# truth_table_scanner

==> truth_table_scanner/clock_map.png <==
Scale: 8 px per µm.
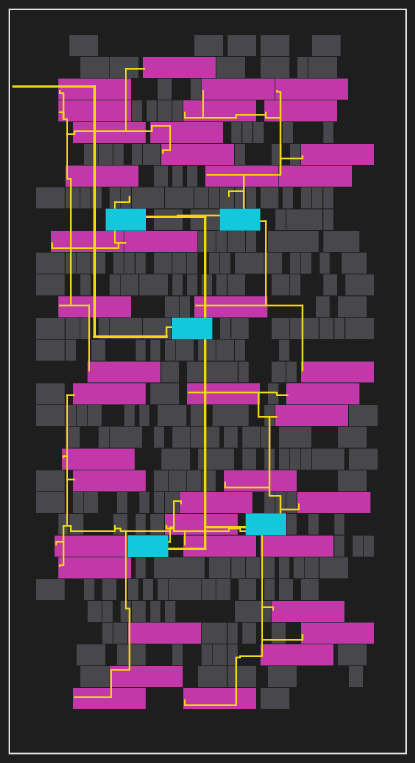
==> truth_table_scanner/final_clocks.png <==
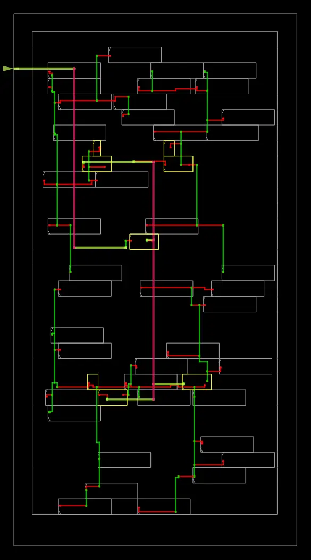
## src/rtl/truth_table_scanner.sv

```systemverilog
// rtl/truth_table_scanner.sv - scans two captured truth tables row by row, counting minterms and mismatches
module truth_table_scanner #(
  parameter int N = 3
) (
  input  logic               clk,
  input  logic               rst_n,
  input  logic               start,
  input  logic               hold,
  input  logic [2**N-1:0]    func_a,
  input  logic [2**N-1:0]    func_b,
  output logic               busy,
  output logic               row_valid,
  output logic [N-1:0]       row_idx,
  output logic               row_a,
  output logic               row_b,
  output logic               done,
  output logic [N:0]         ones_cnt,
  output logic [N:0]         mism_cnt,
  output logic               equal,
  output logic [N-1:0]       first_mism
);

  localparam int W = 2**N;
  localparam logic [N-1:0] IDX_ONE  = 1;
  localparam logic [N-1:0] IDX_LAST = N'(W - 1);
  localparam logic [N:0]   CNT_ONE  = 1;

  typedef enum logic [1:0] {IDLE, SCAN, DONE} state_t;

  state_t         state, state_nxt;
  logic [W-1:0]   a_q, b_q;
  logic [N-1:0]   idx;
  logic           last;

  always_ff @(posedge clk or negedge rst_n) begin
    if (!rst_n) state <= IDLE;
    else        state <= state_nxt;
  end

  always_comb begin
    state_nxt = state;
    case (state)
      IDLE:    if (start) state_nxt = SCAN;
      SCAN:    if (!hold && last) state_nxt = DONE;
      DONE:    state_nxt = IDLE;
      default: state_nxt = IDLE;
    endcase
  end

  assign busy = (state == SCAN);

  // last marks that row W-1 has been presented, so idx never has to wrap
  always_ff @(posedge clk or negedge rst_n) begin
    if (!rst_n) begin
      a_q        <= '0;
      b_q        <= '0;
      idx        <= '0;
      last       <= 1'b0;
      row_valid  <= 1'b0;
      row_idx    <= '0;
      row_a      <= 1'b0;
      row_b      <= 1'b0;
      done       <= 1'b0;
      ones_cnt   <= '0;
      mism_cnt   <= '0;
      equal      <= 1'b0;
      first_mism <= '0;
    end else begin
      row_valid <= 1'b0;
      done      <= 1'b0;
      case (state)
        IDLE: begin
          if (start) begin
            a_q        <= func_a;
            b_q        <= func_b;
            idx        <= '0;
            last       <= 1'b0;
            ones_cnt   <= '0;
            mism_cnt   <= '0;
            first_mism <= '0;
          end
        end
        SCAN: begin
          if (!hold) begin
            if (last) begin
              done  <= 1'b1;
              equal <= (mism_cnt == '0);
            end else begin
              row_valid <= 1'b1;
              row_idx   <= idx;
              row_a     <= a_q[idx];
              row_b     <= b_q[idx];
              if (a_q[idx]) ones_cnt <= ones_cnt + CNT_ONE;
              if (a_q[idx] != b_q[idx]) begin
                mism_cnt <= mism_cnt + CNT_ONE;
                if (mism_cnt == '0) first_mism <= idx;
              end
              if (idx == IDX_LAST) last <= 1'b1;
              else                 idx  <= idx + IDX_ONE;
            end
          end
        end
        default: ;
      endcase
    end
  end

endmodule

```

## config.mk

```make
export PLATFORM = sky130hd
export DESIGN_NAME = truth_table_scanner
export DESIGN_NICKNAME = d
export VERILOG_FILES = /design/src/rtl/truth_table_scanner.sv
export SDC_FILE = /design/constraint.sdc
export NUM_CORES = 1
export LEC_CHECK = 0
export ABC_AREA = 1
export CAP_MARGIN = 15
export CORE_ASPECT_RATIO = 2
export CORE_MARGIN = 3
export CORE_UTILIZATION = 56
export DETAILED_ROUTE_END_ITERATION = 10
export GPL_ROUTABILITY_DRIVEN = 0
export HOLD_SLACK_MARGIN = 0.1
export PLACE_DENSITY = 0.85
export SLEW_MARGIN = 10
export SYNTH_ARGS = -nofsm -noshare
export SYNTH_HDL_FRONTEND = slang
export SYNTH_SLANG_ARGS = --single-unit
```

## constraint.sdc

```tcl
create_clock -name clk -period 4.2 [get_ports clk]
set_input_delay 0.84 -clock clk [delete_from_list [all_inputs] [get_ports clk]]
set_output_delay 0.84 -clock clk [all_outputs]
set_load 0.05 [all_outputs]
```

==> impl_metrics.yaml <==
# synthesis and place-and-route metrics
worst_setup_path:
  worstSetupEndpointType: "output pin"
  crit_path_start_kind: "flip-flop"
  reg2reg_slack_ns: 2.27
  setup.worst_path.end: "busy"
  r2r_end: "ones_cnt[2]"
  critPathMaxStageDelay_ns: 0.83
final_layout:
  layout-drive-gt1-share: 0.151
  stdcell_area_um2: 2590
sta:
  fmax_mhz: 347
  slew_headroom: 0.418
  hold_ws_ns: 0.483
routing:
  met3_length_um: 124
  m1WireLength_um: 1440
logic_synthesis:
  yosys_cells: 243
  avgSynthCellArea_um2: 8.69
  top_area_frac: 0.486
  logic_family: "simple AND/OR/NAND/NOR gates"
  ys_sh_simple: 0.302
  syn-cell-area_um2: 2110
grt:
  grt_antenna_before_repair: 0
  grt_max_degree: 42
die:
  die_y_um: 92.9
  rows: 31
  fp_util: 0.586
run:
  warnings: 27
run_status:
  outcome: "completed"
clocking:
  clk_path_buf_depth: 2
Notes on truth_table_scanner/clock_map.png above:
[magenta] flip-flops | count: 41
[cyan] cells driving clock nets | count: 5
[yellow] clock wires | length: 481 µm
routed clock nets: 6
clock latency on the worst-skew pair: 0.29 ns
Clk pwr share: 0.120
Clk. pwr: 0.247 mW

Notes on truth_table_scanner/final_clocks.png above:
Layout clock buffers: 6
clk sinks: 41
registers: 41
cts bufs inserted: 5
final setup skew: 0.00566 ns

## where the power goes
part           total, mW  leakage (nW)  switching (mW)  internal [mW]
registers          0.660         0.526           0.105          0.555
logic               1.15         0.662           0.783          0.371
clock network      0.247        0.0450           0.132          0.115
total               2.06          1.23            1.02           1.04
## sequential cells by signal, summed over array words and instances, names as in the netlist
name        cells
row_a           1
row_b           1
a_q             8
ones_cnt        4
done            1
b_q             8
state           2
mism_cnt        4
idx             3
row_valid       1
equal           1
first_mism      3
last            1
row_idx         3
## placed cells by master, fill, tap and decap left out, types with 3 or more instances in the layout
cell type	n
nand3_1	10
nand2_1	58
ha_1	5
nand2_4	5
inv_2	5
o21ai_0	28
clkdlybuf4s50_1	38
nor2_1	18
nand2_2	10
a21oi_1	6
nand3_2	8
dfrtp_1	41
nand3_4	3
inv_1	25
nand4_1	7
clkbuf_8	5
## cell type report
type	count	area, µm²	share of cell area
clock buffer	6	72.6	0.0280
timing repair buffer	39	385	0.149
multi-input combinational	164	911	0.352
clock inverter	2	10.0	0.00386
sequential	41	1030	0.396
inverter	32	125	0.0483
tap	49	61.3	0.0237

# colour_sequencer_flat

### config.mk
export PLATFORM = sky130hd
export DESIGN_NAME = colour_sequencer_flat
export DESIGN_NICKNAME = d
export VERILOG_FILES = /design/src/rtl/colour_pkg.sv /design/src/rtl/colour_sequencer_if.sv /design/src/rtl/colour_seq_channel.sv /design/src/rtl/colour_sequencer.sv /design/src/flat_wrapper.sv
export SDC_FILE = /design/constraint.sdc
export NUM_CORES = 1
export LEC_CHECK = 0
export CORE_ASPECT_RATIO = 1.25
export CORE_MARGIN = 1.5
export CORE_UTILIZATION = 40
export CTS_CLUSTER_SIZE = 20
export DETAILED_ROUTE_END_ITERATION = 8
export PLACE_DENSITY_LB_ADDON = 0.1
export SYNTH_ARGS = -nofsm -noshare
export SYNTH_HDL_FRONTEND = slang
export SYNTH_HIERARCHICAL = 1
export SYNTH_SLANG_ARGS = --single-unit
### constraint.sdc
create_clock -name clk -period 2.7 [get_ports clk]
set_input_delay 0.54 -clock clk [delete_from_list [all_inputs] [get_ports clk]]
set_output_delay 0.54 -clock clk [all_outputs]
set_load 0.005 [all_outputs]
### src/rtl/colour_pkg.sv
// Shared types, constants and the colour step rule for the colour sequencer.
package colour_pkg;

   localparam int unsigned COL_W = 3;

   typedef logic [COL_W-1:0] colour_t;

   localparam colour_t COL_OFF  = '0;
   localparam logic    DIR_UP   = 1'b0;
   localparam logic    DIR_DOWN = 1'b1;

   typedef struct packed {
      colour_t colour;
      logic    wrap;
   } next_t;

   // One step from c; the range ends are compared before any arithmetic so nothing overflows.
   function automatic next_t next_colour(colour_t c, logic dir, colour_t min, colour_t max);
      next_t r;
      r.colour = c;
      r.wrap   = 1'b0;
      if (c == COL_OFF) begin
         r.colour = (dir == DIR_DOWN) ? max : min;
      end else if (dir == DIR_UP) begin
         if (c == max) begin
            r.colour = min;
            r.wrap   = 1'b1;
         end else begin
            r.colour = c + colour_t'(1);
         end
      end else begin
         if (c == min) begin
            r.colour = max;
            r.wrap   = 1'b1;
         end else begin
            r.colour = c - colour_t'(1);
         end
      end
      return r;
   endfunction

endpackage

### src/rtl/colour_sequencer_if.sv
// Control and colour bus between a panel controller and the colour sequencer.
interface colour_sequencer_if
   import colour_pkg::*;
#(
   parameter int unsigned NUM_CH = 2
);

   logic [NUM_CH-1:0]       button;
   logic                    auto_en;
   logic                    dir;
   logic                    hold;
   logic [NUM_CH*COL_W-1:0] colour;
   logic [NUM_CH-1:0]       wrap;

   modport master (
      output button, auto_en, dir, hold,
      input  colour, wrap
   );

   modport slave (
      input  button, auto_en, dir, hold,
      output colour, wrap
   );

endinterface

### src/rtl/colour_seq_channel.sv
// One channel: button edge detect, auto-step timer, colour and wrap registers.
module colour_seq_channel
   import colour_pkg::*;
#(
   parameter int unsigned COL_MIN = 1,
   parameter int unsigned COL_MAX = 6,
   parameter int unsigned PERIOD  = 4
) (
   input  logic    clk,
   input  logic    rst,
   input  logic    button,
   input  logic    auto_en,
   input  logic    dir,
   input  logic    hold,
   output colour_t colour,
   output logic    wrap
);

   localparam int unsigned TMR_W = $clog2(PERIOD);
   localparam colour_t     MIN_C = colour_t'(COL_MIN);
   localparam colour_t     MAX_C = colour_t'(COL_MAX);

   logic             btn_q;
   logic [TMR_W-1:0] timer_q, timer_d;
   colour_t          colour_q, colour_d;
   logic             wrap_q, wrap_d;

   logic  step_btn_c, lit_c, tick_c, in_range_c;
   next_t nxt_c;

   assign step_btn_c = button & ~btn_q;
   assign lit_c      = (colour_q != COL_OFF);
   assign tick_c     = auto_en & ~hold & lit_c & (timer_q == TMR_W'(PERIOD - 1));
   assign in_range_c = !lit_c || ((colour_q >= MIN_C) && (colour_q <= MAX_C));
   assign nxt_c      = next_colour(colour_q, dir, MIN_C, MAX_C);

   // Timer is frozen by hold; otherwise it restarts on a tick, a button step or when idle.
   always_comb begin
      timer_d = timer_q;
      if (!hold) begin
         if (!auto_en || !lit_c || step_btn_c || tick_c) begin
            timer_d = '0;
         end else begin
            timer_d = timer_q + TMR_W'(1);
         end
      end
   end

   // Out-of-range recovery beats hold and steps; a button step and a tick merge into one.
   always_comb begin
      colour_d = colour_q;
      wrap_d   = 1'b0;
      if (!in_range_c) begin
         colour_d = MIN_C;
      end else if (!hold && (step_btn_c || tick_c)) begin
         colour_d = nxt_c.colour;
         wrap_d   = nxt_c.wrap;
      end
   end

   always_ff @(posedge clk or posedge rst) begin
      if (rst) begin
         btn_q    <= 1'b0;
         timer_q  <= '0;
         colour_q <= COL_OFF;
         wrap_q   <= 1'b0;
      end else begin
         btn_q    <= button;
         timer_q  <= timer_d;
         colour_q <= colour_d;
         wrap_q   <= wrap_d;
      end
   end

   assign colour = colour_q;
   assign wrap   = wrap_q;

endmodule

### src/rtl/colour_sequencer.sv
// Multi-channel colour stepper driving one RGB panel; auto_en, dir and hold are shared.
module colour_sequencer
   import colour_pkg::*;
#(
   parameter int unsigned NUM_CH  = 2,
   parameter int unsigned COL_MIN = 1,
   parameter int unsigned COL_MAX = 6,
   parameter int unsigned PERIOD  = 4
) (
   input logic               clk,
   input logic               rst,
   colour_sequencer_if.slave bus
);

   for (genvar i = 0; i < NUM_CH; i++) begin : g_ch
      colour_seq_channel #(
         .COL_MIN (COL_MIN),
         .COL_MAX (COL_MAX),
         .PERIOD  (PERIOD)
      ) u_ch (
         .clk     (clk),
         .rst     (rst),
         .button  (bus.button[i]),
         .auto_en (bus.auto_en),
         .dir     (bus.dir),
         .hold    (bus.hold),
         .colour  (bus.colour[i*COL_W +: COL_W]),
         .wrap    (bus.wrap[i])
      );
   end

endmodule

### src/flat_wrapper.sv
// flat-port wrapper written by rule: the top's interface ports become plain ports
module colour_sequencer_flat import colour_pkg::*;
#(
   parameter int unsigned NUM_CH  = 2,
   parameter int unsigned COL_MIN = 1,
   parameter int unsigned COL_MAX = 6,
   parameter int unsigned PERIOD  = 4
)
  (clk, rst, bus_button, bus_auto_en, bus_dir, bus_hold, bus_colour, bus_wrap);
  colour_sequencer_if #(.NUM_CH(NUM_CH)) bus_i ();
  input logic clk;
  input logic rst;
  input wire logic [$bits(bus_i.button)-1:0] bus_button;
  input wire logic [$bits(bus_i.auto_en)-1:0] bus_auto_en;
  input wire logic [$bits(bus_i.dir)-1:0] bus_dir;
  input wire logic [$bits(bus_i.hold)-1:0] bus_hold;
  output wire logic [$bits(bus_i.colour)-1:0] bus_colour;
  output wire logic [$bits(bus_i.wrap)-1:0] bus_wrap;
  assign bus_i.button = bus_button;
  assign bus_i.auto_en = bus_auto_en;
  assign bus_i.dir = bus_dir;
  assign bus_i.hold = bus_hold;
  assign bus_colour = bus_i.colour;
  assign bus_wrap = bus_i.wrap;
  colour_sequencer #(.NUM_CH(NUM_CH), .COL_MIN(COL_MIN), .COL_MAX(COL_MAX), .PERIOD(PERIOD)) u_core (.clk(clk), .rst(rst), .bus(bus_i));
endmodule
==> impl_metrics.yaml <==
# synthesis and place-and-route metrics
power:
  power_frac_clock: 0.137
worst_setup_path:
  critical_path.max_fanout: 10
  setup.worst_path.start: "u_core/g_ch[0].u_ch/colour[2]"
  worstPathArrival_ns: 1.36
  crit_family: "buffers and inverters"
clocking:
  clk_path_buf_depth: 2
  post_cts_buffers: 0
  cts_resized: 0
run_status:
  outcome: "completed"
logic_synthesis:
  synthFlopType: "dfrtp_1"
  syn-cell-area_um2: 1080
  ys_area_um2: 1080
sta:
  finalSetupViolCount: 0
  fin_crit_sh: 0.703
  maxSlewViolCount: 0
routing:
  num_vias: 932
  final_antenna_net_count: 0
die:
  die_area_um2: 3010
  coreArea_um2: 2500
grt:
  grt_max_degree: 17
  gr-total-overflow: 0
  grt.total_usage: 0.165
placement:
  dp_slack_ns: 0.699
==> metal layers <==
layer,vias up,share of wire
li1,460,-
met1,441,0.44
met5,-,0
met2,23,0.50
met3,8,0.040
met4,0,0.027
==> power by group through the flow <==
stage	clock network [mW]	logic (mW)	registers, mW
after floorplan	0	0.456	0.321
after global placement	0	0.597	0.353
after detailed placement	0	0.603	0.354
after CTS	0.159	0.604	0.351
after global routing	0.167	0.676	0.363
final	0.152	0.605	0.348
==> area by class of cell <==
type | instances | area (µm²)
well taps | 33 | 41.3
fillers | 242 | 1230
flip-flops and latches | 14 | 350
inverters | 14 | 52.6
multi-input cells | 86 | 643
clock buffers | 4 | 36.3
repair buffers | 15 | 148
==> cells by family (layout without fill, tap and decap cells) <==
| group | Yosys count | after routing |
|---|---|---|
| flops | 14 | 14 |
| compound gates | 40 | 40 |
| buf+inv | 18 | 33 |
| fa+ha+maj | 12 | 12 |
| simple gates | 34 | 34 |
==> registers in the layout, indices dropped and copies added, names as in the netlist <==
name / cells
u_core/g_ch.u_ch/colour: 6
u_core/g_ch.u_ch/timer_q: 4
u_core/g_ch.u_ch/btn_q: 2
u_core/g_ch.u_ch/wrap: 2
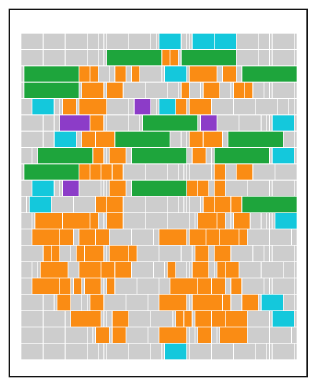
(colour_sequencer_flat/cell_classes.png)
Scale: 6 px per µm. Fill, decap, tap and diode cells in gray.
[green] flip-flops | cells: 14 | share of their area: 28%
[purple] clock drivers and dummy loads | cells: 4 | share of their area: 2.9%
[cyan] other buffers and delay cells | cells: 15 | share of their area: 12%
[orange] all other logic | cells: 100 | share of their area: 57%
fin area: 1270 µm²
# rows: 20
final core utilization: 0.508

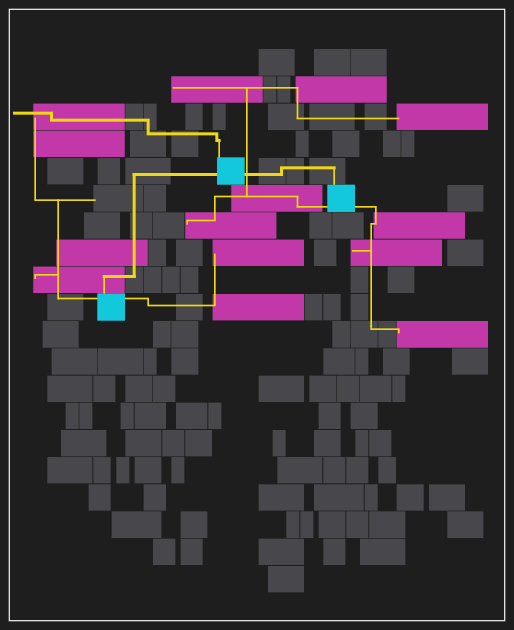
(colour_sequencer_flat/clock_map.png)
Scale: 10 px per µm.
[yellow] clock wires | length: 192 µm
[cyan] cells driving clock nets | count: 3
[magenta] flip-flops | count: 14
routed clock nets: 4
clock latency on the worst-skew pair: 0.29 ns
Clk. pwr: 0.152 mW


# pwm_sat_modulator

==> pwm_sat_modulator/clock_map.png <==
Scale: 4 px per µm.
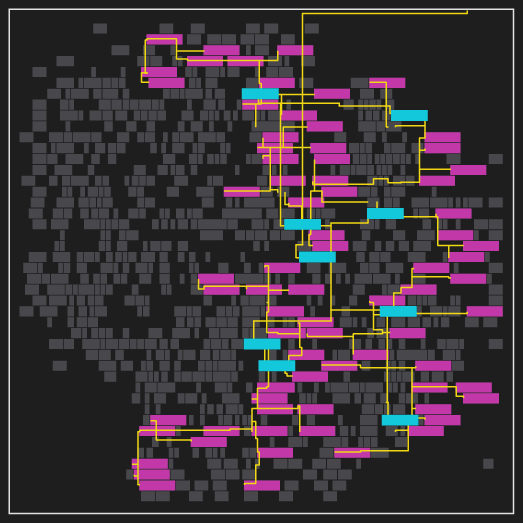
`config.mk`:
```
export PLATFORM = sky130hd
export DESIGN_NAME = pwm_sat_modulator
export DESIGN_NICKNAME = d
export VERILOG_FILES = /design/src/rtl/pwm_sat_modulator_pkg.sv /design/src/rtl/pwm_sat_modulator_deadtime_gen.sv /design/src/rtl/pwm_sat_modulator.sv
export SDC_FILE = /design/constraint.sdc
export NUM_CORES = 1
export LEC_CHECK = 0
export CORE_MARGIN = 2
export CORE_UTILIZATION = 40
export DETAILED_ROUTE_END_ITERATION = 12
export GPL_ROUTABILITY_DRIVEN = 0
export PLACE_DENSITY = 0.65
export SLEW_MARGIN = 20
export SYNTH_ARGS = -nofsm -noshare
export SYNTH_HDL_FRONTEND = slang
export SYNTH_SLANG_ARGS = --single-unit
```
`constraint.sdc`:
```
create_clock -name i_CLK -period 7.25 [get_ports i_CLK]
set_input_delay 0.725 -clock i_CLK [delete_from_list [all_inputs] [get_ports i_CLK]]
set_output_delay 0.725 -clock i_CLK [all_outputs]
set_load 0.1 [all_outputs]
```
`src/rtl/pwm_sat_modulator_pkg.sv`:
```
// Shared control definitions: gate FSM encoding, clamp and saturating-subtract helpers.
// The arithmetic helpers are reused by the PI loop and other control blocks.
package pwm_sat_modulator_pkg;

  typedef enum logic [2:0] {
    IDLE = 3'd0,
    DT_H = 3'd1,
    HIGH = 3'd2,
    DT_L = 3'd3,
    LOW  = 3'd4
  } gate_state_t;

  localparam logic signed [31:0] S32_MAX = 32'sh7FFF_FFFF;
  localparam logic signed [31:0] S32_MIN = 32'sh8000_0000;

  function automatic logic signed [31:0] clamp_s32(
    input logic signed [31:0] value,
    input logic signed [31:0] lo,
    input logic signed [31:0] hi
  );
    if (value < lo)      return lo;
    else if (value > hi) return hi;
    else                 return value;
  endfunction

  // Difference is formed at 33 bits so an overflow is visible as a sign disagreement.
  function automatic logic signed [31:0] sat_sub_s32(
    input logic signed [31:0] a,
    input logic signed [31:0] b
  );
    logic [32:0] diff;
    diff = {a[31], a} - {b[31], b};
    if (diff[32] != diff[31]) return diff[32] ? S32_MIN : S32_MAX;
    else                      return diff[31:0];
  endfunction

endpackage

```
`src/rtl/pwm_sat_modulator_deadtime_gen.sv`:
```
// Complementary gate FSM with dead-time insertion for one converter leg.
// Gates are registered from the next state, so they lag the demand by one cycle.
module pwm_sat_modulator_deadtime_gen
  import pwm_sat_modulator_pkg::*;
#(
  parameter int DEADTIME = 10
) (
  input  logic clk,
  input  logic rst_n,
  input  logic en,
  input  logic dem,
  output logic q_h,
  output logic q_l
);

  localparam int DT_W = $clog2(DEADTIME + 1);
  localparam logic [DT_W-1:0] DT_LOAD = DT_W'(DEADTIME);
  localparam logic [DT_W-1:0] DT_LAST = DT_W'(1);

  gate_state_t     state;
  logic [DT_W-1:0] dt_cnt;

  // NOTE: sequential state uses non-blocking assignments so every register
  // samples the pre-edge values regardless of statement order.
  always_ff @(posedge clk or negedge rst_n) begin
    if (!rst_n) begin
      state  <= IDLE;
      dt_cnt <= '0;
      q_h    <= 1'b0;
      q_l    <= 1'b0;
    end else if (!en) begin
      state  <= IDLE;
      dt_cnt <= '0;
      q_h    <= 1'b0;
      q_l    <= 1'b0;
    end else begin
      case (state)
        IDLE: begin
          state  <= dem ? DT_H : DT_L;
          dt_cnt <= DT_LOAD;
          q_h    <= 1'b0;
          q_l    <= 1'b0;
        end
        DT_H: begin
          // Abandoning toward LOW is safe: the high side never turned on.
          if (!dem) begin
            state  <= LOW;
            dt_cnt <= '0;
            q_h    <= 1'b0;
            q_l    <= 1'b1;
          end else if (dt_cnt <= DT_LAST) begin
            state  <= HIGH;
            dt_cnt <= '0;
            q_h    <= 1'b1;
            q_l    <= 1'b0;
          end else begin
            dt_cnt <= dt_cnt - 1'b1;
          end
        end
        HIGH: begin
          if (!dem) begin
            state  <= DT_L;
            dt_cnt <= DT_LOAD;
            q_h    <= 1'b0;
            q_l    <= 1'b0;
          end
        end
        DT_L: begin
          if (dem) begin
            state  <= HIGH;
            dt_cnt <= '0;
            q_h    <= 1'b1;
            q_l    <= 1'b0;
          end else if (dt_cnt <= DT_LAST) begin
            state  <= LOW;
            dt_cnt <= '0;
            q_h    <= 1'b0;
            q_l    <= 1'b1;
          end else begin
            dt_cnt <= dt_cnt - 1'b1;
          end
        end
        LOW: begin
          if (dem) begin
            state  <= DT_H;
            dt_cnt <= DT_LOAD;
            q_h    <= 1'b0;
            q_l    <= 1'b0;
          end
        end
        default: begin
          state  <= IDLE;
          dt_cnt <= '0;
          q_h    <= 1'b0;
          q_l    <= 1'b0;
        end
      endcase
    end
  end

endmodule

```
`src/rtl/pwm_sat_modulator.sv`:
```
// Saturating PWM modulator: carrier counter, period-boundary duty sampler with
// anti-windup excess, and a dead-time protected complementary gate pair.
module pwm_sat_modulator
  import pwm_sat_modulator_pkg::*;
#(
  parameter int CNT_W    = 16,
  parameter int PERIOD   = 1000,
  parameter int DUTY_MIN = 50,
  parameter int DUTY_MAX = 950,
  parameter int DEADTIME = 10
) (
  input  logic                    i_CLK,
  input  logic                    i_RST,
  input  logic                    i_EN,
  input  logic signed [31:0]      i_U,
  output logic                    o_Q_H,
  output logic                    o_Q_L,
  output logic signed [31:0]      o_AW,
  output logic                    o_SAT,
  output logic                    o_SYNC,
  output logic [CNT_W-1:0]        o_DUTY
);

  localparam logic [CNT_W-1:0] CNT_LAST = CNT_W'(PERIOD - 1);

  logic [CNT_W-1:0]   cnt;
  logic [CNT_W-1:0]   cnt_next;
  logic               running;
  logic               start;
  logic               wrap;
  logic               sample;
  logic               dem;
  logic signed [31:0] duty_sat;
  logic signed [31:0] aw_next;

  // NOTE: every signal driven here gets a value on every path, so no latch is inferred.
  always_comb begin
    start    = i_EN && !running;
    wrap     = (cnt == CNT_LAST);
    sample   = i_EN && (start || wrap);
    cnt_next = (!i_EN || start || wrap) ? '0 : cnt + 1'b1;
    duty_sat = clamp_s32(i_U, 32'(DUTY_MIN), 32'(DUTY_MAX));
    aw_next  = sat_sub_s32(i_U, duty_sat);
    dem      = (cnt < o_DUTY);
  end

  // Duty only loads when the counter is about to return to 0, so a period
  // always runs with one duty value.
  always_ff @(posedge i_CLK or negedge i_RST) begin
    if (!i_RST) begin
      running <= 1'b0;
      cnt     <= '0;
      o_SYNC  <= 1'b0;
      o_DUTY  <= CNT_W'(DUTY_MIN);
      o_AW    <= '0;
      o_SAT   <= 1'b0;
    end else begin
      running <= i_EN;
      cnt     <= cnt_next;
      o_SYNC  <= i_EN && (cnt_next == '0);
      if (!i_EN) begin
        o_AW  <= '0;
        o_SAT <= 1'b0;
      end else if (sample) begin
        o_DUTY <= duty_sat[CNT_W-1:0];
        o_AW   <= aw_next;
        o_SAT  <= (i_U != duty_sat);
      end
    end
  end

  pwm_sat_modulator_deadtime_gen #(
    .DEADTIME (DEADTIME)
  ) u_deadtime_gen (
    .clk   (i_CLK),
    .rst_n (i_RST),
    .en    (i_EN),
    .dem   (dem),
    .q_h   (o_Q_H),
    .q_l   (o_Q_L)
  );

endmodule

```
==> impl_metrics.yaml <==
# synthesis and place-and-route metrics
run_status:
  outcome: "completed"
placement:
  place_area_um2: 6950
  dp_slack_ns: 1.17
grt:
  busiest_layer: "met2"
  use_met1: 0.289
  grt_antenna_before_repair: 0
  grt.total_usage: 0.210
  grt_pass1_wl_um: 27200
final_layout:
  final_common_cell: "nor2_1"
  stdcell_count: 993
  buffer_area_frac: 0.119
  clkCellAreaFrac: 0.0426
  buffers: 87
  stdcell_area_um2: 7260
  n_all_inverters: 28
logic_synthesis:
  ys_sh_simple: 0.224
  synth_flop_count: 75
  ys_types: 71
  synth_warnings: 0
  edf_count: 0
sta:
  slew_headroom: 0.302
clocking:
  cts.sinks: 75
  hold_buffers: 0
routing:
  drt_iter0_drc: 367
run:
  warnings: 29
die:
  die_area_um2: 15800
worst_setup_path:
  worstSetupEndpointType: "flip-flop"
  crit_path_start_kind: "primary input"
Notes on pwm_sat_modulator/clock_map.png above:
[yellow] clock wires | length: 1000 µm
[cyan] cells driving clock nets | count: 9
[magenta] flip-flops | count: 75
routed clock nets: 10
clock latency on the worst-skew pair: 0.34 ns
final setup skew: 0.00783 ns

[cell usage after synthesis, types with 3 or more instances]
master	instances	area share
and2_1	3	0.0032
clkbuf_1	13	0.0082
nor4b_1	4	0.0059
mux2i_1	4	0.0068
o2bb2ai_1	4	0.0059
a31oi_1	11	0.012
nand2b_1	6	0.0063
o211ai_1	11	0.014
dfrtp_1	72	0.30
xnor2_1	23	0.034
o31ai_1	4	0.0051
or4_1	3	0.0038
nor2_1	87	0.055
and3_1	12	0.013
o21ai_2	10	0.015
nand4_1	11	0.012
nor4_1	8	0.0085
o21a_1	6	0.0076
a21oi_1	42	0.036
dfstp_2	3	0.013
nand3_1	15	0.013
buf_2	11	0.0093
nand2_1	79	0.050
or3_1	7	0.0074
ha_1	51	0.11
xor2_1	20	0.030
a211oi_1	5	0.0063
inv_1	28	0.018
o21bai_1	7	0.0089
nor3_1	27	0.023
o21ai_0	53	0.045
a22oi_1	3	0.0038
a21o_1	18	0.023
a211o_1	4	0.0059
nor2b_1	6	0.0063
clkbuf_2	3	0.0025
o2111ai_1	3	0.0044

# easyaxi_rd_arb

==> src/rtl/easyaxi_rd_arb_pkg.sv <==
// Purpose: shared AXI read-channel field widths, packed AR/R widths and arbiter state encoding.
// Latency: n/a (definitions only).
// Backpressure: n/a.
package easyaxi_rd_arb_pkg;

    localparam int AXI_ID_W    = 4;
    localparam int AXI_ADDR_W  = 32;
    localparam int AXI_LEN_W   = 8;
    localparam int AXI_SIZE_W  = 3;
    localparam int AXI_BURST_W = 2;
    localparam int AXI_DATA_W  = 32;
    localparam int AXI_RESP_W  = 2;
    localparam int AXI_USER_W  = 1;

    // AR payload: {arid, araddr, arlen, arsize, arburst, aruser}
    localparam int AXI_AR_W = AXI_ID_W + AXI_ADDR_W + AXI_LEN_W + AXI_SIZE_W
                            + AXI_BURST_W + AXI_USER_W;
    // R payload: {rid, rdata, rresp, rlast, ruser}
    localparam int AXI_R_W  = AXI_ID_W + AXI_DATA_W + AXI_RESP_W + 1 + AXI_USER_W;

    // rlast sits directly above ruser in the packed R payload
    localparam int R_LAST_BIT = AXI_USER_W;

    typedef enum logic {
        ST_IDLE  = 1'b0,
        ST_GRANT = 1'b1
    } arb_state_t;

    function automatic logic r_is_last(input logic [AXI_R_W-1:0] r);
        return r[R_LAST_BIT];
    endfunction

endpackage

==> src/rtl/easyaxi_ost_cnt.sv <==
// Purpose: per-master outstanding read-burst counter, saturating at 0 and flagging underflow.
// Latency: count updates one cycle after inc/dec; full/empty/underflow are combinational.
// Backpressure: none itself; full is used upstream to stop granting that master.
module easyaxi_ost_cnt #(
    parameter int OST_DEPTH = 16
) (
    input  logic clk,
    input  logic rst,
    input  logic inc,
    input  logic dec,
    output logic full,
    output logic empty,
    output logic underflow
);

    localparam int CNT_W = $clog2(OST_DEPTH + 1);

    logic [CNT_W-1:0] cnt;

    assign full      = (cnt == CNT_W'(OST_DEPTH));
    assign empty     = (cnt == '0);
    // An inc in the same cycle accounts for the burst being retired, so no underflow then
    assign underflow = dec & ~inc & empty;

    // Count up on AR issue, down on burst completion; simultaneous inc+dec cancel out
    always_ff @(posedge clk) begin
        if (rst) begin
            cnt <= '0;
        end else if (inc & ~dec) begin
            cnt <= cnt + 1'b1;
        end else if (dec & ~inc & ~empty) begin
            cnt <= cnt - 1'b1;
        end
    end

endmodule

==> src/rtl/easyaxi_rd_arb.sv <==
// Purpose: 2:1 AXI read arbiter; round-robin AR grant with master index as ARID MSB, R routed by RID MSB.
// Latency: AR valid -> slave AR valid after 1 cycle, 1 AR per 2 cycles max; R path is 0-cycle combinational.
// Backpressure: slave arready passes to the granted master only; a master at OST_DEPTH outstanding is not granted.
module easyaxi_rd_arb
    import easyaxi_rd_arb_pkg::*;
#(
    parameter int OST_DEPTH = 16
) (
    input  logic                 clk,
    input  logic                 rst,

    input  logic                 m0_arvalid,
    output logic                 m0_arready,
    input  logic [AXI_AR_W-1:0]  m0_ar,
    input  logic                 m1_arvalid,
    output logic                 m1_arready,
    input  logic [AXI_AR_W-1:0]  m1_ar,

    output logic                 s_arvalid,
    input  logic                 s_arready,
    output logic [AXI_AR_W:0]    s_ar,

    input  logic                 s_rvalid,
    output logic                 s_rready,
    input  logic [AXI_R_W:0]     s_r,

    output logic                 m0_rvalid,
    input  logic                 m0_rready,
    output logic [AXI_R_W-1:0]   m0_r,
    output logic                 m1_rvalid,
    input  logic                 m1_rready,
    output logic [AXI_R_W-1:0]   m1_r,

    output logic                 busy,
    output logic                 err
);

    arb_state_t state;
    logic       gnt_idx;
    logic       rr_ptr;

    logic full0, full1;
    logic empty0, empty1;
    logic uflow0, uflow1;
    logic elig0, elig1;
    logic ar_hs;
    logic inc0, inc1, dec0, dec1;
    logic r_sel;

    assign elig0 = m0_arvalid & ~full0;
    assign elig1 = m1_arvalid & ~full1;

    // AR mux: only the granted master is visible to the slave while in GRANT
    always_comb begin
        s_arvalid  = 1'b0;
        m0_arready = 1'b0;
        m1_arready = 1'b0;
        s_ar       = {gnt_idx, (gnt_idx ? m1_ar : m0_ar)};
        if (state == ST_GRANT) begin
            s_arvalid  = gnt_idx ? m1_arvalid : m0_arvalid;
            m0_arready = ~gnt_idx & s_arready;
            m1_arready =  gnt_idx & s_arready;
        end
    end

    assign ar_hs = s_arvalid & s_arready;

    // Grant FSM: pick an eligible master in IDLE, hold it until its AR handshakes
    always_ff @(posedge clk) begin
        if (rst) begin
            state   <= ST_IDLE;
            gnt_idx <= 1'b0;
            rr_ptr  <= 1'b0;
        end else begin
            case (state)
                ST_IDLE: begin
                    if (elig0 | elig1) begin
                        state   <= ST_GRANT;
                        gnt_idx <= (elig0 & elig1) ? rr_ptr : elig1;
                    end
                end
                ST_GRANT: begin
                    if (ar_hs) begin
                        rr_ptr <= ~gnt_idx;
                        state  <= ST_IDLE;
                    end
                end
                default: state <= ST_IDLE;
            endcase
        end
    end

    // R demux: RID MSB names the master; payload goes to both with the MSB stripped
    always_comb begin
        r_sel     = s_r[AXI_R_W];
        m0_r      = s_r[AXI_R_W-1:0];
        m1_r      = s_r[AXI_R_W-1:0];
        m0_rvalid = s_rvalid & ~r_sel;
        m1_rvalid = s_rvalid &  r_sel;
        s_rready  = r_sel ? m1_rready : m0_rready;
    end

    assign inc0 = ar_hs & ~gnt_idx;
    assign inc1 = ar_hs &  gnt_idx;
    assign dec0 = m0_rvalid & m0_rready & r_is_last(m0_r);
    assign dec1 = m1_rvalid & m1_rready & r_is_last(m1_r);

    easyaxi_ost_cnt #(.OST_DEPTH(OST_DEPTH)) u_cnt0 (
        .clk       (clk),
        .rst       (rst),
        .inc       (inc0),
        .dec       (dec0),
        .full      (full0),
        .empty     (empty0),
        .underflow (uflow0)
    );

    easyaxi_ost_cnt #(.OST_DEPTH(OST_DEPTH)) u_cnt1 (
        .clk       (clk),
        .rst       (rst),
        .inc       (inc1),
        .dec       (dec1),
        .full      (full1),
        .empty     (empty1),
        .underflow (uflow1)
    );

    assign busy = (state == ST_GRANT) | ~empty0 | ~empty1;

    // Sticky error: a burst completed for a master that had nothing outstanding
    always_ff @(posedge clk) begin
        if (rst) begin
            err <= 1'b0;
        end else if (uflow0 | uflow1) begin
            err <= 1'b1;
        end
    end

endmodule

==> config.mk <==
export PLATFORM = sky130hd
export DESIGN_NAME = easyaxi_rd_arb
export DESIGN_NICKNAME = d
export VERILOG_FILES = /design/src/rtl/easyaxi_rd_arb_pkg.sv /design/src/rtl/easyaxi_ost_cnt.sv /design/src/rtl/easyaxi_rd_arb.sv
export SDC_FILE = /design/constraint.sdc
export NUM_CORES = 1
export LEC_CHECK = 0
export ABC_AREA = 1
export CAP_MARGIN = 10
export CORE_AREA = 2 2 113 115
export DETAILED_ROUTE_END_ITERATION = 16
export DIE_AREA = 0 0 115 117
export PLACE_DENSITY_LB_ADDON = 0.15
export SETUP_SLACK_MARGIN = 0.5
export SYNTH_ARGS = -nofsm -noshare
export SYNTH_HDL_FRONTEND = slang
export SYNTH_SLANG_ARGS = --single-unit
==> constraint.sdc <==
create_clock -name clk -period 5.9 [get_ports clk]
set_input_delay 1.77 -clock clk [delete_from_list [all_inputs] [get_ports clk]]
set_output_delay 1.77 -clock clk [all_outputs]
set_load 0.005 [all_outputs]
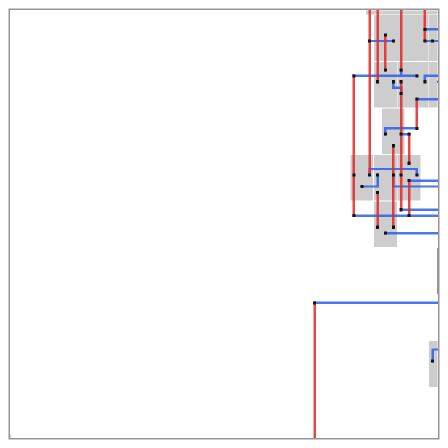
(easyaxi_rd_arb/zoom.png)
Window x 45 to 70, y 46 to 71 µm. Cells in gray, sequential cells in the stronger gray; small squares are vias.
[red] met2
[blue] met1
sequential cells in the window: 0
most frequent: nand2_1 (4), nor2_1 (2)
cells with their middle in the window: 8

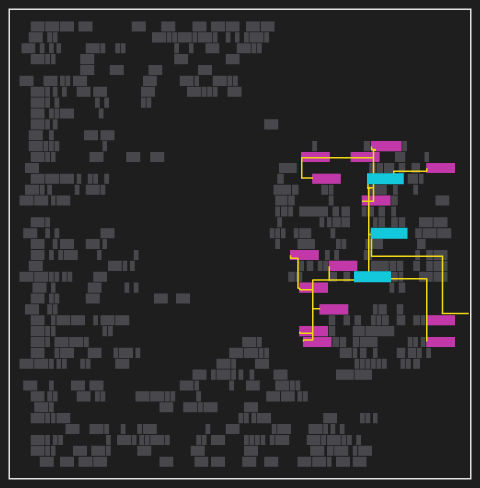
(easyaxi_rd_arb/clock_map.png)
Scale: 4 px per µm.
[cyan] cells driving clock nets | count: 3
[yellow] clock wires | length: 222 µm
[magenta] flip-flops | count: 14
routed clock nets: 4
Clk pwr share: 0.275
Clk. pwr: 0.143 mW

==> impl_metrics.yaml <==
# synthesis and place-and-route metrics
grt:
  grt_antenna_before_repair: 0
  grt.total_usage: 0.109
  busiest_layer: "met2"
  grt_max_degree: 59
final_layout:
  fin_util: 0.288
  flop-count: 14
  n_fill_cell: 1372
logic_synthesis:
  most_common_cell: "nand2_1"
  ys_area_um2: 2210
  syn-cell-area_um2: 2210
placement:
  dp_slack_ns: 0.993
sta:
  fmax_mhz: 204
  tightest_slew_ns: 0.952
  fin_tns_setup_ns: 0
  hold_violations: 0
worst_setup_path:
  r2r-start: "gnt_idx"
  worstPathArrival_ns: 3.14
  critPathBufInv: 3
  crit_chain: "clkdlybuf4s50_1 > inv_1 > nor3_1 > clkdlybuf4s50_1"
  setup.worst_path.start: "s_arready"
routing:
  drt_iter0_drc: 108
  routedWlPerCell_um: 12.6
  drt-vias-per-instance: 3.84
  met2_length_um: 4150
power:
  p_int_mw: 0.369
  irDropWorstVdd_mv: 0.0717
run_status:
  outcome: "completed"
clocking:
  numCtsBuffers: 3
-- tightest hold or removal path, stage by stage, from the launching register on --
cell and delay [ns]:
dfxtp_1 0.32, o21ai_0 0.08, inv_1 0.05
-- cells in the final DEF (no fill, tap or decap) --
master	synthesis	layout
o21ai_1	1	1
inv_2	1	1
nand2_1	171	171
clkbuf_16	0	3
o211ai_1	1	1
clkdlybuf4s50_1	0	170
a21oi_1	13	13
ha_1	6	6
nor3_1	2	2
xnor2_1	4	4
nand2_2	3	3
dfxtp_2	0	1
o21bai_1	1	1
dfxtp_1	14	13
nand3_2	1	1
nor2_1	12	12
buf_4	81	1
fa_1	2	2
o21ai_0	11	11
inv_1	28	28
clkbuf_8	0	1
nand4_1	7	7
or2_2	1	1
nand3_1	15	15
nand4_2	2	2
-- registers in the layout (all words and copies together) (netlist names) --
signal / count
err: 1
u_cnt1.cnt: 5
u_cnt0.cnt: 5
gnt_idx: 1
rr_ptr: 1
state: 1
-- logic make-up after synthesis --
logic type,count (synthesis),share of synthesized area
and+or+nand+nor,214,0.397
xor gates and xnor gates,4,0.0159
adders and majority gates,8,0.0521
DFF,14,0.127
AOI/OAI and AO/OA,27,0.0635
buffers and inverters,122,0.345

# ae_hit_ctrl

==> ae_hit_ctrl/cell_classes.png <==
Scale: 3 px per µm. Fill, decap, tap and diode cells in gray.
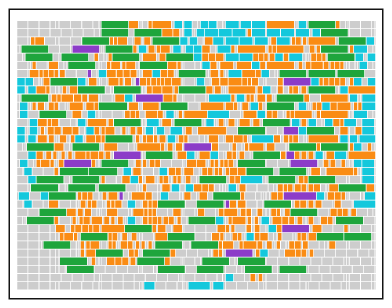
==> ae_hit_ctrl/clock_map.png <==
Scale: 4 px per µm.
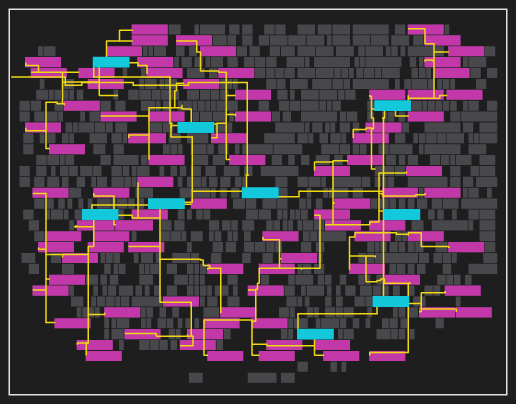
$ cat src/rtl/ae_hit_ctrl.sv
// ae_hit_ctrl: acoustic-emission hit sequencer in the clk_10M ADC domain.
// Arms while the host keeps the read stream open. Each threshold crossing
// captures HIT_LEN samples into the async FIFO write side. A marker word and a
// status word {trunc, hit_count[14:0]} close the hit, then a dead time runs
// before the block re-arms.
module ae_hit_ctrl #(
  parameter int              DW       = 16,
  parameter int              HIT_LEN  = 256,
  parameter int              DEAD_LEN = 64,
  parameter logic [DW-1:0]   MARKER   = 16'hA55A
) (
  input  logic          clk_10M,
  input  logic          RESET,
  input  logic          stream_open,
  input  logic          adc_valid,
  input  logic [DW-1:0] adc_data,
  input  logic [DW-1:0] threshold,
  input  logic          fifo_full,
  output logic          fifo_wr_en,
  output logic [DW-1:0] fifo_din,
  output logic          busy,
  output logic [15:0]   hit_count,
  output logic [15:0]   drop_count
);

  typedef enum logic [2:0] {
    IDLE    = 3'd0,
    ARMED   = 3'd1,
    CAPTURE = 3'd2,
    TRAIL0  = 3'd3,
    TRAIL1  = 3'd4,
    DEAD    = 3'd5
  } state_t;

  // Index of the last sample in a hit, and the dead-time reload value.
  localparam logic [15:0] HIT_LAST  = 16'(HIT_LEN - 1);
  localparam logic [15:0] DEAD_INIT = 16'(DEAD_LEN);
  localparam bit          HIT_ONE   = (HIT_LEN == 1);
  localparam bit          DEAD_ZERO = (DEAD_LEN == 0);

  // Registered state and datapath.
  state_t        state_q, state_n;
  logic          open_meta, open_s;
  logic          req_q, req_n;
  logic [DW-1:0] data_q, data_n;
  logic [15:0]   cnt_q, cnt_n;
  logic [15:0]   dead_q, dead_n;
  logic          trunc_q, trunc_n;
  logic          mark_q, mark_n;
  logic [15:0]   hit_q, hit_n;
  logic [15:0]   drop_q, drop_n;
  logic          busy_q, busy_n;

  logic          trigger_s;
  logic          accepted_s;
  logic          lost_s;
  logic [15:0]   status_s;

  // A pending word is written whenever the FIFO has room; a full FIFO in the
  // same cycle means that word is either held (trailer) or lost (capture).
  assign accepted_s = req_q & ~fifo_full;
  assign lost_s     = req_q & fifo_full;
  assign trigger_s  = adc_valid & (adc_data >= threshold);
  assign status_s   = {trunc_q, hit_q[14:0]};

  assign fifo_wr_en = accepted_s;
  assign fifo_din   = data_q;
  assign busy       = busy_q;
  assign hit_count  = hit_q;
  assign drop_count = drop_q;

  // Two-flop synchronizer bringing the bus_clk stream-open flag into clk_10M.
  always_ff @(posedge clk_10M or posedge RESET) begin
    if (RESET) begin
      open_meta <= 1'b0;
      open_s    <= 1'b0;
    end else begin
      open_meta <= stream_open;
      open_s    <= open_meta;
    end
  end

  // State and datapath registers.
  always_ff @(posedge clk_10M or posedge RESET) begin
    if (RESET) begin
      state_q <= IDLE;
      req_q   <= 1'b0;
      data_q  <= '0;
      cnt_q   <= 16'd0;
      dead_q  <= 16'd0;
      trunc_q <= 1'b0;
      mark_q  <= 1'b0;
      hit_q   <= 16'd0;
      drop_q  <= 16'd0;
      busy_q  <= 1'b0;
    end else begin
      state_q <= state_n;
      req_q   <= req_n;
      data_q  <= data_n;
      cnt_q   <= cnt_n;
      dead_q  <= dead_n;
      trunc_q <= trunc_n;
      mark_q  <= mark_n;
      hit_q   <= hit_n;
      drop_q  <= drop_n;
      busy_q  <= busy_n;
    end
  end

  // Next-state and write-request logic; a closed stream overrides every state.
  always_comb begin
    state_n = state_q;
    req_n   = req_q;
    data_n  = data_q;
    cnt_n   = cnt_q;
    dead_n  = dead_q;
    trunc_n = trunc_q;
    mark_n  = mark_q;
    hit_n   = hit_q;
    drop_n  = drop_q;

    if (!open_s) begin
      state_n = IDLE;
      req_n   = 1'b0;
      hit_n   = 16'd0;
      drop_n  = 16'd0;
    end else begin
      case (state_q)
        IDLE: begin
          req_n   = 1'b0;
          hit_n   = 16'd0;
          drop_n  = 16'd0;
          state_n = ARMED;
        end

        ARMED: begin
          req_n = 1'b0;
          if (trigger_s) begin
            if (!fifo_full) begin
              hit_n   = hit_q + 16'd1;
              req_n   = 1'b1;
              data_n  = adc_data;
              cnt_n   = 16'd1;
              trunc_n = 1'b0;
              mark_n  = 1'b0;
              state_n = HIT_ONE ? TRAIL0 : CAPTURE;
            end else begin
              // No room for sample 0: the whole hit is dropped.
              drop_n  = (drop_q != 16'hFFFF) ? (drop_q + 16'd1) : drop_q;
              dead_n  = DEAD_INIT;
              state_n = DEAD_ZERO ? ARMED : DEAD;
            end
          end else begin
            state_n = ARMED;
          end
        end

        CAPTURE: begin
          if (lost_s) begin
            trunc_n = 1'b1;
          end else begin
            trunc_n = trunc_q;
          end
          if (adc_valid) begin
            req_n  = 1'b1;
            data_n = adc_data;
            if (cnt_q == HIT_LAST) begin
              mark_n  = 1'b0;
              state_n = TRAIL0;
            end else begin
              cnt_n = cnt_q + 16'd1;
            end
          end else begin
            req_n = 1'b0;
          end
        end

        TRAIL0: begin
          if (!mark_q) begin
            // The last capture word gets its one acceptance cycle here.
            if (lost_s) begin
              trunc_n = 1'b1;
            end else begin
              trunc_n = trunc_q;
            end
            req_n  = 1'b1;
            data_n = MARKER;
            mark_n = 1'b1;
          end else if (accepted_s) begin
            req_n   = 1'b1;
            data_n  = DW'(status_s);
            state_n = TRAIL1;
          end else begin
            req_n = 1'b1;
          end
        end

        TRAIL1: begin
          if (accepted_s) begin
            req_n   = 1'b0;
            dead_n  = DEAD_INIT;
            state_n = DEAD_ZERO ? ARMED : DEAD;
          end else begin
            req_n = 1'b1;
          end
        end

        DEAD: begin
          req_n = 1'b0;
          if (dead_q <= 16'd1) begin
            state_n = ARMED;
          end else begin
            dead_n = dead_q - 16'd1;
          end
        end

        default: begin
          state_n = IDLE;
          req_n   = 1'b0;
        end
      endcase
    end

    busy_n = (state_n == CAPTURE) || (state_n == TRAIL0) ||
             (state_n == TRAIL1)  || (state_n == DEAD);
  end

endmodule

$ cat config.mk
export PLATFORM = sky130hd
export DESIGN_NAME = ae_hit_ctrl
export DESIGN_NICKNAME = d
export VERILOG_FILES = /design/src/rtl/ae_hit_ctrl.sv
export SDC_FILE = /design/constraint.sdc
export NUM_CORES = 1
export LEC_CHECK = 0
export CORE_AREA = 2 2 122 94
export DETAILED_ROUTE_END_ITERATION = 16
export DIE_AREA = 0 0 124 96
export PLACE_DENSITY = 0.77
export SKIP_CTS_REPAIR_TIMING = 1
export SYNTH_ARGS = -nofsm -noshare
export SYNTH_HDL_FRONTEND = slang
export SYNTH_SLANG_ARGS = --single-unit
$ cat constraint.sdc
create_clock -name clk_10M -period 2.78 [get_ports clk_10M]
set_clock_uncertainty 0.1 [all_clocks]
set_input_delay 0.556 -clock clk_10M [delete_from_list [all_inputs] [get_ports clk_10M]]
set_output_delay 0.556 -clock clk_10M [all_outputs]
set_load 0.1 [all_outputs]
==> impl_metrics.yaml <==
# synthesis and place-and-route metrics
logic_synthesis:
  xor_area_frac: 0.0492
  ys_sh_aoi: 0.171
  yosys_cells: 595
  synthFlopType: "dfrtp_1"
worst_setup_path:
  worstPathRequired_ns: 2.95
  worstSetupEndpointType: "flip-flop"
clocking:
  cts.sinks: 89
  numCtsBuffers: 9
grt:
  grt_pass1_wl_um: 22700
  gr-total-overflow: 0
sta:
  fin_ws_ns: -0.102
  rsz0062_at_grt: "yes"
  finalSetupViolCount: 8
  fmax_mhz: 347
placement:
  hpwl_um: 10300
  gp_congestion: 0.910
  placedCellCount: 847
  place_area_um2: 6470
hold_path:
  min_to: "open_s"
final_layout:
  combGateArea_um2: 3040
  layout-drive-gt1-share: 0.247
routing:
  routedWlPerCell_um: 17.2
  drt_iter0_drc: 488
  final_antenna_net_count: 0
die:
  coreArea_um2: 10700
run_status:
  outcome: "finished, violations left"
  violations: "negative setup slack"
power:
  irDropWorstVdd_mv: 0.379
## Picture notes: ae_hit_ctrl/cell_classes.png
[purple] clock drivers and dummy loads | cells: 16 | share of their area: 4.2%
[cyan] other buffers and delay cells | cells: 136 | share of their area: 18%
[green] flip-flops | cells: 89 | share of their area: 32%
[orange] all other logic | cells: 485 | share of their area: 45%
fin area: 7100 µm²
final core utilization: 0.661

## Picture notes: ae_hit_ctrl/clock_map.png
[magenta] flip-flops | count: 89
[yellow] clock wires | length: 1180 µm
[cyan] cells driving clock nets | count: 9
routed clock nets: 10
flops lie: all over the die
Clk. pwr: 1.22 mW
Clk pwr share: 0.298
clock latency on the worst-skew pair: 0.35 ns

==> through the flow <==
stage               utilization  setup WS, ns
floorplan                     -       -0.0289
global placement          0.602        -0.605
detailed placement        0.602        -0.731
CTS                       0.630        -0.366
global route              0.661        -0.144
finish                    0.661        -0.102
==> power by group <==
part	internal, mW	switching [mW]
Sequential	1.41	0.0934
Clock	0.723	0.500
Combinational	0.360	1.02
Total	2.49	1.61
==> how the worst max path moves through the flow <==
stage,from,endpoint,cells past startpoint
6_report,threshold[1],drop_count[10],9
3_3_place_gp,threshold[13],drop_count[12],11
5_1_grt,threshold[13],drop_count[10],10
2_1_floorplan,threshold[13],fifo_din[9],10
4_1_cts,threshold[14],drop_count[10],11
3_5_place_dp,threshold[14],drop_count[10],11
==> final cells by class <==
class	count	area share
tap	140	0.0247
inverter	25	0.0141
clock inverter	2	0.00529
clock buffer	14	0.0358
sequential	89	0.314
timing repair buffer	136	0.178
multi-input combinational	460	0.428
==> state kept, by name (all words and copies together), names as in the netlist <==
register,count
req_q,1
drop_count,16
busy,1
trunc_q,1
fifo_din,16
open_s,1
open_meta,1
state_q,3
hit_count,16
cnt_q,16
dead_q,16
mark_q,1

# alu_mul_seq_flat

==> alu_mul_seq_flat/zoom.png <==
Window x 35 to 60, y 35 to 60 µm. Cells in gray, sequential cells in the stronger gray; small squares are vias.
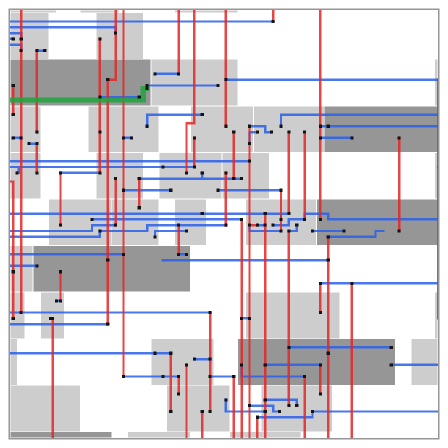
==> alu_mul_seq_flat/clock_map.png <==
Scale: 6 px per µm.
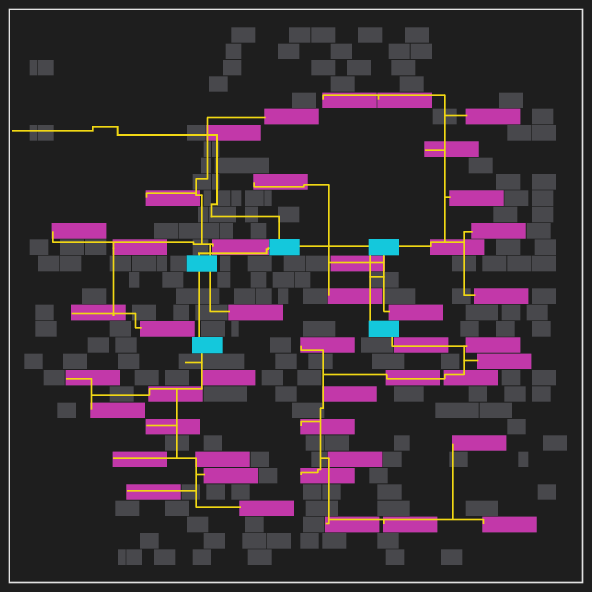
<file path="config.mk">
export PLATFORM = sky130hd
export DESIGN_NAME = alu_mul_seq_flat
export DESIGN_NICKNAME = d
export VERILOG_FILES = /design/src/rtl/alu_mul_seq_if.sv /design/src/rtl/alu_mul_seq.sv /design/src/flat_wrapper.sv
export SDC_FILE = /design/constraint.sdc
export NUM_CORES = 1
export LEC_CHECK = 0
export CAP_MARGIN = 30
export CORE_MARGIN = 2
export CORE_UTILIZATION = 25
export CTS_CLUSTER_SIZE = 20
export DETAILED_ROUTE_END_ITERATION = 12
export GPL_TIMING_DRIVEN = 0
export HOLD_SLACK_MARGIN = 0.05
export PLACE_DENSITY = 0.52
export SYNTH_ARGS = -nofsm -noshare
export SYNTH_HDL_FRONTEND = slang
export SYNTH_SLANG_ARGS = --single-unit
export TNS_END_PERCENT = 20
</file>
<file path="constraint.sdc">
create_clock -name clk -period 1.7 [get_ports clk]
set_input_delay 0.51 -clock clk [delete_from_list [all_inputs] [get_ports clk]]
set_output_delay 0.51 -clock clk [all_outputs]
set_load 0.03 [all_outputs]
</file>
<file path="src/rtl/alu_mul_seq_if.sv">
// Start/busy/done handshake between the control unit and the sequential multiplier.
interface alu_mul_seq_if;
    logic        start;
    logic [7:0]  mcand;
    logic [7:0]  mplier;
    logic        busy;
    logic        done;
    logic [15:0] product;

    modport master (
        output start,
        output mcand,
        output mplier,
        input  busy,
        input  done,
        input  product
    );

    modport slave (
        input  start,
        input  mcand,
        input  mplier,
        output busy,
        output done,
        output product
    );
endinterface

</file>
<file path="src/rtl/alu_mul_seq.sv">
// 8x8->16 unsigned shift-and-add multiplier that borrows the shared ALU adder.
// Optional feature: define MUL_ZERO_SKIP_EN to finish zero-operand multiplies in one cycle.
`ifndef OP_SUM
`define OP_SUM 3'd0
`endif

module alu_mul_seq (
    input  logic               clk,
    input  logic               rst_n,
    alu_mul_seq_if.slave       ctrl,
    output logic [7:0]         alu_a,
    output logic [7:0]         alu_b,
    output logic [2:0]         alu_op,
    input  logic [7:0]         alu_out,
    input  logic [7:0]         alu_flags
);

    typedef enum logic [1:0] {StIdle, StRun, StDone} state_e;

    state_e      state_q, state_d;
    logic [7:0]  mc_q, mc_d;
    logic [7:0]  hi_q, hi_d;
    logic [7:0]  lo_q, lo_d;
    logic [2:0]  cnt_q, cnt_d;
    logic [15:0] product_q, product_d;
    logic [15:0] step_acc;
    logic        zero_skip;
    logic        unused_flags;

    assign unused_flags = ^alu_flags[7:1];

`ifdef MUL_ZERO_SKIP_EN
    assign zero_skip = (ctrl.mcand == 8'd0) || (ctrl.mplier == 8'd0);
`else
    assign zero_skip = 1'b0;
`endif

    // {carry, sum, lo} shifted right by one: carry becomes the new hi MSB.
    assign step_acc = {alu_flags[0], alu_out, lo_q[7:1]};

    always_ff @(posedge clk or negedge rst_n) begin
        if (!rst_n) begin
            state_q   <= StIdle;
            mc_q      <= 8'd0;
            hi_q      <= 8'd0;
            lo_q      <= 8'd0;
            cnt_q     <= 3'd0;
            product_q <= 16'd0;
        end else begin
            state_q   <= state_d;
            mc_q      <= mc_d;
            hi_q      <= hi_d;
            lo_q      <= lo_d;
            cnt_q     <= cnt_d;
            product_q <= product_d;
        end
    end

    always_comb begin
        state_d   = state_q;
        mc_d      = mc_q;
        hi_d      = hi_q;
        lo_d      = lo_q;
        cnt_d     = cnt_q;
        product_d = product_q;
        alu_a     = 8'd0;
        alu_b     = 8'd0;
        alu_op    = `OP_SUM;

        unique case (state_q)
            StIdle: begin
                if (ctrl.start) begin
                    if (zero_skip) begin
                        product_d = 16'd0;
                        state_d   = StDone;
                    end else begin
                        mc_d    = ctrl.mcand;
                        lo_d    = ctrl.mplier;
                        hi_d    = 8'd0;
                        cnt_d   = 3'd0;
                        state_d = StRun;
                    end
                end
            end
            StRun: begin
                alu_a = hi_q;
                alu_b = lo_q[0] ? mc_q : 8'd0;
                {hi_d, lo_d} = step_acc;
                if (cnt_q == 3'd7) begin
                    product_d = step_acc;
                    state_d   = StDone;
                end else begin
                    cnt_d = cnt_q + 3'd1;
                end
            end
            StDone: begin
                state_d = StIdle;
            end
            default: begin
                state_d = StIdle;
            end
        endcase
    end

    assign ctrl.busy    = (state_q != StIdle);
    assign ctrl.done    = (state_q == StDone);
    assign ctrl.product = product_q;

endmodule

</file>
<file path="src/flat_wrapper.sv">
// flat-port wrapper written by rule: the top's interface ports become plain ports
module alu_mul_seq_flat 
  (clk, rst_n, alu_a, alu_b, alu_op, alu_out, alu_flags, ctrl_start, ctrl_mcand, ctrl_mplier, ctrl_busy, ctrl_done, ctrl_product);
  alu_mul_seq_if ctrl_i ();
  input  logic clk;
  input  logic rst_n;
  output logic [7:0] alu_a;
  output logic [7:0] alu_b;
  output logic [2:0] alu_op;
  input  logic [7:0] alu_out;
  input  logic [7:0] alu_flags;
  input wire logic [$bits(ctrl_i.start)-1:0] ctrl_start;
  input wire logic [$bits(ctrl_i.mcand)-1:0] ctrl_mcand;
  input wire logic [$bits(ctrl_i.mplier)-1:0] ctrl_mplier;
  output wire logic [$bits(ctrl_i.busy)-1:0] ctrl_busy;
  output wire logic [$bits(ctrl_i.done)-1:0] ctrl_done;
  output wire logic [$bits(ctrl_i.product)-1:0] ctrl_product;
  assign ctrl_i.start = ctrl_start;
  assign ctrl_i.mcand = ctrl_mcand;
  assign ctrl_i.mplier = ctrl_mplier;
  assign ctrl_busy = ctrl_i.busy;
  assign ctrl_done = ctrl_i.done;
  assign ctrl_product = ctrl_i.product;
  alu_mul_seq u_core (.clk(clk), .rst_n(rst_n), .ctrl(ctrl_i), .alu_a(alu_a), .alu_b(alu_b), .alu_op(alu_op), .alu_out(alu_out), .alu_flags(alu_flags));
endmodule
</file>
==> impl_metrics.yaml <==
# synthesis and place-and-route metrics
run_status:
  outcome: "finished, violations left"
  violations: "negative setup slack"
power:
  p_int_mw: 3.83
  power.share.combinational: 0.555
  seqPwrFrac: 0.307
final_layout:
  layout-drive-gt1-share: 0.463
  area_dominant_class: "flip-flops and latches"
  lay_top_cells: "44 x dfrtp_1, 26 x clkdlybuf4s50_1, 20 x buf_6, 16 x dlygate4sd2_1, 15 x mux2_2"
  num_antenna_cells: 0
clocking:
  clk_path_buf_depth: 2
  htree_levels: 2
sta:
  fin_ws_ns: -0.292
  fmax_mhz: 502
  slew_headroom: 0.667
  finalSetupViolCount: 26
placement:
  placedCellCount: 319
  place_area_um2: 2860
worst_setup_path:
  critPathMaxStageDelay_ns: 0.43
logic_synthesis:
  ys_area_um2: 2080
routing:
  num_vias: 1457
  final_antenna_net_count: 0
grt:
  busiest_layer: "met2"
Notes on alu_mul_seq_flat/zoom.png above:
[green] met3
[blue] met1
[red] met2
netlist names of flops here include: u_core.lo_q (3), u_core.state_q (2)
cells with their middle in the window: 25
sequential cells in the window: 5
most frequent: or4b_1 (4), dfrtp_1 (4)

Notes on alu_mul_seq_flat/clock_map.png above:
[magenta] flip-flops | count: 45
[cyan] cells driving clock nets | count: 5
[yellow] clock wires | length: 609 µm
flops lie: all over the die
final setup skew: 0.00917 ns
Clk pwr share: 0.138
clock latency on the worst-skew pair: 0.29 ns
Clk. pwr: 0.854 mW

kinds of logic (layout without fill, tap and decap cells):
logic type | count (synthesis) | after routing | synth area share
other cells | 1 | 3 | 0.00180
buf+inv | 17 | 94 | 0.0565
compound gates | 22 | 22 | 0.102
mux | 24 | 24 | 0.146
flops | 45 | 45 | 0.541
simple gates | 39 | 39 | 0.141
fa+ha+maj | 2 | 2 | 0.0120
synth_stat cells:
cell	instances	area share
o221a_2	8	0.043
or2_2	2	0.0060
a22o_1	8	0.034
o21ba_2	1	0.0048
ha_1	2	0.012
inv_1	4	0.0072
nand2b_1	3	0.0090
clkbuf_2	2	0.0048
o21bai_2	1	0.0054
nor3b_4	1	0.0090
or2b_1	1	0.0036
nor2b_1	1	0.0030
mux2_4	9	0.065
dfrtp_1	45	0.54
and2_1	8	0.024
o221ai_1	3	0.013
clkbuf_1	1	0.0018
buf_6	5	0.027
nand3_1	3	0.0072
and2b_1	1	0.0036
mux2_2	15	0.081
buf_2	2	0.0048
conb_1	1	0.0018
a21oi_1	1	0.0024
buf_4	3	0.011
and3_1	8	0.024
nand2_1	2	0.0036
nand3b_4	1	0.0096
or4b_1	8	0.038

# spi_master_cfg

==> spi_master_cfg/cell_classes.png <==
Scale: 4 px per µm. Fill, decap, tap and diode cells in gray.
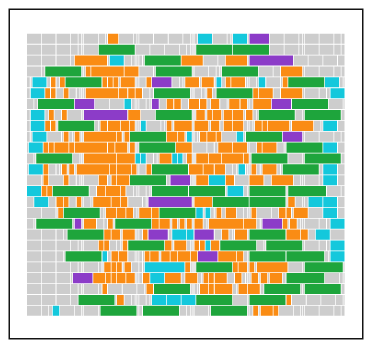
==> spi_master_cfg/zoom.png <==
Window x 32 to 57, y 28 to 53 µm. Cells in gray, sequential cells in the stronger gray; small squares are vias.
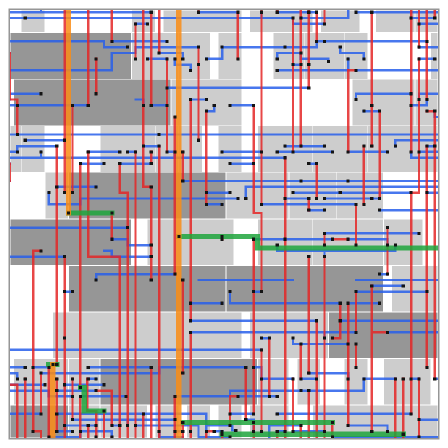
==> spi_master_cfg/density.png <==
Scale: 3 px per µm. 9 x 8 tiles, from black (low) to pale yellow (high), 0 to 100% covered.
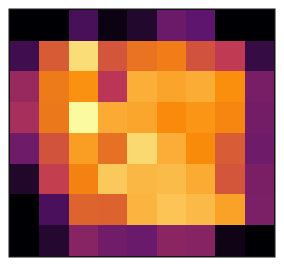
[src/rtl/spi_pkg.sv]
// Shared types and constants for the configurable SPI master and its clock generator.
package spi_pkg;

  typedef enum logic [2:0] {
    IDLE,
    SETUP,
    XFER,
    HOLD,
    DONE
  } spi_state_t;

  // SPI mode is {cpol, cpha}
  typedef logic [1:0] spi_mode_t;
  localparam spi_mode_t MODE0 = 2'b00;
  localparam spi_mode_t MODE1 = 2'b01;
  localparam spi_mode_t MODE2 = 2'b10;
  localparam spi_mode_t MODE3 = 2'b11;

  localparam int DEF_DATA_W  = 8;
  localparam int DEF_NUM_CS  = 4;
  localparam int DEF_CLK_DIV = 4;

  function automatic int cs_width(input int n);
    return (n > 1) ? $clog2(n) : 1;
  endfunction

endpackage

[src/rtl/spi_clk_gen.sv]
// SCLK timing for the SPI master: half-period divider plus SCLK edge counter.
module spi_clk_gen
  import spi_pkg::*;
#(
  parameter int DATA_W  = DEF_DATA_W,
  parameter int CLK_DIV = DEF_CLK_DIV
) (
  input  logic clk,
  input  logic reset,
  input  logic en,
  input  logic xfer,
  output logic tick,
  output logic lead_edge,
  output logic trail_edge,
  output logic last_edge
);

  localparam int EDGES = 2 * DATA_W;
  localparam int EW    = $clog2(EDGES);

  logic [7:0]    div_q, div_d;
  logic [EW-1:0] edge_q, edge_d;

  // tick marks the final cycle of each CLK_DIV window; in XFER it is also an SCLK edge
  always_comb begin
    tick       = en && (div_q == 8'(CLK_DIV - 1));
    lead_edge  = xfer && tick && !edge_q[0];
    trail_edge = xfer && tick && edge_q[0];
    last_edge  = xfer && tick && (edge_q == EW'(EDGES - 1));

    div_d = (!en || tick) ? '0 : div_q + 8'd1;

    edge_d = edge_q;
    if (!xfer) begin
      edge_d = '0;
    end else if (tick) begin
      edge_d = last_edge ? '0 : edge_q + EW'(1);
    end
  end

  always_ff @(posedge clk or negedge reset) begin
    if (!reset) begin
      div_q  <= '0;
      edge_q <= '0;
    end else begin
      div_q  <= div_d;
      edge_q <= edge_d;
    end
  end

endmodule

[src/rtl/spi_master_cfg.sv]
// Configurable SPI master: one word per request with per-transfer mode, chip select
// and bit order; all outputs come straight from flops.
module spi_master_cfg
  import spi_pkg::*;
#(
  parameter int DATA_W  = DEF_DATA_W,
  parameter int NUM_CS  = DEF_NUM_CS,
  parameter int CLK_DIV = DEF_CLK_DIV
) (
  input  logic                        clk,
  input  logic                        reset,
  input  logic                        tx_enable,
  input  logic [DATA_W-1:0]           tx_data,
  input  logic [cs_width(NUM_CS)-1:0] cs_sel,
  input  logic                        cpol,
  input  logic                        cpha,
  input  logic                        lsb_first,
  input  logic                        miso,
  output logic                        sclk,
  output logic                        mosi,
  output logic [NUM_CS-1:0]           cs_n,
  output logic [DATA_W-1:0]           rx_data,
  output logic                        busy,
  output logic                        done
);

  localparam int CS_W  = cs_width(NUM_CS);
  localparam int IDX_W = $clog2(DATA_W);
  localparam logic [CS_W:0] NUM_CS_V = (CS_W + 1)'(NUM_CS);

  spi_state_t        state_q, state_d;
  logic [DATA_W-1:0] tx_q, tx_d, rx_shift_q, rx_shift_d, rx_data_q, rx_data_d;
  logic [CS_W-1:0]   sel_q, sel_d;
  spi_mode_t         mode_q, mode_d;
  logic              lsb_q, lsb_d;
  logic [IDX_W-1:0]  tx_idx_q, tx_idx_d, rx_idx_q, rx_idx_d;
  logic              sclk_q, sclk_d, mosi_q, mosi_d, busy_q, busy_d, done_q, done_d;
  logic [NUM_CS-1:0] cs_n_q, cs_n_d;
  logic              start, active_d, gen_en, gen_xfer;
  logic              tick, lead_edge, trail_edge, last_edge;

  function automatic logic [IDX_W-1:0] bit_pos(input logic [IDX_W-1:0] idx, input logic lsb);
    return lsb ? idx : IDX_W'(DATA_W - 1) - idx;
  endfunction

  assign gen_en   = (state_q == SETUP) || (state_q == XFER) || (state_q == HOLD);
  assign gen_xfer = (state_q == XFER);

  spi_clk_gen #(
    .DATA_W (DATA_W),
    .CLK_DIV(CLK_DIV)
  ) u_clk_gen (
    .clk       (clk),
    .reset     (reset),
    .en        (gen_en),
    .xfer      (gen_xfer),
    .tick      (tick),
    .lead_edge (lead_edge),
    .trail_edge(trail_edge),
    .last_edge (last_edge)
  );

  always_comb begin
    start   = (state_q == IDLE) && tx_enable && ({1'b0, cs_sel} < NUM_CS_V);
    state_d = state_q;
    case (state_q)
      IDLE:    if (start) state_d = SETUP;
      SETUP:   if (tick) state_d = XFER;
      XFER:    if (last_edge) state_d = HOLD;
      HOLD:    if (tick) state_d = DONE;
      DONE:    state_d = IDLE;
      default: state_d = IDLE;
    endcase

    tx_d   = tx_q;
    sel_d  = sel_q;
    mode_d = mode_q;
    lsb_d  = lsb_q;
    if (start) begin
      tx_d   = tx_data;
      sel_d  = cs_sel;
      mode_d = {cpol, cpha};
      lsb_d  = lsb_first;
    end

    // cpha=0 presents bit 0 before the first edge; cpha=1 launches it on edge 1
    tx_idx_d   = tx_idx_q;
    rx_idx_d   = rx_idx_q;
    rx_shift_d = rx_shift_q;
    mosi_d     = mosi_q;
    if (start) begin
      tx_idx_d   = '0;
      rx_idx_d   = '0;
      rx_shift_d = '0;
      mosi_d     = cpha ? 1'b0 : tx_data[bit_pos('0, lsb_first)];
    end else if (lead_edge) begin
      if (mode_q[0]) begin
        mosi_d   = tx_q[bit_pos(tx_idx_q, lsb_q)];
        tx_idx_d = tx_idx_q + IDX_W'(1);
      end else begin
        rx_shift_d[bit_pos(rx_idx_q, lsb_q)] = miso;
        rx_idx_d = rx_idx_q + IDX_W'(1);
      end
    end else if (trail_edge) begin
      if (mode_q[0]) begin
        rx_shift_d[bit_pos(rx_idx_q, lsb_q)] = miso;
        rx_idx_d = rx_idx_q + IDX_W'(1);
      end else if (!last_edge) begin
        tx_idx_d = tx_idx_q + IDX_W'(1);
        mosi_d   = tx_q[bit_pos(tx_idx_q + IDX_W'(1), lsb_q)];
      end
    end
    if (state_d == IDLE) begin
      mosi_d = 1'b0;
    end

    if (state_d == IDLE) begin
      sclk_d = cpol;
    end else if (lead_edge || trail_edge) begin
      sclk_d = ~sclk_q;
    end else if (state_d == XFER) begin
      sclk_d = sclk_q;
    end else begin
      sclk_d = mode_d[1];
    end

    active_d  = (state_d == SETUP) || (state_d == XFER) || (state_d == HOLD);
    busy_d    = active_d;
    done_d    = (state_d == DONE);
    rx_data_d = (state_d == DONE) ? rx_shift_q : rx_data_q;
  end

  genvar gi;
  for (gi = 0; gi < NUM_CS; gi++) begin : g_cs
    assign cs_n_d[gi] = !(active_d && (sel_d == CS_W'(gi)));
  end

  always_ff @(posedge clk or negedge reset) begin
    if (!reset) begin
      state_q    <= IDLE;
      tx_q       <= '0;
      sel_q      <= '0;
      mode_q     <= MODE0;
      lsb_q      <= 1'b0;
      tx_idx_q   <= '0;
      rx_idx_q   <= '0;
      rx_shift_q <= '0;
      rx_data_q  <= '0;
      sclk_q     <= 1'b0;
      mosi_q     <= 1'b0;
      busy_q     <= 1'b0;
      done_q     <= 1'b0;
      cs_n_q     <= '1;
    end else begin
      state_q    <= state_d;
      tx_q       <= tx_d;
      sel_q      <= sel_d;
      mode_q     <= mode_d;
      lsb_q      <= lsb_d;
      tx_idx_q   <= tx_idx_d;
      rx_idx_q   <= rx_idx_d;
      rx_shift_q <= rx_shift_d;
      rx_data_q  <= rx_data_d;
      sclk_q     <= sclk_d;
      mosi_q     <= mosi_d;
      busy_q     <= busy_d;
      done_q     <= done_d;
      cs_n_q     <= cs_n_d;
    end
  end

  assign sclk    = sclk_q;
  assign mosi    = mosi_q;
  assign cs_n    = cs_n_q;
  assign rx_data = rx_data_q;
  assign busy    = busy_q;
  assign done    = done_q;

endmodule

[config.mk]
export PLATFORM = sky130hd
export DESIGN_NAME = spi_master_cfg
export DESIGN_NICKNAME = d
export VERILOG_FILES = /design/src/rtl/spi_pkg.sv /design/src/rtl/spi_clk_gen.sv /design/src/rtl/spi_master_cfg.sv
export SDC_FILE = /design/constraint.sdc
export NUM_CORES = 1
export LEC_CHECK = 0
export CAP_MARGIN = 10
export CORE_AREA = 4 4 84 78
export DETAILED_ROUTE_END_ITERATION = 16
export DIE_AREA = 0 0 88 82
export GPL_TIMING_DRIVEN = 0
export PLACE_DENSITY = 0.87
export SYNTH_ARGS = -nofsm -noshare
export SYNTH_HDL_FRONTEND = slang
export SYNTH_SLANG_ARGS = --single-unit
[constraint.sdc]
create_clock -name clk -period 2.7 [get_ports clk]
set_input_delay 0.405 -clock clk [delete_from_list [all_inputs] [get_ports clk]]
set_output_delay 0.405 -clock clk [all_outputs]
set_load 0.005 [all_outputs]
==> impl_metrics.yaml <==
# synthesis and place-and-route metrics
run_status:
  outcome: "completed"
worst_setup_path:
  setup.worst_path.end: "sclk"
  critPathMaxStageDelay_ns: 0.64
  worstSetupEndpointType: "flip-flop"
  crit_path_start_kind: "primary input"
final_layout:
  n_all_inverters: 9
  logic_gates: 207
  buffer_area_frac: 0.113
placement:
  hpwl_um: 4540
  gp_congestion: 0.829
logic_synthesis:
  ys_sh_aoi: 0.0863
  xor_area_frac: 0.0458
  adder_share: 0.0164
routing:
  wirelength_um: 6580
  num_vias: 2317
die:
  die_area_um2: 7220
About spi_master_cfg/cell_classes.png:
[green] flip-flops | cells: 58 | share of their area: 40%
[purple] clock drivers and dummy loads | cells: 16 | share of their area: 6.9%
[cyan] other buffers and delay cells | cells: 50 | share of their area: 12%
[orange] all other logic | cells: 216 | share of their area: 42%
CORE AREA: 5630 µm²
final core utilization: 0.663
flop share of the area: 0.390
fin area: 3730 µm²
# rows: 26

About spi_master_cfg/zoom.png:
[orange] met4
[green] met3
[red] met2
[blue] met1
cells with their middle in the window: 48
most frequent: dfrtp_1 (8), clkbuf_1 (4), nor2_1 (4)
netlist names of flops here include: state_q (3), tx_idx_q (2)
sequential cells in the window: 8

About spi_master_cfg/density.png:
tiles over 75% full: 29%
densest ninth of the die: middle
nearly empty tiles: 9.7%
emptiest ninth of the die: bottom left
floorplan utilization: 0.544

[through the flow]
step	setup WS (ns)	total power, mW	utilization	hold WS (ns)
3_5_place_dp	0.110	2.87	0.618	0.482
4_1_cts	0.420	3.91	0.663	0.167
3_3_place_gp	-0.499	2.77	0.614	0.472
6_report	0.363	3.90	0.663	0.148
5_1_grt	0.290	4.15	0.663	0.203
2_1_floorplan	0.693	2.38	-	0.109
[worst max-delay path: cells and delay by family]
family | cells | cell delay [ns]
buffers and inverters | 1 | 0.59
multiplexers | 1 | 0.43
AND-OR/OR-AND | 3 | 0.49
AND/OR/NAND/NOR | 1 | 0.64
[metal layers]
metal	GRT usage	routed length (µm)	vias to the layer above
met2	0.345	3360	87
met1	0.242	2680	1102
met5	0	0	-
li1	-	-	1105
met4	0.0828	165	0
met3	0.0642	373	23
[flip-flops by register name, indices dropped and copies added, names as in the netlist, 3 cells and up]
register,count
rx_idx_q,3
tx_idx_q,3
state_q,3
rx_data,8
u_clk_gen.div_q,8
u_clk_gen.edge_q,4
rx_shift_q,8
cs_n,4
tx_q,8

# pipe_ctrl

--- config.mk ---
export PLATFORM = sky130hd
export DESIGN_NAME = pipe_ctrl
export DESIGN_NICKNAME = d
export VERILOG_FILES = /design/src/rtl/pipe_ctrl.sv
export SDC_FILE = /design/constraint.sdc
export NUM_CORES = 1
export LEC_CHECK = 0
export CELL_PAD_IN_SITES_DETAIL_PLACEMENT = 0
export CELL_PAD_IN_SITES_GLOBAL_PLACEMENT = 1
export CORE_ASPECT_RATIO = 1.4
export CORE_MARGIN = 2
export CORE_UTILIZATION = 30
export CTS_CLUSTER_SIZE = 30
export DETAILED_ROUTE_END_ITERATION = 10
export GPL_ROUTABILITY_DRIVEN = 0
export PLACE_DENSITY_LB_ADDON = 0.1
export SLEW_MARGIN = 20
export SYNTH_ARGS = -nofsm -noshare
export SYNTH_HDL_FRONTEND = slang
export SYNTH_SLANG_ARGS = --single-unit
--- constraint.sdc ---
create_clock -name clk_in -period 2.1 [get_ports clk_in]
set_clock_uncertainty 0.05 [all_clocks]
set_input_delay 0.315 -clock clk_in [delete_from_list [all_inputs] [get_ports clk_in]]
set_output_delay 0.315 -clock clk_in [all_outputs]
set_load 0.005 [all_outputs]
--- src/rtl/pipe_ctrl.sv ---
// Pipeline control unit for the rv32i core.
// Merges stall requests from IF/ID/EXE/MEM into the per-stage stall vector,
// turns EXE jump requests into a PC redirect plus a multi-cycle flush, defers
// jumps that arrive while EXE is frozen, and flags stalls that never clear.
// Optional build macro: PIPE_CTRL_PERF_EN enables the stall-cycle and
// accepted-jump performance counters; without it both ports read 0.
//
// state | meaning
// RUN   | normal operation, jump requests accepted
// PEND  | jump latched while EXE/MEM frozen, waiting for them to release
// FLUSH | redirect issued, younger IF/ID/EXE contents being flushed
module pipe_ctrl #(
   parameter int FLUSH_CYCLES  = 2,
   parameter int STALL_TIMEOUT = 1024
) (
   input  logic        clk_in,
   input  logic        reset_in,
   input  logic        if_stall_req_in,
   input  logic        id_stall_req_in,
   input  logic        exe_stall_req_in,
   input  logic        mem_stall_req_in,
   input  logic        jump_req_in,
   input  logic [31:0] jump_addr_in,
   output logic [5:0]  stall_out,
   output logic        jump_flush_out,
   output logic        jump_out,
   output logic [31:0] jump_addr_out,
   output logic        stall_timeout_out,
   output logic [31:0] stall_cycles_out,
   output logic [31:0] jump_count_out
);

   localparam logic [1:0]  ST_RUN   = 2'd0;
   localparam logic [1:0]  ST_PEND  = 2'd1;
   localparam logic [1:0]  ST_FLUSH = 2'd2;

   localparam logic        STOP   = 1'b1;
   localparam logic        NOSTOP = 1'b0;

   localparam logic [3:0]  LP_FLUSH_LOAD = 4'(FLUSH_CYCLES);
   localparam logic [15:0] LP_TIMEOUT    = 16'(STALL_TIMEOUT);

   logic [1:0]  r_state;
   logic [3:0]  r_flush_cnt;
   logic [31:0] r_target;
   logic        r_first;
   logic [15:0] r_stall_cnt;
   logic        r_timeout;

   logic [5:0]  w_stall;
   logic        w_in_flush;
   logic        w_stall_any;
   logic        w_enter_flush;

   assign w_in_flush = (r_state == ST_FLUSH);

   // Priority-encode stall requests; IF/ID requests are dead while flushing.
   always_comb begin
      w_stall = 6'b000000;
      if (reset_in)
         w_stall = 6'b000000;
      else if (mem_stall_req_in)
         w_stall = 6'b011111;
      else if (exe_stall_req_in)
         w_stall = 6'b001111;
      else if (id_stall_req_in && !w_in_flush)
         w_stall = 6'b000111;
      else if (if_stall_req_in && !w_in_flush)
         w_stall = 6'b000011;
   end

   assign w_stall_any = |w_stall;

   // A jump starts flushing either straight from RUN (EXE free) or once PEND sees EXE/MEM release.
   always_comb begin
      w_enter_flush = 1'b0;
      if (r_state == ST_RUN)
         w_enter_flush = jump_req_in && (w_stall[3] == NOSTOP);
      else if (r_state == ST_PEND)
         w_enter_flush = !mem_stall_req_in && !exe_stall_req_in;
   end

   // Jump sequencing FSM: target latch, flush counter and first-cycle marker.
   always_ff @(posedge clk_in or posedge reset_in) begin
      if (reset_in) begin
         r_state     <= ST_RUN;
         r_flush_cnt <= 4'd0;
         r_target    <= 32'd0;
         r_first     <= 1'b0;
      end else begin
         r_first <= 1'b0;
         case (r_state)
            ST_RUN: begin
               if (jump_req_in) begin
                  r_target <= jump_addr_in;
                  if (w_stall[3] == NOSTOP) begin
                     r_state     <= ST_FLUSH;
                     r_flush_cnt <= LP_FLUSH_LOAD;
                     r_first     <= 1'b1;
                  end else begin
                     r_state <= ST_PEND;
                  end
               end
            end
            ST_PEND: begin
               if (w_enter_flush) begin
                  r_state     <= ST_FLUSH;
                  r_flush_cnt <= LP_FLUSH_LOAD;
                  r_first     <= 1'b1;
               end
            end
            ST_FLUSH: begin
               // EXE frozen means the flushed slots have not advanced yet, so hold the count.
               if (w_stall[3] == NOSTOP) begin
                  if (r_flush_cnt <= 4'd1) begin
                     r_flush_cnt <= 4'd0;
                     r_state     <= ST_RUN;
                  end else begin
                     r_flush_cnt <= r_flush_cnt - 4'd1;
                  end
               end
            end
            default: begin
               r_state     <= ST_RUN;
               r_flush_cnt <= 4'd0;
            end
         endcase
      end
   end

   // Watchdog: count consecutive stalled cycles, saturate, latch a sticky flag.
   always_ff @(posedge clk_in or posedge reset_in) begin
      if (reset_in) begin
         r_stall_cnt <= 16'd0;
         r_timeout   <= 1'b0;
      end else begin
         if (!w_stall_any)
            r_stall_cnt <= 16'd0;
         else if (r_stall_cnt != LP_TIMEOUT)
            r_stall_cnt <= r_stall_cnt + 16'd1;
         if (w_stall_any && (r_stall_cnt >= (LP_TIMEOUT - 16'd1)))
            r_timeout <= 1'b1;
      end
   end

   assign stall_out         = w_stall;
   assign jump_flush_out    = w_in_flush && !reset_in;
   assign jump_out          = w_in_flush && r_first && !reset_in;
   assign jump_addr_out     = r_target;
   assign stall_timeout_out = r_timeout;

`ifdef PIPE_CTRL_PERF_EN
   logic [31:0] r_stall_cycles;
   logic [31:0] r_jump_count;

   // Free-running performance counters, wrapping modulo 2^32.
   always_ff @(posedge clk_in or posedge reset_in) begin
      if (reset_in) begin
         r_stall_cycles <= 32'd0;
         r_jump_count   <= 32'd0;
      end else begin
         if (w_stall_any)
            r_stall_cycles <= r_stall_cycles + 32'd1;
         if (w_enter_flush)
            r_jump_count <= r_jump_count + 32'd1;
      end
   end

   assign stall_cycles_out = r_stall_cycles;
   assign jump_count_out   = r_jump_count;
`else
   assign stall_cycles_out = 32'd0;
   assign jump_count_out   = 32'd0;
`endif

endmodule

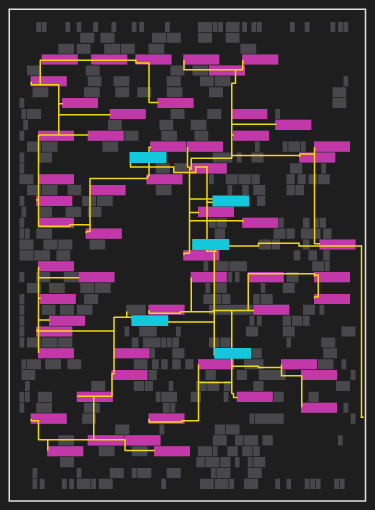
(pipe_ctrl/clock_map.png)
Scale: 4 px per µm.
[cyan] cells driving clock nets | count: 5
[magenta] flip-flops | count: 56
[yellow] clock wires | length: 834 µm
flops lie: all over the die
routed clock nets: 6
clock latency on the worst-skew pair: 0.29 ns
Clk pwr share: 0.231
Clk. pwr: 1.02 mW

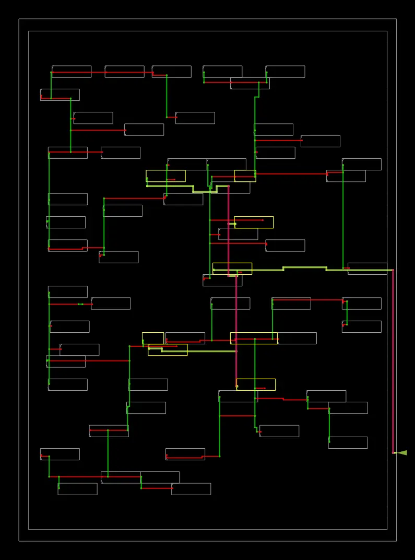
(pipe_ctrl/final_clocks.png)
cts bufs inserted: 5
registers: 56
Layout clock buffers: 7
clk sinks: 56

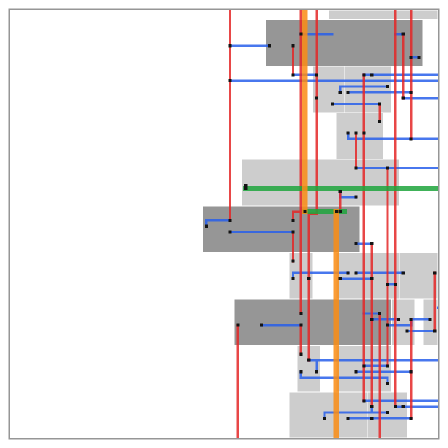
(pipe_ctrl/zoom.png)
Window x 32 to 57, y 49 to 74 µm. Cells in gray, sequential cells in the stronger gray; small squares are vias.
[red] met2
[orange] met4
[green] met3
[blue] met1
cells with their middle in the window: 15
sequential cells in the window: 3
netlist names of flops here include: r_stall_cnt (3)
most frequent: dfrtp_1 (3), nor2_1 (2), inv_1 (2)

==> impl_metrics.yaml <==
# synthesis and place-and-route metrics
sta:
  finalSetupViolCount: 0
  fin_tns_setup_ns: 0
clocking:
  cts_root_buf: "clkbuf_16"
  htree_levels: 2
  clk_path_buf_depth: 2
  post_cts_buffers: 0
  cts_tree: "yes"
logic_synthesis:
  most_common_cell: "buf_4"
  ys_types: 40
  ys_area_um2: 3010
  yosys.area.top_type: "dfrtp_1"
  xor_area_frac: 0.0378
  logic_family: "buffers and inverters"
  ys_seq_frac: 0.465
final_layout:
  clkCellAreaFrac: 0.0464
  area_growth_syn_to_layout_pct: 30.8
  layout-drive-gt1-share: 0.164
run_status:
  outcome: "completed"
worst_setup_path:
  critPathBufInv: 3
  worstSetupEndpointType: "output pin"
power:
  power_density_nw_per_um2: 1120
  swShare: 0.272
die:
  rows: 43
run:
  cap_violations: 0
routing:
  wirelength_um: 6210
[stage by stage]
stage	util	setup slack, ns	total power [mW]	hold slack (ns)
final	0.400	0.0915	4.41	0.425
after global routing	0.400	0.0110	4.75	0.463
after CTS	0.400	0.00644	4.49	0.436
after detailed placement	0.381	0.0186	3.43	0.415
after global placement	0.381	0.0217	3.43	0.407
after floorplan	-	0.226	2.53	0.417
[what timing repair did]
action                                  4_1_cts  5_1_grt
gates resized                                 1        2
endpoints found under the hold margin         0        0
endpoints found under the setup margin        2        3
hold buffers                                  0        0
pin swaps                                     0        1
[state kept, by name (all words and copies together), names as in the netlist]
signal,flops
r_flush_cnt,4
jump_addr_out,32
r_state,2
stall_timeout_out,1
r_first,1
r_stall_cnt,16
[per-layer routing]
| metal | part of all wire | track usage |
|---|---|---|
| met3 | 0.067 | 0.0363 |
| met2 | 0.52 | 0.204 |
| met1 | 0.39 | 0.141 |
| met4 | 0.014 | 0.0369 |
| met5 | 0 | 0 |
[logic make-up after synthesis]
group / after synthesis
other cells: 1
buf+inv: 82
mux: 33
compound gates: 18
fa+ha+maj: 4
simple gates: 67
flops: 56
xor+xnor: 13

# ram_ctrl

==> ram_ctrl/zoom.png <==
Window x 19 to 44, y 19 to 44 µm. Cells in gray, sequential cells in the stronger gray; small squares are vias.
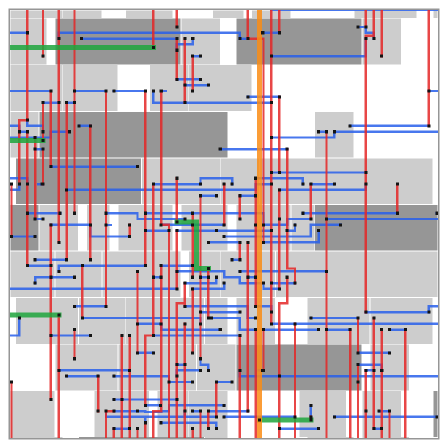
==> ram_ctrl/density.png <==
Scale: 4 px per µm. 6 x 6 tiles, from black (low) to pale yellow (high), 0 to 100% covered.
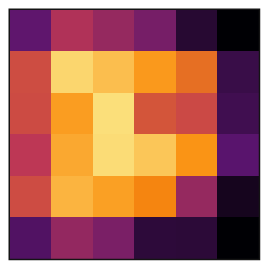
`config.mk`:
```
export PLATFORM = sky130hd
export DESIGN_NAME = ram_ctrl
export DESIGN_NICKNAME = d
export VERILOG_FILES = /design/src/rtl/ram_pkg.sv /design/src/rtl/ram_ctrl.sv
export SDC_FILE = /design/constraint.sdc
export NUM_CORES = 1
export LEC_CHECK = 0
export ABC_CLOCK_PERIOD_IN_PS = 4700
export CORE_MARGIN = 4
export CORE_UTILIZATION = 43
export DETAILED_ROUTE_END_ITERATION = 7
export MAX_ROUTING_LAYER = met4
export PLACE_DENSITY = 0.92
export SYNTH_ARGS = -nofsm -noshare
export SYNTH_HDL_FRONTEND = slang
export SYNTH_SLANG_ARGS = --single-unit
```
`constraint.sdc`:
```
create_clock -name clk -period 4.7 [get_ports clk]
set_input_delay 1.175 -clock clk [delete_from_list [all_inputs] [get_ports clk]]
set_output_delay 1.175 -clock clk [all_outputs]
set_load 0.02 [all_outputs]
```
`src/rtl/ram_pkg.sv`:
```
// Shared types and sizing constants for the ram_ctrl request/response controller.
package ram_pkg;

    localparam int RAM_DEPTH  = 128;
    localparam int RAM_ADDR_W = 8;
    localparam int RAM_DATA_W = 8;

    typedef enum logic [1:0] {
        IDLE,
        ACCESS,
        CAPTURE,
        RESP
    } ram_ctrl_state_t;

endpackage

```
`src/rtl/ram_ctrl.sv`:
```
// Single-outstanding request controller in front of a synchronous RAM.
// All outputs are registered; next values are formed combinationally from the FSM.
module ram_ctrl
    import ram_pkg::*;
#(
    parameter int ADDR_W = RAM_ADDR_W,
    parameter int DATA_W = RAM_DATA_W,
    parameter int DEPTH  = RAM_DEPTH
) (
    input  logic              clk,
    input  logic              reset,
    input  logic              req_valid,
    output logic              req_ready,
    input  logic              req_we,
    input  logic [ADDR_W-1:0] req_addr,
    input  logic [DATA_W-1:0] req_wdata,
    output logic              rsp_valid,
    input  logic              rsp_ready,
    output logic [DATA_W-1:0] rsp_rdata,
    output logic              rsp_err,
    output logic              ram_cs,
    output logic              ram_we,
    output logic              ram_oe,
    output logic [ADDR_W-1:0] ram_addr,
    output logic [DATA_W-1:0] ram_wdata,
    input  logic [DATA_W-1:0] ram_rdata
);

    function automatic logic addr_oob(input logic [ADDR_W-1:0] a);
        return 32'(a) >= 32'(DEPTH);
    endfunction

    ram_ctrl_state_t   state_q, state_d;
    logic              req_we_p0, req_we_d;
    logic              req_ready_d, rsp_valid_d, rsp_err_d;
    logic              ram_cs_d, ram_we_d, ram_oe_d;
    logic [DATA_W-1:0] rsp_rdata_d, ram_wdata_d;
    logic [ADDR_W-1:0] ram_addr_d;

    always_comb begin
        state_d     = state_q;
        req_we_d    = req_we_p0;
        req_ready_d = 1'b0;
        rsp_valid_d = 1'b0;
        rsp_err_d   = rsp_err;
        rsp_rdata_d = rsp_rdata;
        ram_cs_d    = 1'b0;
        ram_we_d    = 1'b0;
        ram_oe_d    = 1'b0;
        ram_addr_d  = '0;
        ram_wdata_d = '0;

        case (state_q)
            IDLE: begin
                if (req_valid) begin
                    req_we_d = req_we;
                    if (addr_oob(req_addr)) begin
                        // Out-of-range requests never touch the RAM.
                        state_d     = RESP;
                        rsp_valid_d = 1'b1;
                        rsp_err_d   = 1'b1;
                        rsp_rdata_d = '0;
                    end else begin
                        state_d    = ACCESS;
                        ram_cs_d   = 1'b1;
                        ram_addr_d = req_addr;
                        ram_we_d   = req_we;
                        ram_oe_d   = ~req_we;
                        if (req_we) ram_wdata_d = req_wdata;
                    end
                end else begin
                    req_ready_d = 1'b1;
                end
            end
            ACCESS: begin
                if (req_we_p0) begin
                    state_d     = RESP;
                    rsp_valid_d = 1'b1;
                    rsp_err_d   = 1'b0;
                    rsp_rdata_d = '0;
                end else begin
                    state_d = CAPTURE;
                end
            end
            CAPTURE: begin
                // RAM data_out was updated at the ACCESS closing edge.
                state_d     = RESP;
                rsp_valid_d = 1'b1;
                rsp_err_d   = 1'b0;
                rsp_rdata_d = ram_rdata;
            end
            RESP: begin
                if (rsp_ready) begin
                    state_d     = IDLE;
                    req_ready_d = 1'b1;
                    rsp_err_d   = 1'b0;
                    rsp_rdata_d = '0;
                end else begin
                    rsp_valid_d = 1'b1;
                end
            end
            default: begin
                state_d     = IDLE;
                req_ready_d = 1'b1;
                rsp_err_d   = 1'b0;
                rsp_rdata_d = '0;
            end
        endcase
    end

    // Registered outputs and FSM state
    always_ff @(posedge clk) begin
        if (reset) begin
            state_q   <= IDLE;
            req_ready <= 1'b1;
            rsp_valid <= 1'b0;
            rsp_err   <= 1'b0;
            rsp_rdata <= '0;
            ram_cs    <= 1'b0;
            ram_we    <= 1'b0;
            ram_oe    <= 1'b0;
            ram_addr  <= '0;
            ram_wdata <= '0;
        end else begin
            state_q   <= state_d;
            req_ready <= req_ready_d;
            rsp_valid <= rsp_valid_d;
            rsp_err   <= rsp_err_d;
            rsp_rdata <= rsp_rdata_d;
            ram_cs    <= ram_cs_d;
            ram_we    <= ram_we_d;
            ram_oe    <= ram_oe_d;
            ram_addr  <= ram_addr_d;
            ram_wdata <= ram_wdata_d;
        end
    end

    always_ff @(posedge clk) begin
        req_we_p0 <= req_we_d;
    end

endmodule

```
==> impl_metrics.yaml <==
# synthesis and place-and-route metrics
run_status:
  outcome: "completed"
sta:
  slew_headroom: 0.444
  min_period_ns: 2.58
  fin_tns_setup_ns: 0
  fin_ws_ns: 2.12
  hold_ws_ns: 0.479
logic_synthesis:
  avgSynthCellArea_um2: 11.2
  syn-cell-area_um2: 1260
worst_setup_path:
  setup.worst_path.start: "req_valid"
  worstRegToRegCells: 5
  reg2reg_slack_ns: 2.56
grt:
  grt_antenna_before_repair: 0
  gr-total-overflow: 0
final_layout:
  sh_seq_area: 0.344
  area_dominant_class: "flip-flops and latches"
  n_fill_cell: 195
clocking:
  hold_buffers: 0
placement:
  place_area_um2: 1850
  portBuffers: 58
hold_path:
  hp-class: "flip-flop to flip-flop"
die:
  num_tap_cells: 31
routing:
  num_vias: 1015
power:
  p_comb_mw: 0.320
## Picture notes: ram_ctrl/zoom.png
[green] met3
[blue] met1
[orange] met4
[red] met2
cells with their middle in the window: 47
netlist names of flops here include: rsp_rdata (2)
sequential cells in the window: 6
most frequent: nand2b_1 (7), dfxtp_1 (5)

## Picture notes: ram_ctrl/density.png
emptiest ninth of the die: bottom right
fullest tile: 93%
nearly empty tiles: 5.6%
floorplan utilization: 0.454
CORE AREA: 2780 µm²
final core utilization: 0.701

[kinds of logic after synthesis]
kind of cell    Yosys count
mux                      10
flops                    33
fa+ha+maj                 5
compound gates            9
buf+inv                   8
other cells               1
simple gates             47
[routing by layer]
layer  vias to the layer above  track usage  share of wire
li1                        500            -              -
met1                       459        0.162           0.38
met2                        50        0.256           0.49
met3                         6       0.0991           0.11
met4                         0       0.0786          0.019
met5                         -            -              0
[placed cells by master (no fill, tap or decap)]
master           count
a2111oi_0            2
a2111oi_4            1
a211oi_1             1
a21oi_1              3
a311oi_1             1
and2_1               8
and2_2               1
and3_1               8
and3b_1              1
bufinv_16            2
clkbuf_4             5
clkdlybuf4s50_1     58
clkinv_2             1
conb_1               1
dfxtp_1             32
edfxtp_1             1
ha_1                 5
inv_1                2
inv_2                1
mux2i_1             10
nand2_1              5
nand2b_1            12
nand3b_1             4
nor2b_1              3
nor2b_2              2
nor3_1               1
nor4_1               1
o21bai_1             1
or2b_1               1
[worst max-delay path, stage by stage]
cell	delay, ns
clkdlybuf4s50_1	0.54
nor2b_2	0.09
a2111oi_4	0.78
mux2i_1	0.27

# id_ex_skid_stage

[src/rtl/pipe_pkg.sv]
// Shared ID/EX pipeline types: default widths, skid-stage state and payload layout.
package pipe_pkg;

  localparam int unsigned DATA_W_DEF  = 32;
  localparam int unsigned RADDR_W_DEF = 5;
  localparam int unsigned ALUOP_W_DEF = 8;

  typedef enum logic [1:0] {
    EMPTY = 2'd0,
    ONE   = 2'd1,
    TWO   = 2'd2
  } stage_state_t;

  // Field order matches the flat vector packed by id_ex_skid_stage (MSB first).
  typedef struct packed {
    logic                   regfile_we;
    logic [RADDR_W_DEF-1:0] regfile_waddr;
    logic [ALUOP_W_DEF-1:0] alu_op;
    logic [DATA_W_DEF-1:0]  alu_src1;
    logic [DATA_W_DEF-1:0]  alu_src2;
    logic                   mem_re;
    logic                   mem_we;
  } id_ex_payload_t;

  function automatic int unsigned payload_width(input int unsigned data_w,
                                                input int unsigned raddr_w,
                                                input int unsigned aluop_w);
    return 3 + raddr_w + aluop_w + 2 * data_w;
  endfunction

endpackage

[src/rtl/pipe_payload_slot.sv]
// One payload register with load enable; cleared by synchronous active-low reset.
module pipe_payload_slot #(
  parameter int unsigned W = 8
) (
  input  logic         clk,
  input  logic         rst,
  input  logic         load_i,
  input  logic [W-1:0] d_i,
  output logic [W-1:0] q_o
);

  logic [W-1:0] data_q;

  // Capture on load, hold otherwise.
  always_ff @(posedge clk) begin
    if (!rst) begin
      data_q <= '0;
    end else if (load_i) begin
      data_q <= d_i;
    end
  end

  assign q_o = data_q;

endmodule

[src/rtl/id_ex_skid_stage.sv]
// Two-entry elastic ID/EX stage (main + skid slot) with registered in_ready and flush.
// Optional performance counters enabled by defining ID_EX_PERF_CNT_EN.
module id_ex_skid_stage
  import pipe_pkg::*;
#(
  parameter int unsigned DATA_W  = DATA_W_DEF,
  parameter int unsigned RADDR_W = RADDR_W_DEF,
  parameter int unsigned ALUOP_W = ALUOP_W_DEF,
  parameter int unsigned CNT_W   = 32
) (
  input  logic               clk,
  input  logic               rst,
  input  logic               flush,
  input  logic               in_valid,
  output logic               in_ready,
  input  logic               in_regfile_we,
  input  logic [RADDR_W-1:0] in_regfile_waddr,
  input  logic [ALUOP_W-1:0] in_alu_op,
  input  logic [DATA_W-1:0]  in_alu_src1,
  input  logic [DATA_W-1:0]  in_alu_src2,
  input  logic               in_mem_re,
  input  logic               in_mem_we,
  output logic               out_valid,
  input  logic               out_ready,
  output logic               out_regfile_we,
  output logic [RADDR_W-1:0] out_regfile_waddr,
  output logic [ALUOP_W-1:0] out_alu_op,
  output logic [DATA_W-1:0]  out_alu_src1,
  output logic [DATA_W-1:0]  out_alu_src2,
  output logic               out_mem_re,
  output logic               out_mem_we,
  output logic [CNT_W-1:0]   stall_cnt,
  output logic [CNT_W-1:0]   flush_cnt
);

  localparam int unsigned PW = payload_width(DATA_W, RADDR_W, ALUOP_W);

  stage_state_t state_q, state_d;
  logic         in_ready_q;
  logic         accept, drain;
  logic         main_load, skid_load, main_from_skid;
  logic [PW-1:0] in_payload, main_d, main_q, skid_q;
  logic         main_regfile_we, main_mem_re, main_mem_we;

  assign in_payload = {in_regfile_we, in_regfile_waddr, in_alu_op, in_alu_src1, in_alu_src2,
                       in_mem_re, in_mem_we};

  assign out_valid = (state_q != EMPTY);
  assign in_ready  = in_ready_q;
  assign accept    = in_valid & in_ready_q;
  assign drain     = out_valid & out_ready;

  // Next state and slot load enables; flush overrides everything but reset.
  always_comb begin
    state_d        = state_q;
    main_load      = 1'b0;
    skid_load      = 1'b0;
    main_from_skid = 1'b0;
    if (flush) begin
      state_d = EMPTY;
    end else begin
      unique case (state_q)
        EMPTY: begin
          if (accept) begin
            state_d   = ONE;
            main_load = 1'b1;
          end
        end
        ONE: begin
          if (accept && drain) begin
            main_load = 1'b1;
          end else if (accept) begin
            state_d   = TWO;
            skid_load = 1'b1;
          end else if (drain) begin
            state_d = EMPTY;
          end
        end
        TWO: begin
          if (drain) begin
            state_d        = ONE;
            main_load      = 1'b1;
            main_from_skid = 1'b1;
          end
        end
        default: state_d = EMPTY;
      endcase
    end
  end

  assign main_d = main_from_skid ? skid_q : in_payload;

  // State and registered ready; ready derives from next state so no comb path from out_ready.
  always_ff @(posedge clk) begin
    if (!rst) begin
      state_q    <= EMPTY;
      in_ready_q <= 1'b0;
    end else begin
      state_q    <= state_d;
      in_ready_q <= (state_d != TWO);
    end
  end

  pipe_payload_slot #(
    .W (PW)
  ) u_main_slot (
    .clk    (clk),
    .rst    (rst),
    .load_i (main_load),
    .d_i    (main_d),
    .q_o    (main_q)
  );

  pipe_payload_slot #(
    .W (PW)
  ) u_skid_slot (
    .clk    (clk),
    .rst    (rst),
    .load_i (skid_load),
    .d_i    (in_payload),
    .q_o    (skid_q)
  );

  assign {main_regfile_we, out_regfile_waddr, out_alu_op, out_alu_src1, out_alu_src2,
          main_mem_re, main_mem_we} = main_q;

  // Bubbles must never write state; data fields stay put to avoid toggling.
  assign out_regfile_we = main_regfile_we & out_valid;
  assign out_mem_re     = main_mem_re & out_valid;
  assign out_mem_we     = main_mem_we & out_valid;

`ifdef ID_EX_PERF_CNT_EN
  logic [CNT_W-1:0] stall_cnt_q, flush_cnt_q;

  // Saturating stall and squash counters.
  always_ff @(posedge clk) begin
    if (!rst) begin
      stall_cnt_q <= '0;
      flush_cnt_q <= '0;
    end else begin
      if (out_valid && !out_ready && (stall_cnt_q != '1)) begin
        stall_cnt_q <= stall_cnt_q + CNT_W'(1);
      end
      if (flush && (state_q != EMPTY) && (flush_cnt_q != '1)) begin
        flush_cnt_q <= flush_cnt_q + CNT_W'(1);
      end
    end
  end

  assign stall_cnt = stall_cnt_q;
  assign flush_cnt = flush_cnt_q;
`else
  assign stall_cnt = '0;
  assign flush_cnt = '0;
`endif

endmodule

[config.mk]
export PLATFORM = sky130hd
export DESIGN_NAME = id_ex_skid_stage
export DESIGN_NICKNAME = d
export VERILOG_FILES = /design/src/rtl/pipe_pkg.sv /design/src/rtl/pipe_payload_slot.sv /design/src/rtl/id_ex_skid_stage.sv
export SDC_FILE = /design/constraint.sdc
export NUM_CORES = 1
export LEC_CHECK = 0
export CELL_PAD_IN_SITES_DETAIL_PLACEMENT = 1
export CELL_PAD_IN_SITES_GLOBAL_PLACEMENT = 2
export CORE_MARGIN = 2
export CORE_UTILIZATION = 28
export DETAILED_ROUTE_END_ITERATION = 7
export PLACE_DENSITY = 0.85
export SYNTH_ARGS = -nofsm -noshare
export SYNTH_HDL_FRONTEND = slang
export SYNTH_SLANG_ARGS = --single-unit
export TNS_END_PERCENT = 5
[constraint.sdc]
create_clock -name clk -period 2.15 [get_ports clk]
set_input_delay 0.645 -clock clk [delete_from_list [all_inputs] [get_ports clk]]
set_output_delay 0.645 -clock clk [all_outputs]
set_load 0.05 [all_outputs]
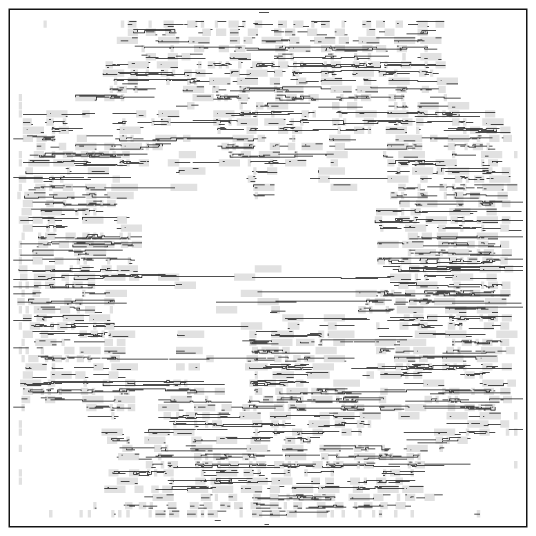
(id_ex_skid_stage/met1.png)
Scale: 3 px per µm.
nets with wire on the layer: 885
wire length on this layer: 8610 µm
main direction: horizontal
longest straight run: 44.6 µm
WL final: 19400 µm
via count: 5758

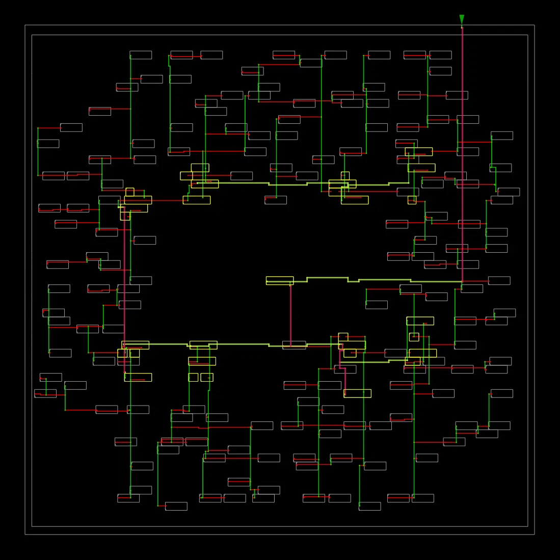
(id_ex_skid_stage/final_clocks.png)
cts bufs inserted: 17
clk sinks: 163
clock latency on the worst-skew pair: 0.43 ns

==> impl_metrics.yaml <==
# synthesis and place-and-route metrics
logic_synthesis:
  edf_count: 0
  synth_warnings: 0
  ys_sh_mux: 0.104
  ys_types: 25
  yosys.area.top_type: "dfxtp_1"
hold_path:
  hp-class: "flip-flop to flip-flop"
clocking:
  post_cts_buffers: 0
power:
  power_leakage_nw: 4.53
  power_density_nw_per_um2: 762
  p_sw_mw: 2.40
  power_frac_clock: 0.404
  top_power_group: "registers"
  p_comb_mw: 1.30
sta:
  finalSetupViolCount: 0
  fmax_mhz: 494
routing:
  final_antenna_net_count: 0
  drt_iter0_drc: 191
final_layout:
  combGateArea_um2: 3540
  area_dominant_class: "multi-input combinational cells"
  comb_share: 0.359
run_status:
  outcome: "completed"
placement:
  place_area_um2: 9350
die:
  fp_util: 0.284
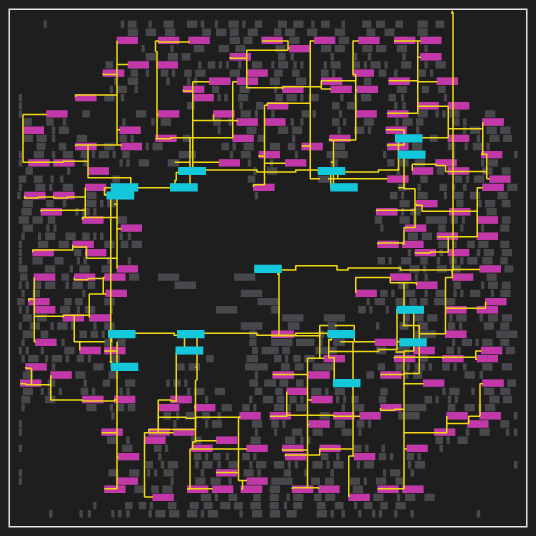
(id_ex_skid_stage/clock_map.png)
Scale: 3 px per µm.
[magenta] flip-flops | count: 163
[yellow] clock wires | length: 2570 µm
[cyan] cells driving clock nets | count: 17
flops lie: all over the die
routed clock nets: 18
final setup skew: 0.0134 ns
Clk. pwr: 3.04 mW

## worst paths after layout
path                                           from                   to  slack [ns]  depth (start not counted)
worst min register to register  u_skid_slot.q_o[58]  u_skid_slot.q_o[58]        0.45                          2
worst max register to register           state_q[0]  u_main_slot.q_o[48]        0.53                          6
worst max-delay path                     state_q[0]           out_mem_we        0.12                          3
worst min-delay path            u_skid_slot.q_o[58]  u_skid_slot.q_o[58]        0.45                          2
## stage by stage
stage	std cells	utilization	hold slack (ns)
CTS	1339	0.356	0.456
floorplan	932	-	0.435
global placement	1307	0.337	0.439
global route	1339	0.356	0.473
finish	1339	0.356	0.454
detailed placement	1307	0.337	0.447
## worst min-delay path, stage by stage (launching register included)
cell      delay [ns]
dfxtp_1         0.31
nand2_1         0.05
a21boi_1        0.05
## routing by layer
metal / up-vias / part of all wire / track usage
li1: 2873 / - / -
met1: 2751 / 0.44 / 0.158
met2: 124 / 0.50 / 0.236
met3: 10 / 0.049 / 0.0350
met4: 0 / 0.0093 / 0.0351
met5: - / 0 / 0
## flip-flops by register name, summed over array words and instances (netlist names)
| signal | flops |
|---|---|
| u_main_slot.q_o | 80 |
| u_skid_slot.q_o | 80 |
| state_q | 2 |
| in_ready | 1 |

# decode_id_flat

==> decode_id_flat/zoom.png <==
Window x 237 to 262, y 237 to 262 µm. Cells in gray, sequential cells in the stronger gray; small squares are vias.
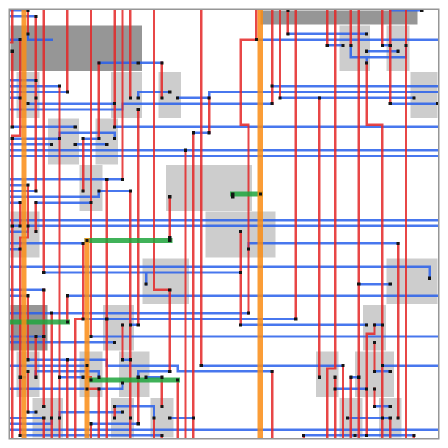
**config.mk**
```make
export PLATFORM = sky130hd
export DESIGN_NAME = decode_id_flat
export DESIGN_NICKNAME = d
export VERILOG_FILES = /design/src/rtl/decode_id_if.sv /design/src/rtl/decode_id.sv /design/src/flat_wrapper.sv
export SDC_FILE = /design/constraint.sdc
export NUM_CORES = 2
export LEC_CHECK = 0
export ABC_AREA = 1
export CAP_MARGIN = 20
export CELL_PAD_IN_SITES_DETAIL_PLACEMENT = 1
export CELL_PAD_IN_SITES_GLOBAL_PLACEMENT = 1
export CORE_MARGIN = 5
export CORE_UTILIZATION = 25
export CTS_BUF_LIST = sky130_fd_sc_hd__clkbuf_8
export CTS_CLUSTER_DIAMETER = 200
export DETAILED_ROUTE_END_ITERATION = 8
export PLACE_DENSITY_LB_ADDON = 0.08
export SKIP_LAST_GASP = 1
export SYNTH_ARGS = -nofsm -noshare
export SYNTH_HDL_FRONTEND = slang
export SYNTH_SLANG_ARGS = --single-unit
```
**constraint.sdc**
```tcl
create_clock -name clk -period 44.9 [get_ports clk]
set_input_delay 11.225 -clock clk [delete_from_list [all_inputs] [get_ports clk]]
set_output_delay 11.225 -clock clk [all_outputs]
set_load 0.02 [all_outputs]
```
**src/rtl/decode_id_if.sv**
```systemverilog
// rtl/decode_id_if.sv - IF/ID inputs, WB write port and ID/EX latch outputs of the decode stage
interface decode_id_if;
  logic [31:0] if_id_instr;
  logic [31:0] if_id_npc;
  logic        wb_reg_write;
  logic [4:0]  wb_write_reg;
  logic [31:0] wb_write_data;
  logic [1:0]  id_ex_wb;
  logic [2:0]  id_ex_m;
  logic [3:0]  id_ex_ex;
  logic [31:0] id_ex_npc;
  logic [31:0] id_ex_rdata1;
  logic [31:0] id_ex_rdata2;
  logic [31:0] id_ex_sign_ext;
  logic [4:0]  id_ex_rt;
  logic [4:0]  id_ex_rd;

  modport master (
    output if_id_instr, if_id_npc, wb_reg_write, wb_write_reg, wb_write_data,
    input  id_ex_wb, id_ex_m, id_ex_ex, id_ex_npc, id_ex_rdata1, id_ex_rdata2,
           id_ex_sign_ext, id_ex_rt, id_ex_rd
  );

  modport slave (
    input  if_id_instr, if_id_npc, wb_reg_write, wb_write_reg, wb_write_data,
    output id_ex_wb, id_ex_m, id_ex_ex, id_ex_npc, id_ex_rdata1, id_ex_rdata2,
           id_ex_sign_ext, id_ex_rt, id_ex_rd
  );
endinterface

```
**src/rtl/decode_id.sv**
```systemverilog
// rtl/decode_id.sv - MIPS ID stage: register file with WB write-through, control decode,
// sign extension and the ID/EX latch
module decode_id (
  input  logic       clk,
  input  logic       rst,
  decode_id_if.slave bus
);
  localparam logic [5:0] OP_RTYPE = 6'h00;
  localparam logic [5:0] OP_LW    = 6'h23;
  localparam logic [5:0] OP_SW    = 6'h2B;
  localparam logic [5:0] OP_BEQ   = 6'h04;

  logic [31:0] regs_q [32];

  logic [5:0]  opcode;
  logic [4:0]  rs, rt, rd;
  logic [15:0] imm;
  logic        wb_we;
  logic [31:0] rdata1, rdata2, sign_ext;
  logic [1:0]  wb_d, wb_q;
  logic [2:0]  m_d, m_q;
  logic [3:0]  ex_d, ex_q;
  logic [31:0] npc_q, rdata1_q, rdata2_q, sign_ext_q;
  logic [4:0]  rt_q, rd_q;

  assign opcode   = bus.if_id_instr[31:26];
  assign rs       = bus.if_id_instr[25:21];
  assign rt       = bus.if_id_instr[20:16];
  assign rd       = bus.if_id_instr[15:11];
  assign imm      = bus.if_id_instr[15:0];
  assign sign_ext = {{16{imm[15]}}, imm};

  // r0 is never written, so it reads back as zero without a special case
  assign wb_we  = bus.wb_reg_write && (bus.wb_write_reg != 5'd0);
  assign rdata1 = (wb_we && bus.wb_write_reg == rs) ? bus.wb_write_data : regs_q[rs];
  assign rdata2 = (wb_we && bus.wb_write_reg == rt) ? bus.wb_write_data : regs_q[rt];

  // wb = {reg_write, mem_to_reg}, m = {branch, mem_read, mem_write},
  // ex = {reg_dst, alu_op[1:0], alu_src}; unknown opcodes become a bubble
  always_comb begin
    wb_d = 2'b00;
    m_d  = 3'b000;
    ex_d = 4'b0000;
    case (opcode)
      OP_RTYPE: begin wb_d = 2'b10; m_d = 3'b000; ex_d = 4'b1100; end
      OP_LW:    begin wb_d = 2'b11; m_d = 3'b010; ex_d = 4'b0001; end
      OP_SW:    begin wb_d = 2'b00; m_d = 3'b001; ex_d = 4'b0001; end
      OP_BEQ:   begin wb_d = 2'b00; m_d = 3'b100; ex_d = 4'b0010; end
      default:  begin wb_d = 2'b00; m_d = 3'b000; ex_d = 4'b0000; end
    endcase
  end

  always_ff @(posedge clk or posedge rst) begin
    if (rst) begin
      for (int i = 0; i < 32; i++) regs_q[i] <= 32'd0;
    end else if (wb_we) begin
      regs_q[bus.wb_write_reg] <= bus.wb_write_data;
    end
  end

  always_ff @(posedge clk or posedge rst) begin
    if (rst) begin
      wb_q       <= 2'b00;
      m_q        <= 3'b000;
      ex_q       <= 4'b0000;
      npc_q      <= 32'd0;
      rdata1_q   <= 32'd0;
      rdata2_q   <= 32'd0;
      sign_ext_q <= 32'd0;
      rt_q       <= 5'd0;
      rd_q       <= 5'd0;
    end else begin
      wb_q       <= wb_d;
      m_q        <= m_d;
      ex_q       <= ex_d;
      npc_q      <= bus.if_id_npc;
      rdata1_q   <= rdata1;
      rdata2_q   <= rdata2;
      sign_ext_q <= sign_ext;
      rt_q       <= rt;
      rd_q       <= rd;
    end
  end

  assign bus.id_ex_wb       = wb_q;
  assign bus.id_ex_m        = m_q;
  assign bus.id_ex_ex       = ex_q;
  assign bus.id_ex_npc      = npc_q;
  assign bus.id_ex_rdata1   = rdata1_q;
  assign bus.id_ex_rdata2   = rdata2_q;
  assign bus.id_ex_sign_ext = sign_ext_q;
  assign bus.id_ex_rt       = rt_q;
  assign bus.id_ex_rd       = rd_q;
endmodule

```
**src/flat_wrapper.sv**
```systemverilog
// flat-port wrapper written by rule: the top's interface ports become plain ports
module decode_id_flat 
  (clk, rst, bus_if_id_instr, bus_if_id_npc, bus_wb_reg_write, bus_wb_write_reg, bus_wb_write_data, bus_id_ex_wb, bus_id_ex_m, bus_id_ex_ex, bus_id_ex_npc, bus_id_ex_rdata1, bus_id_ex_rdata2, bus_id_ex_sign_ext, bus_id_ex_rt, bus_id_ex_rd);
  decode_id_if bus_i ();
  input  logic clk;
  input  logic rst;
  input wire logic [$bits(bus_i.if_id_instr)-1:0] bus_if_id_instr;
  input wire logic [$bits(bus_i.if_id_npc)-1:0] bus_if_id_npc;
  input wire logic [$bits(bus_i.wb_reg_write)-1:0] bus_wb_reg_write;
  input wire logic [$bits(bus_i.wb_write_reg)-1:0] bus_wb_write_reg;
  input wire logic [$bits(bus_i.wb_write_data)-1:0] bus_wb_write_data;
  output wire logic [$bits(bus_i.id_ex_wb)-1:0] bus_id_ex_wb;
  output wire logic [$bits(bus_i.id_ex_m)-1:0] bus_id_ex_m;
  output wire logic [$bits(bus_i.id_ex_ex)-1:0] bus_id_ex_ex;
  output wire logic [$bits(bus_i.id_ex_npc)-1:0] bus_id_ex_npc;
  output wire logic [$bits(bus_i.id_ex_rdata1)-1:0] bus_id_ex_rdata1;
  output wire logic [$bits(bus_i.id_ex_rdata2)-1:0] bus_id_ex_rdata2;
  output wire logic [$bits(bus_i.id_ex_sign_ext)-1:0] bus_id_ex_sign_ext;
  output wire logic [$bits(bus_i.id_ex_rt)-1:0] bus_id_ex_rt;
  output wire logic [$bits(bus_i.id_ex_rd)-1:0] bus_id_ex_rd;
  assign bus_i.if_id_instr = bus_if_id_instr;
  assign bus_i.if_id_npc = bus_if_id_npc;
  assign bus_i.wb_reg_write = bus_wb_reg_write;
  assign bus_i.wb_write_reg = bus_wb_write_reg;
  assign bus_i.wb_write_data = bus_wb_write_data;
  assign bus_id_ex_wb = bus_i.id_ex_wb;
  assign bus_id_ex_m = bus_i.id_ex_m;
  assign bus_id_ex_ex = bus_i.id_ex_ex;
  assign bus_id_ex_npc = bus_i.id_ex_npc;
  assign bus_id_ex_rdata1 = bus_i.id_ex_rdata1;
  assign bus_id_ex_rdata2 = bus_i.id_ex_rdata2;
  assign bus_id_ex_sign_ext = bus_i.id_ex_sign_ext;
  assign bus_id_ex_rt = bus_i.id_ex_rt;
  assign bus_id_ex_rd = bus_i.id_ex_rd;
  decode_id u_core (.clk(clk), .rst(rst), .bus(bus_i));
endmodule
```
==> impl_metrics.yaml <==
# synthesis and place-and-route metrics
logic_synthesis:
  ys_area_um2: 60000
  syn_inst: 8495
  async_reset_ff_frac: 1.00
  ys_seq_frac: 0.478
  avgSynthCellArea_um2: 7.06
hold_path:
  hp-class: "flip-flop to flip-flop"
final_layout:
  area_dominant_class: "flip-flops and latches"
  logic_gates: 6486
  final_common_cell: "nand2_1"
  stdcell_area_um2: 69400
worst_setup_path:
  crit_chain: "buf_8 > inv_8 > buf_4 > buf_4 > buf_4 > buf_4 > nand2_1 > nand3_1 > nand3_1 > nand2_1 > nand2_1 > nand3_1 > nand3_1 > nand2_1"
  reg2reg_slack_ns: 43.21
  crit_cells: 14
  critPathMaxStageDelay_ns: 0.85
sta:
  fin_crit_sh: 0.341
  fmax_mhz: 65.3
  finalClockSkew_ns: 0.0422
run_status:
  outcome: "completed"
routing:
  drt_iter0_drc: 4638
  final_antenna_net_count: 0
die:
  die-width_um: 500
clocking:
  path_clk_slew_ns: 0.06
  hold_buffers: 0
About decode_id_flat/zoom.png:
[orange] met4
[red] met2
[green] met3
[blue] met1
netlist names of flops here include: u_core.regs_q (1)
sequential cells in the window: 1
most frequent: nand2_1 (12), nand3_1 (5)
cells with their middle in the window: 26

[logic make-up after synthesis]
logic type / after synthesis / synth area share
XOR/XNOR: 3 / 0.000438
AND/OR/NAND/NOR: 5488 / 0.382
AND-OR/OR-AND: 995 / 0.0830
flip-flops: 1147 / 0.478
buffers and inverters: 862 / 0.0567
[power by group through the flow]
stage	registers (mW)	clock network [mW]	logic, mW
5_1_grt	1.39	1.20	0.672
6_report	1.37	1.11	0.590
3_5_place_dp	1.38	0	0.594
2_1_floorplan	1.35	0	0.390
3_3_place_gp	1.38	0	0.580
4_1_cts	1.36	1.16	0.595
[registers in the layout, summed over array words and instances, names as in the netlist]
name	cells
u_core.bus.id_ex_ex	3
u_core.bus.id_ex_m	1
u_core.bus.id_ex_npc	32
u_core.bus.id_ex_rd	1
u_core.bus.id_ex_rdata1	32
u_core.bus.id_ex_rdata2	32
u_core.bus.id_ex_rt	5
u_core.bus.id_ex_sign_ext	15
u_core.bus.id_ex_wb	2
u_core.regs_q	1024


==> layout pictures side by side <==
The clock network.
shot_01.png
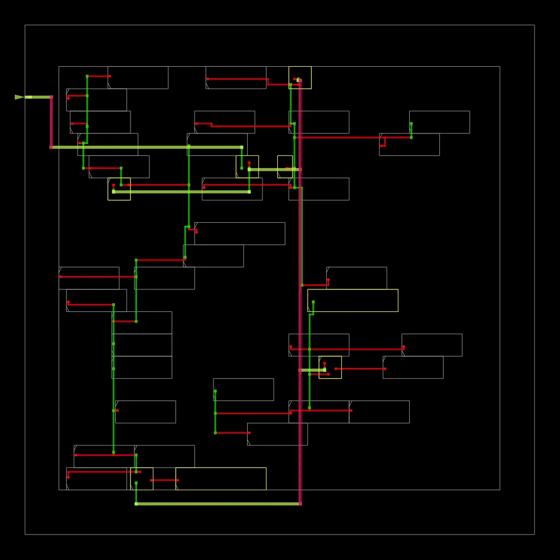
shot_02.png
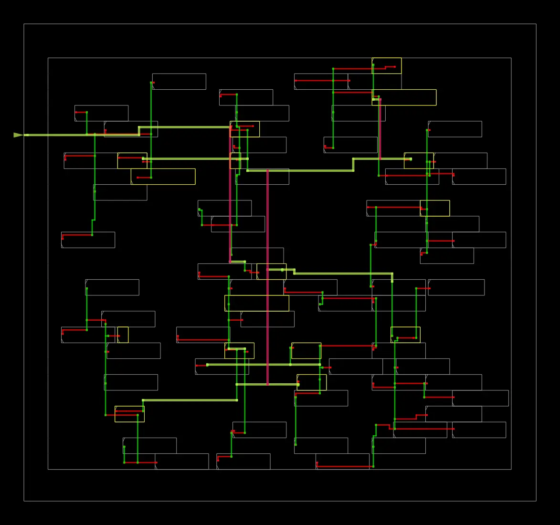
shot_03.png
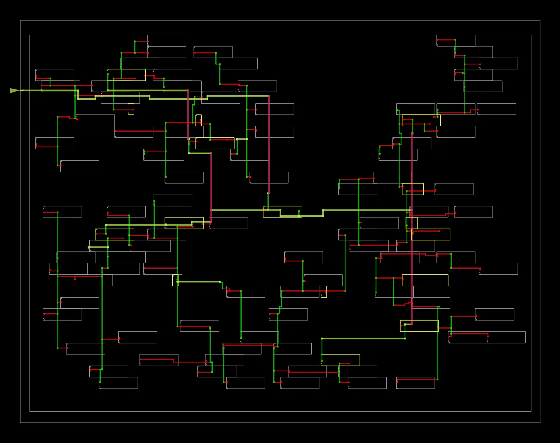
shot_04.png
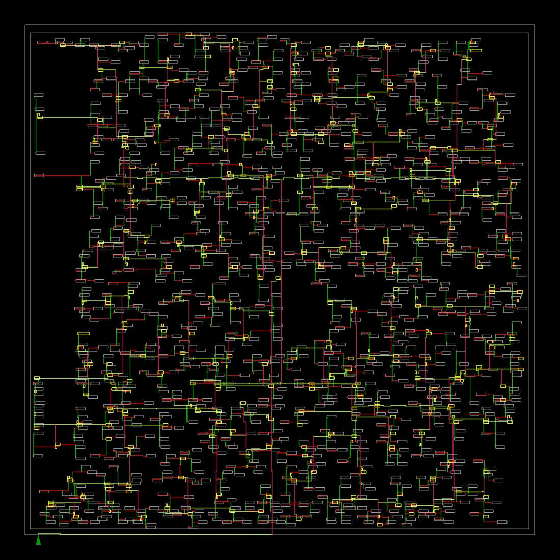
shot_05.png
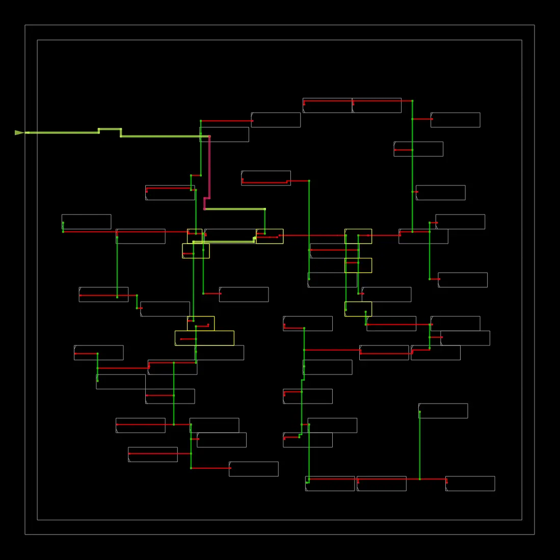
shot_06.png
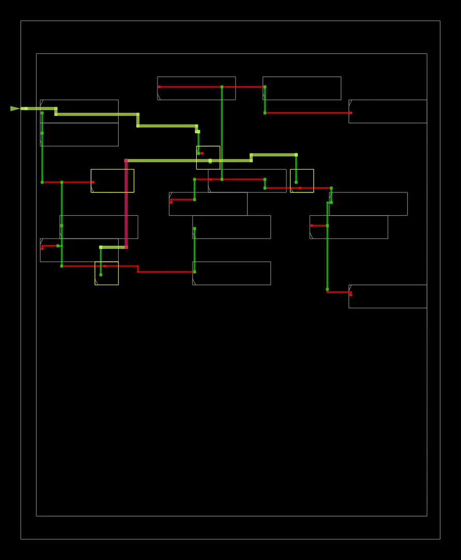
For decode_id_flat, see shot_04.png.
For spi_master_cfg, see shot_02.png.
For ae_hit_ctrl, see shot_03.png.
For alu_mul_seq_flat, see shot_05.png.
For colour_sequencer_flat, see shot_06.png.
For ram_ctrl, see shot_01.png.
- fewest sequential cells: shot_06.png
- most clock buffers: shot_04.png


==> notes/layouts.md <==
Pictures saved along the way, in no particular order.

Zoomed window.
Plate I
Window x 12 to 37, y 18 to 43 µm. Cells in gray, sequential cells in the stronger gray; small squares are vias.
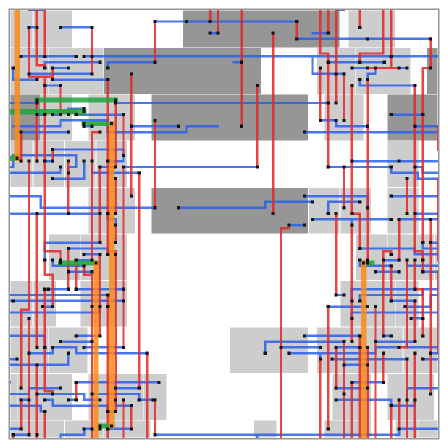
Plate II
Window x 12 to 37, y 34 to 59 µm. Cells in gray, sequential cells in the stronger gray; small squares are vias.
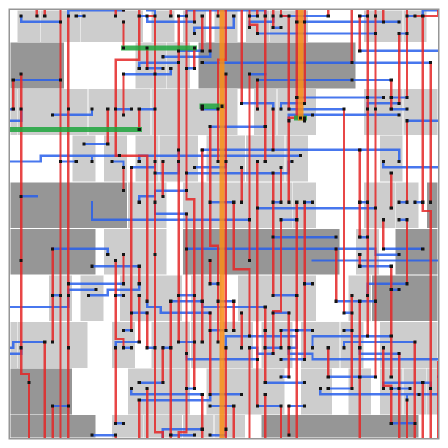
Plate III
Window x 50 to 75, y 50 to 75 µm. Cells in gray, sequential cells in the stronger gray; small squares are vias.
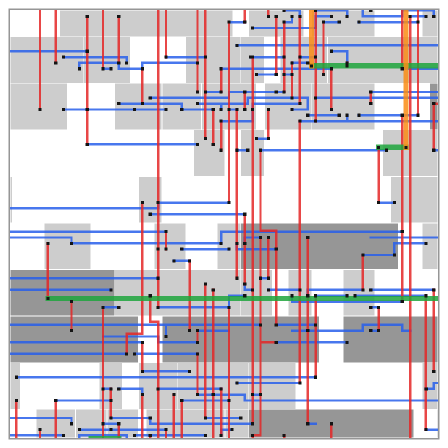
Plate IV
Window x 50 to 75, y 36 to 61 µm. Cells in gray, sequential cells in the stronger gray; small squares are vias.
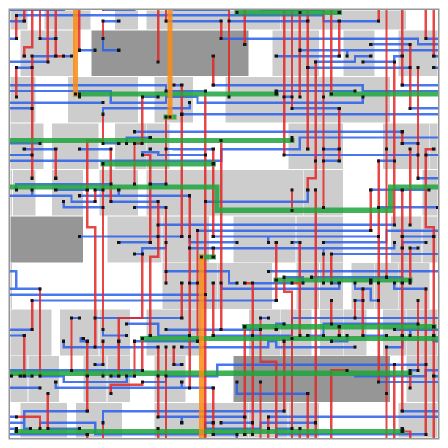
Plate II: truth_table_scanner
Plate I: colour_sequencer_flat
Plate III: pwm_sat_modulator
Plate IV: ae_hit_ctrl

Power figures rest on the tool's default switching activity, not on a simulated workload.
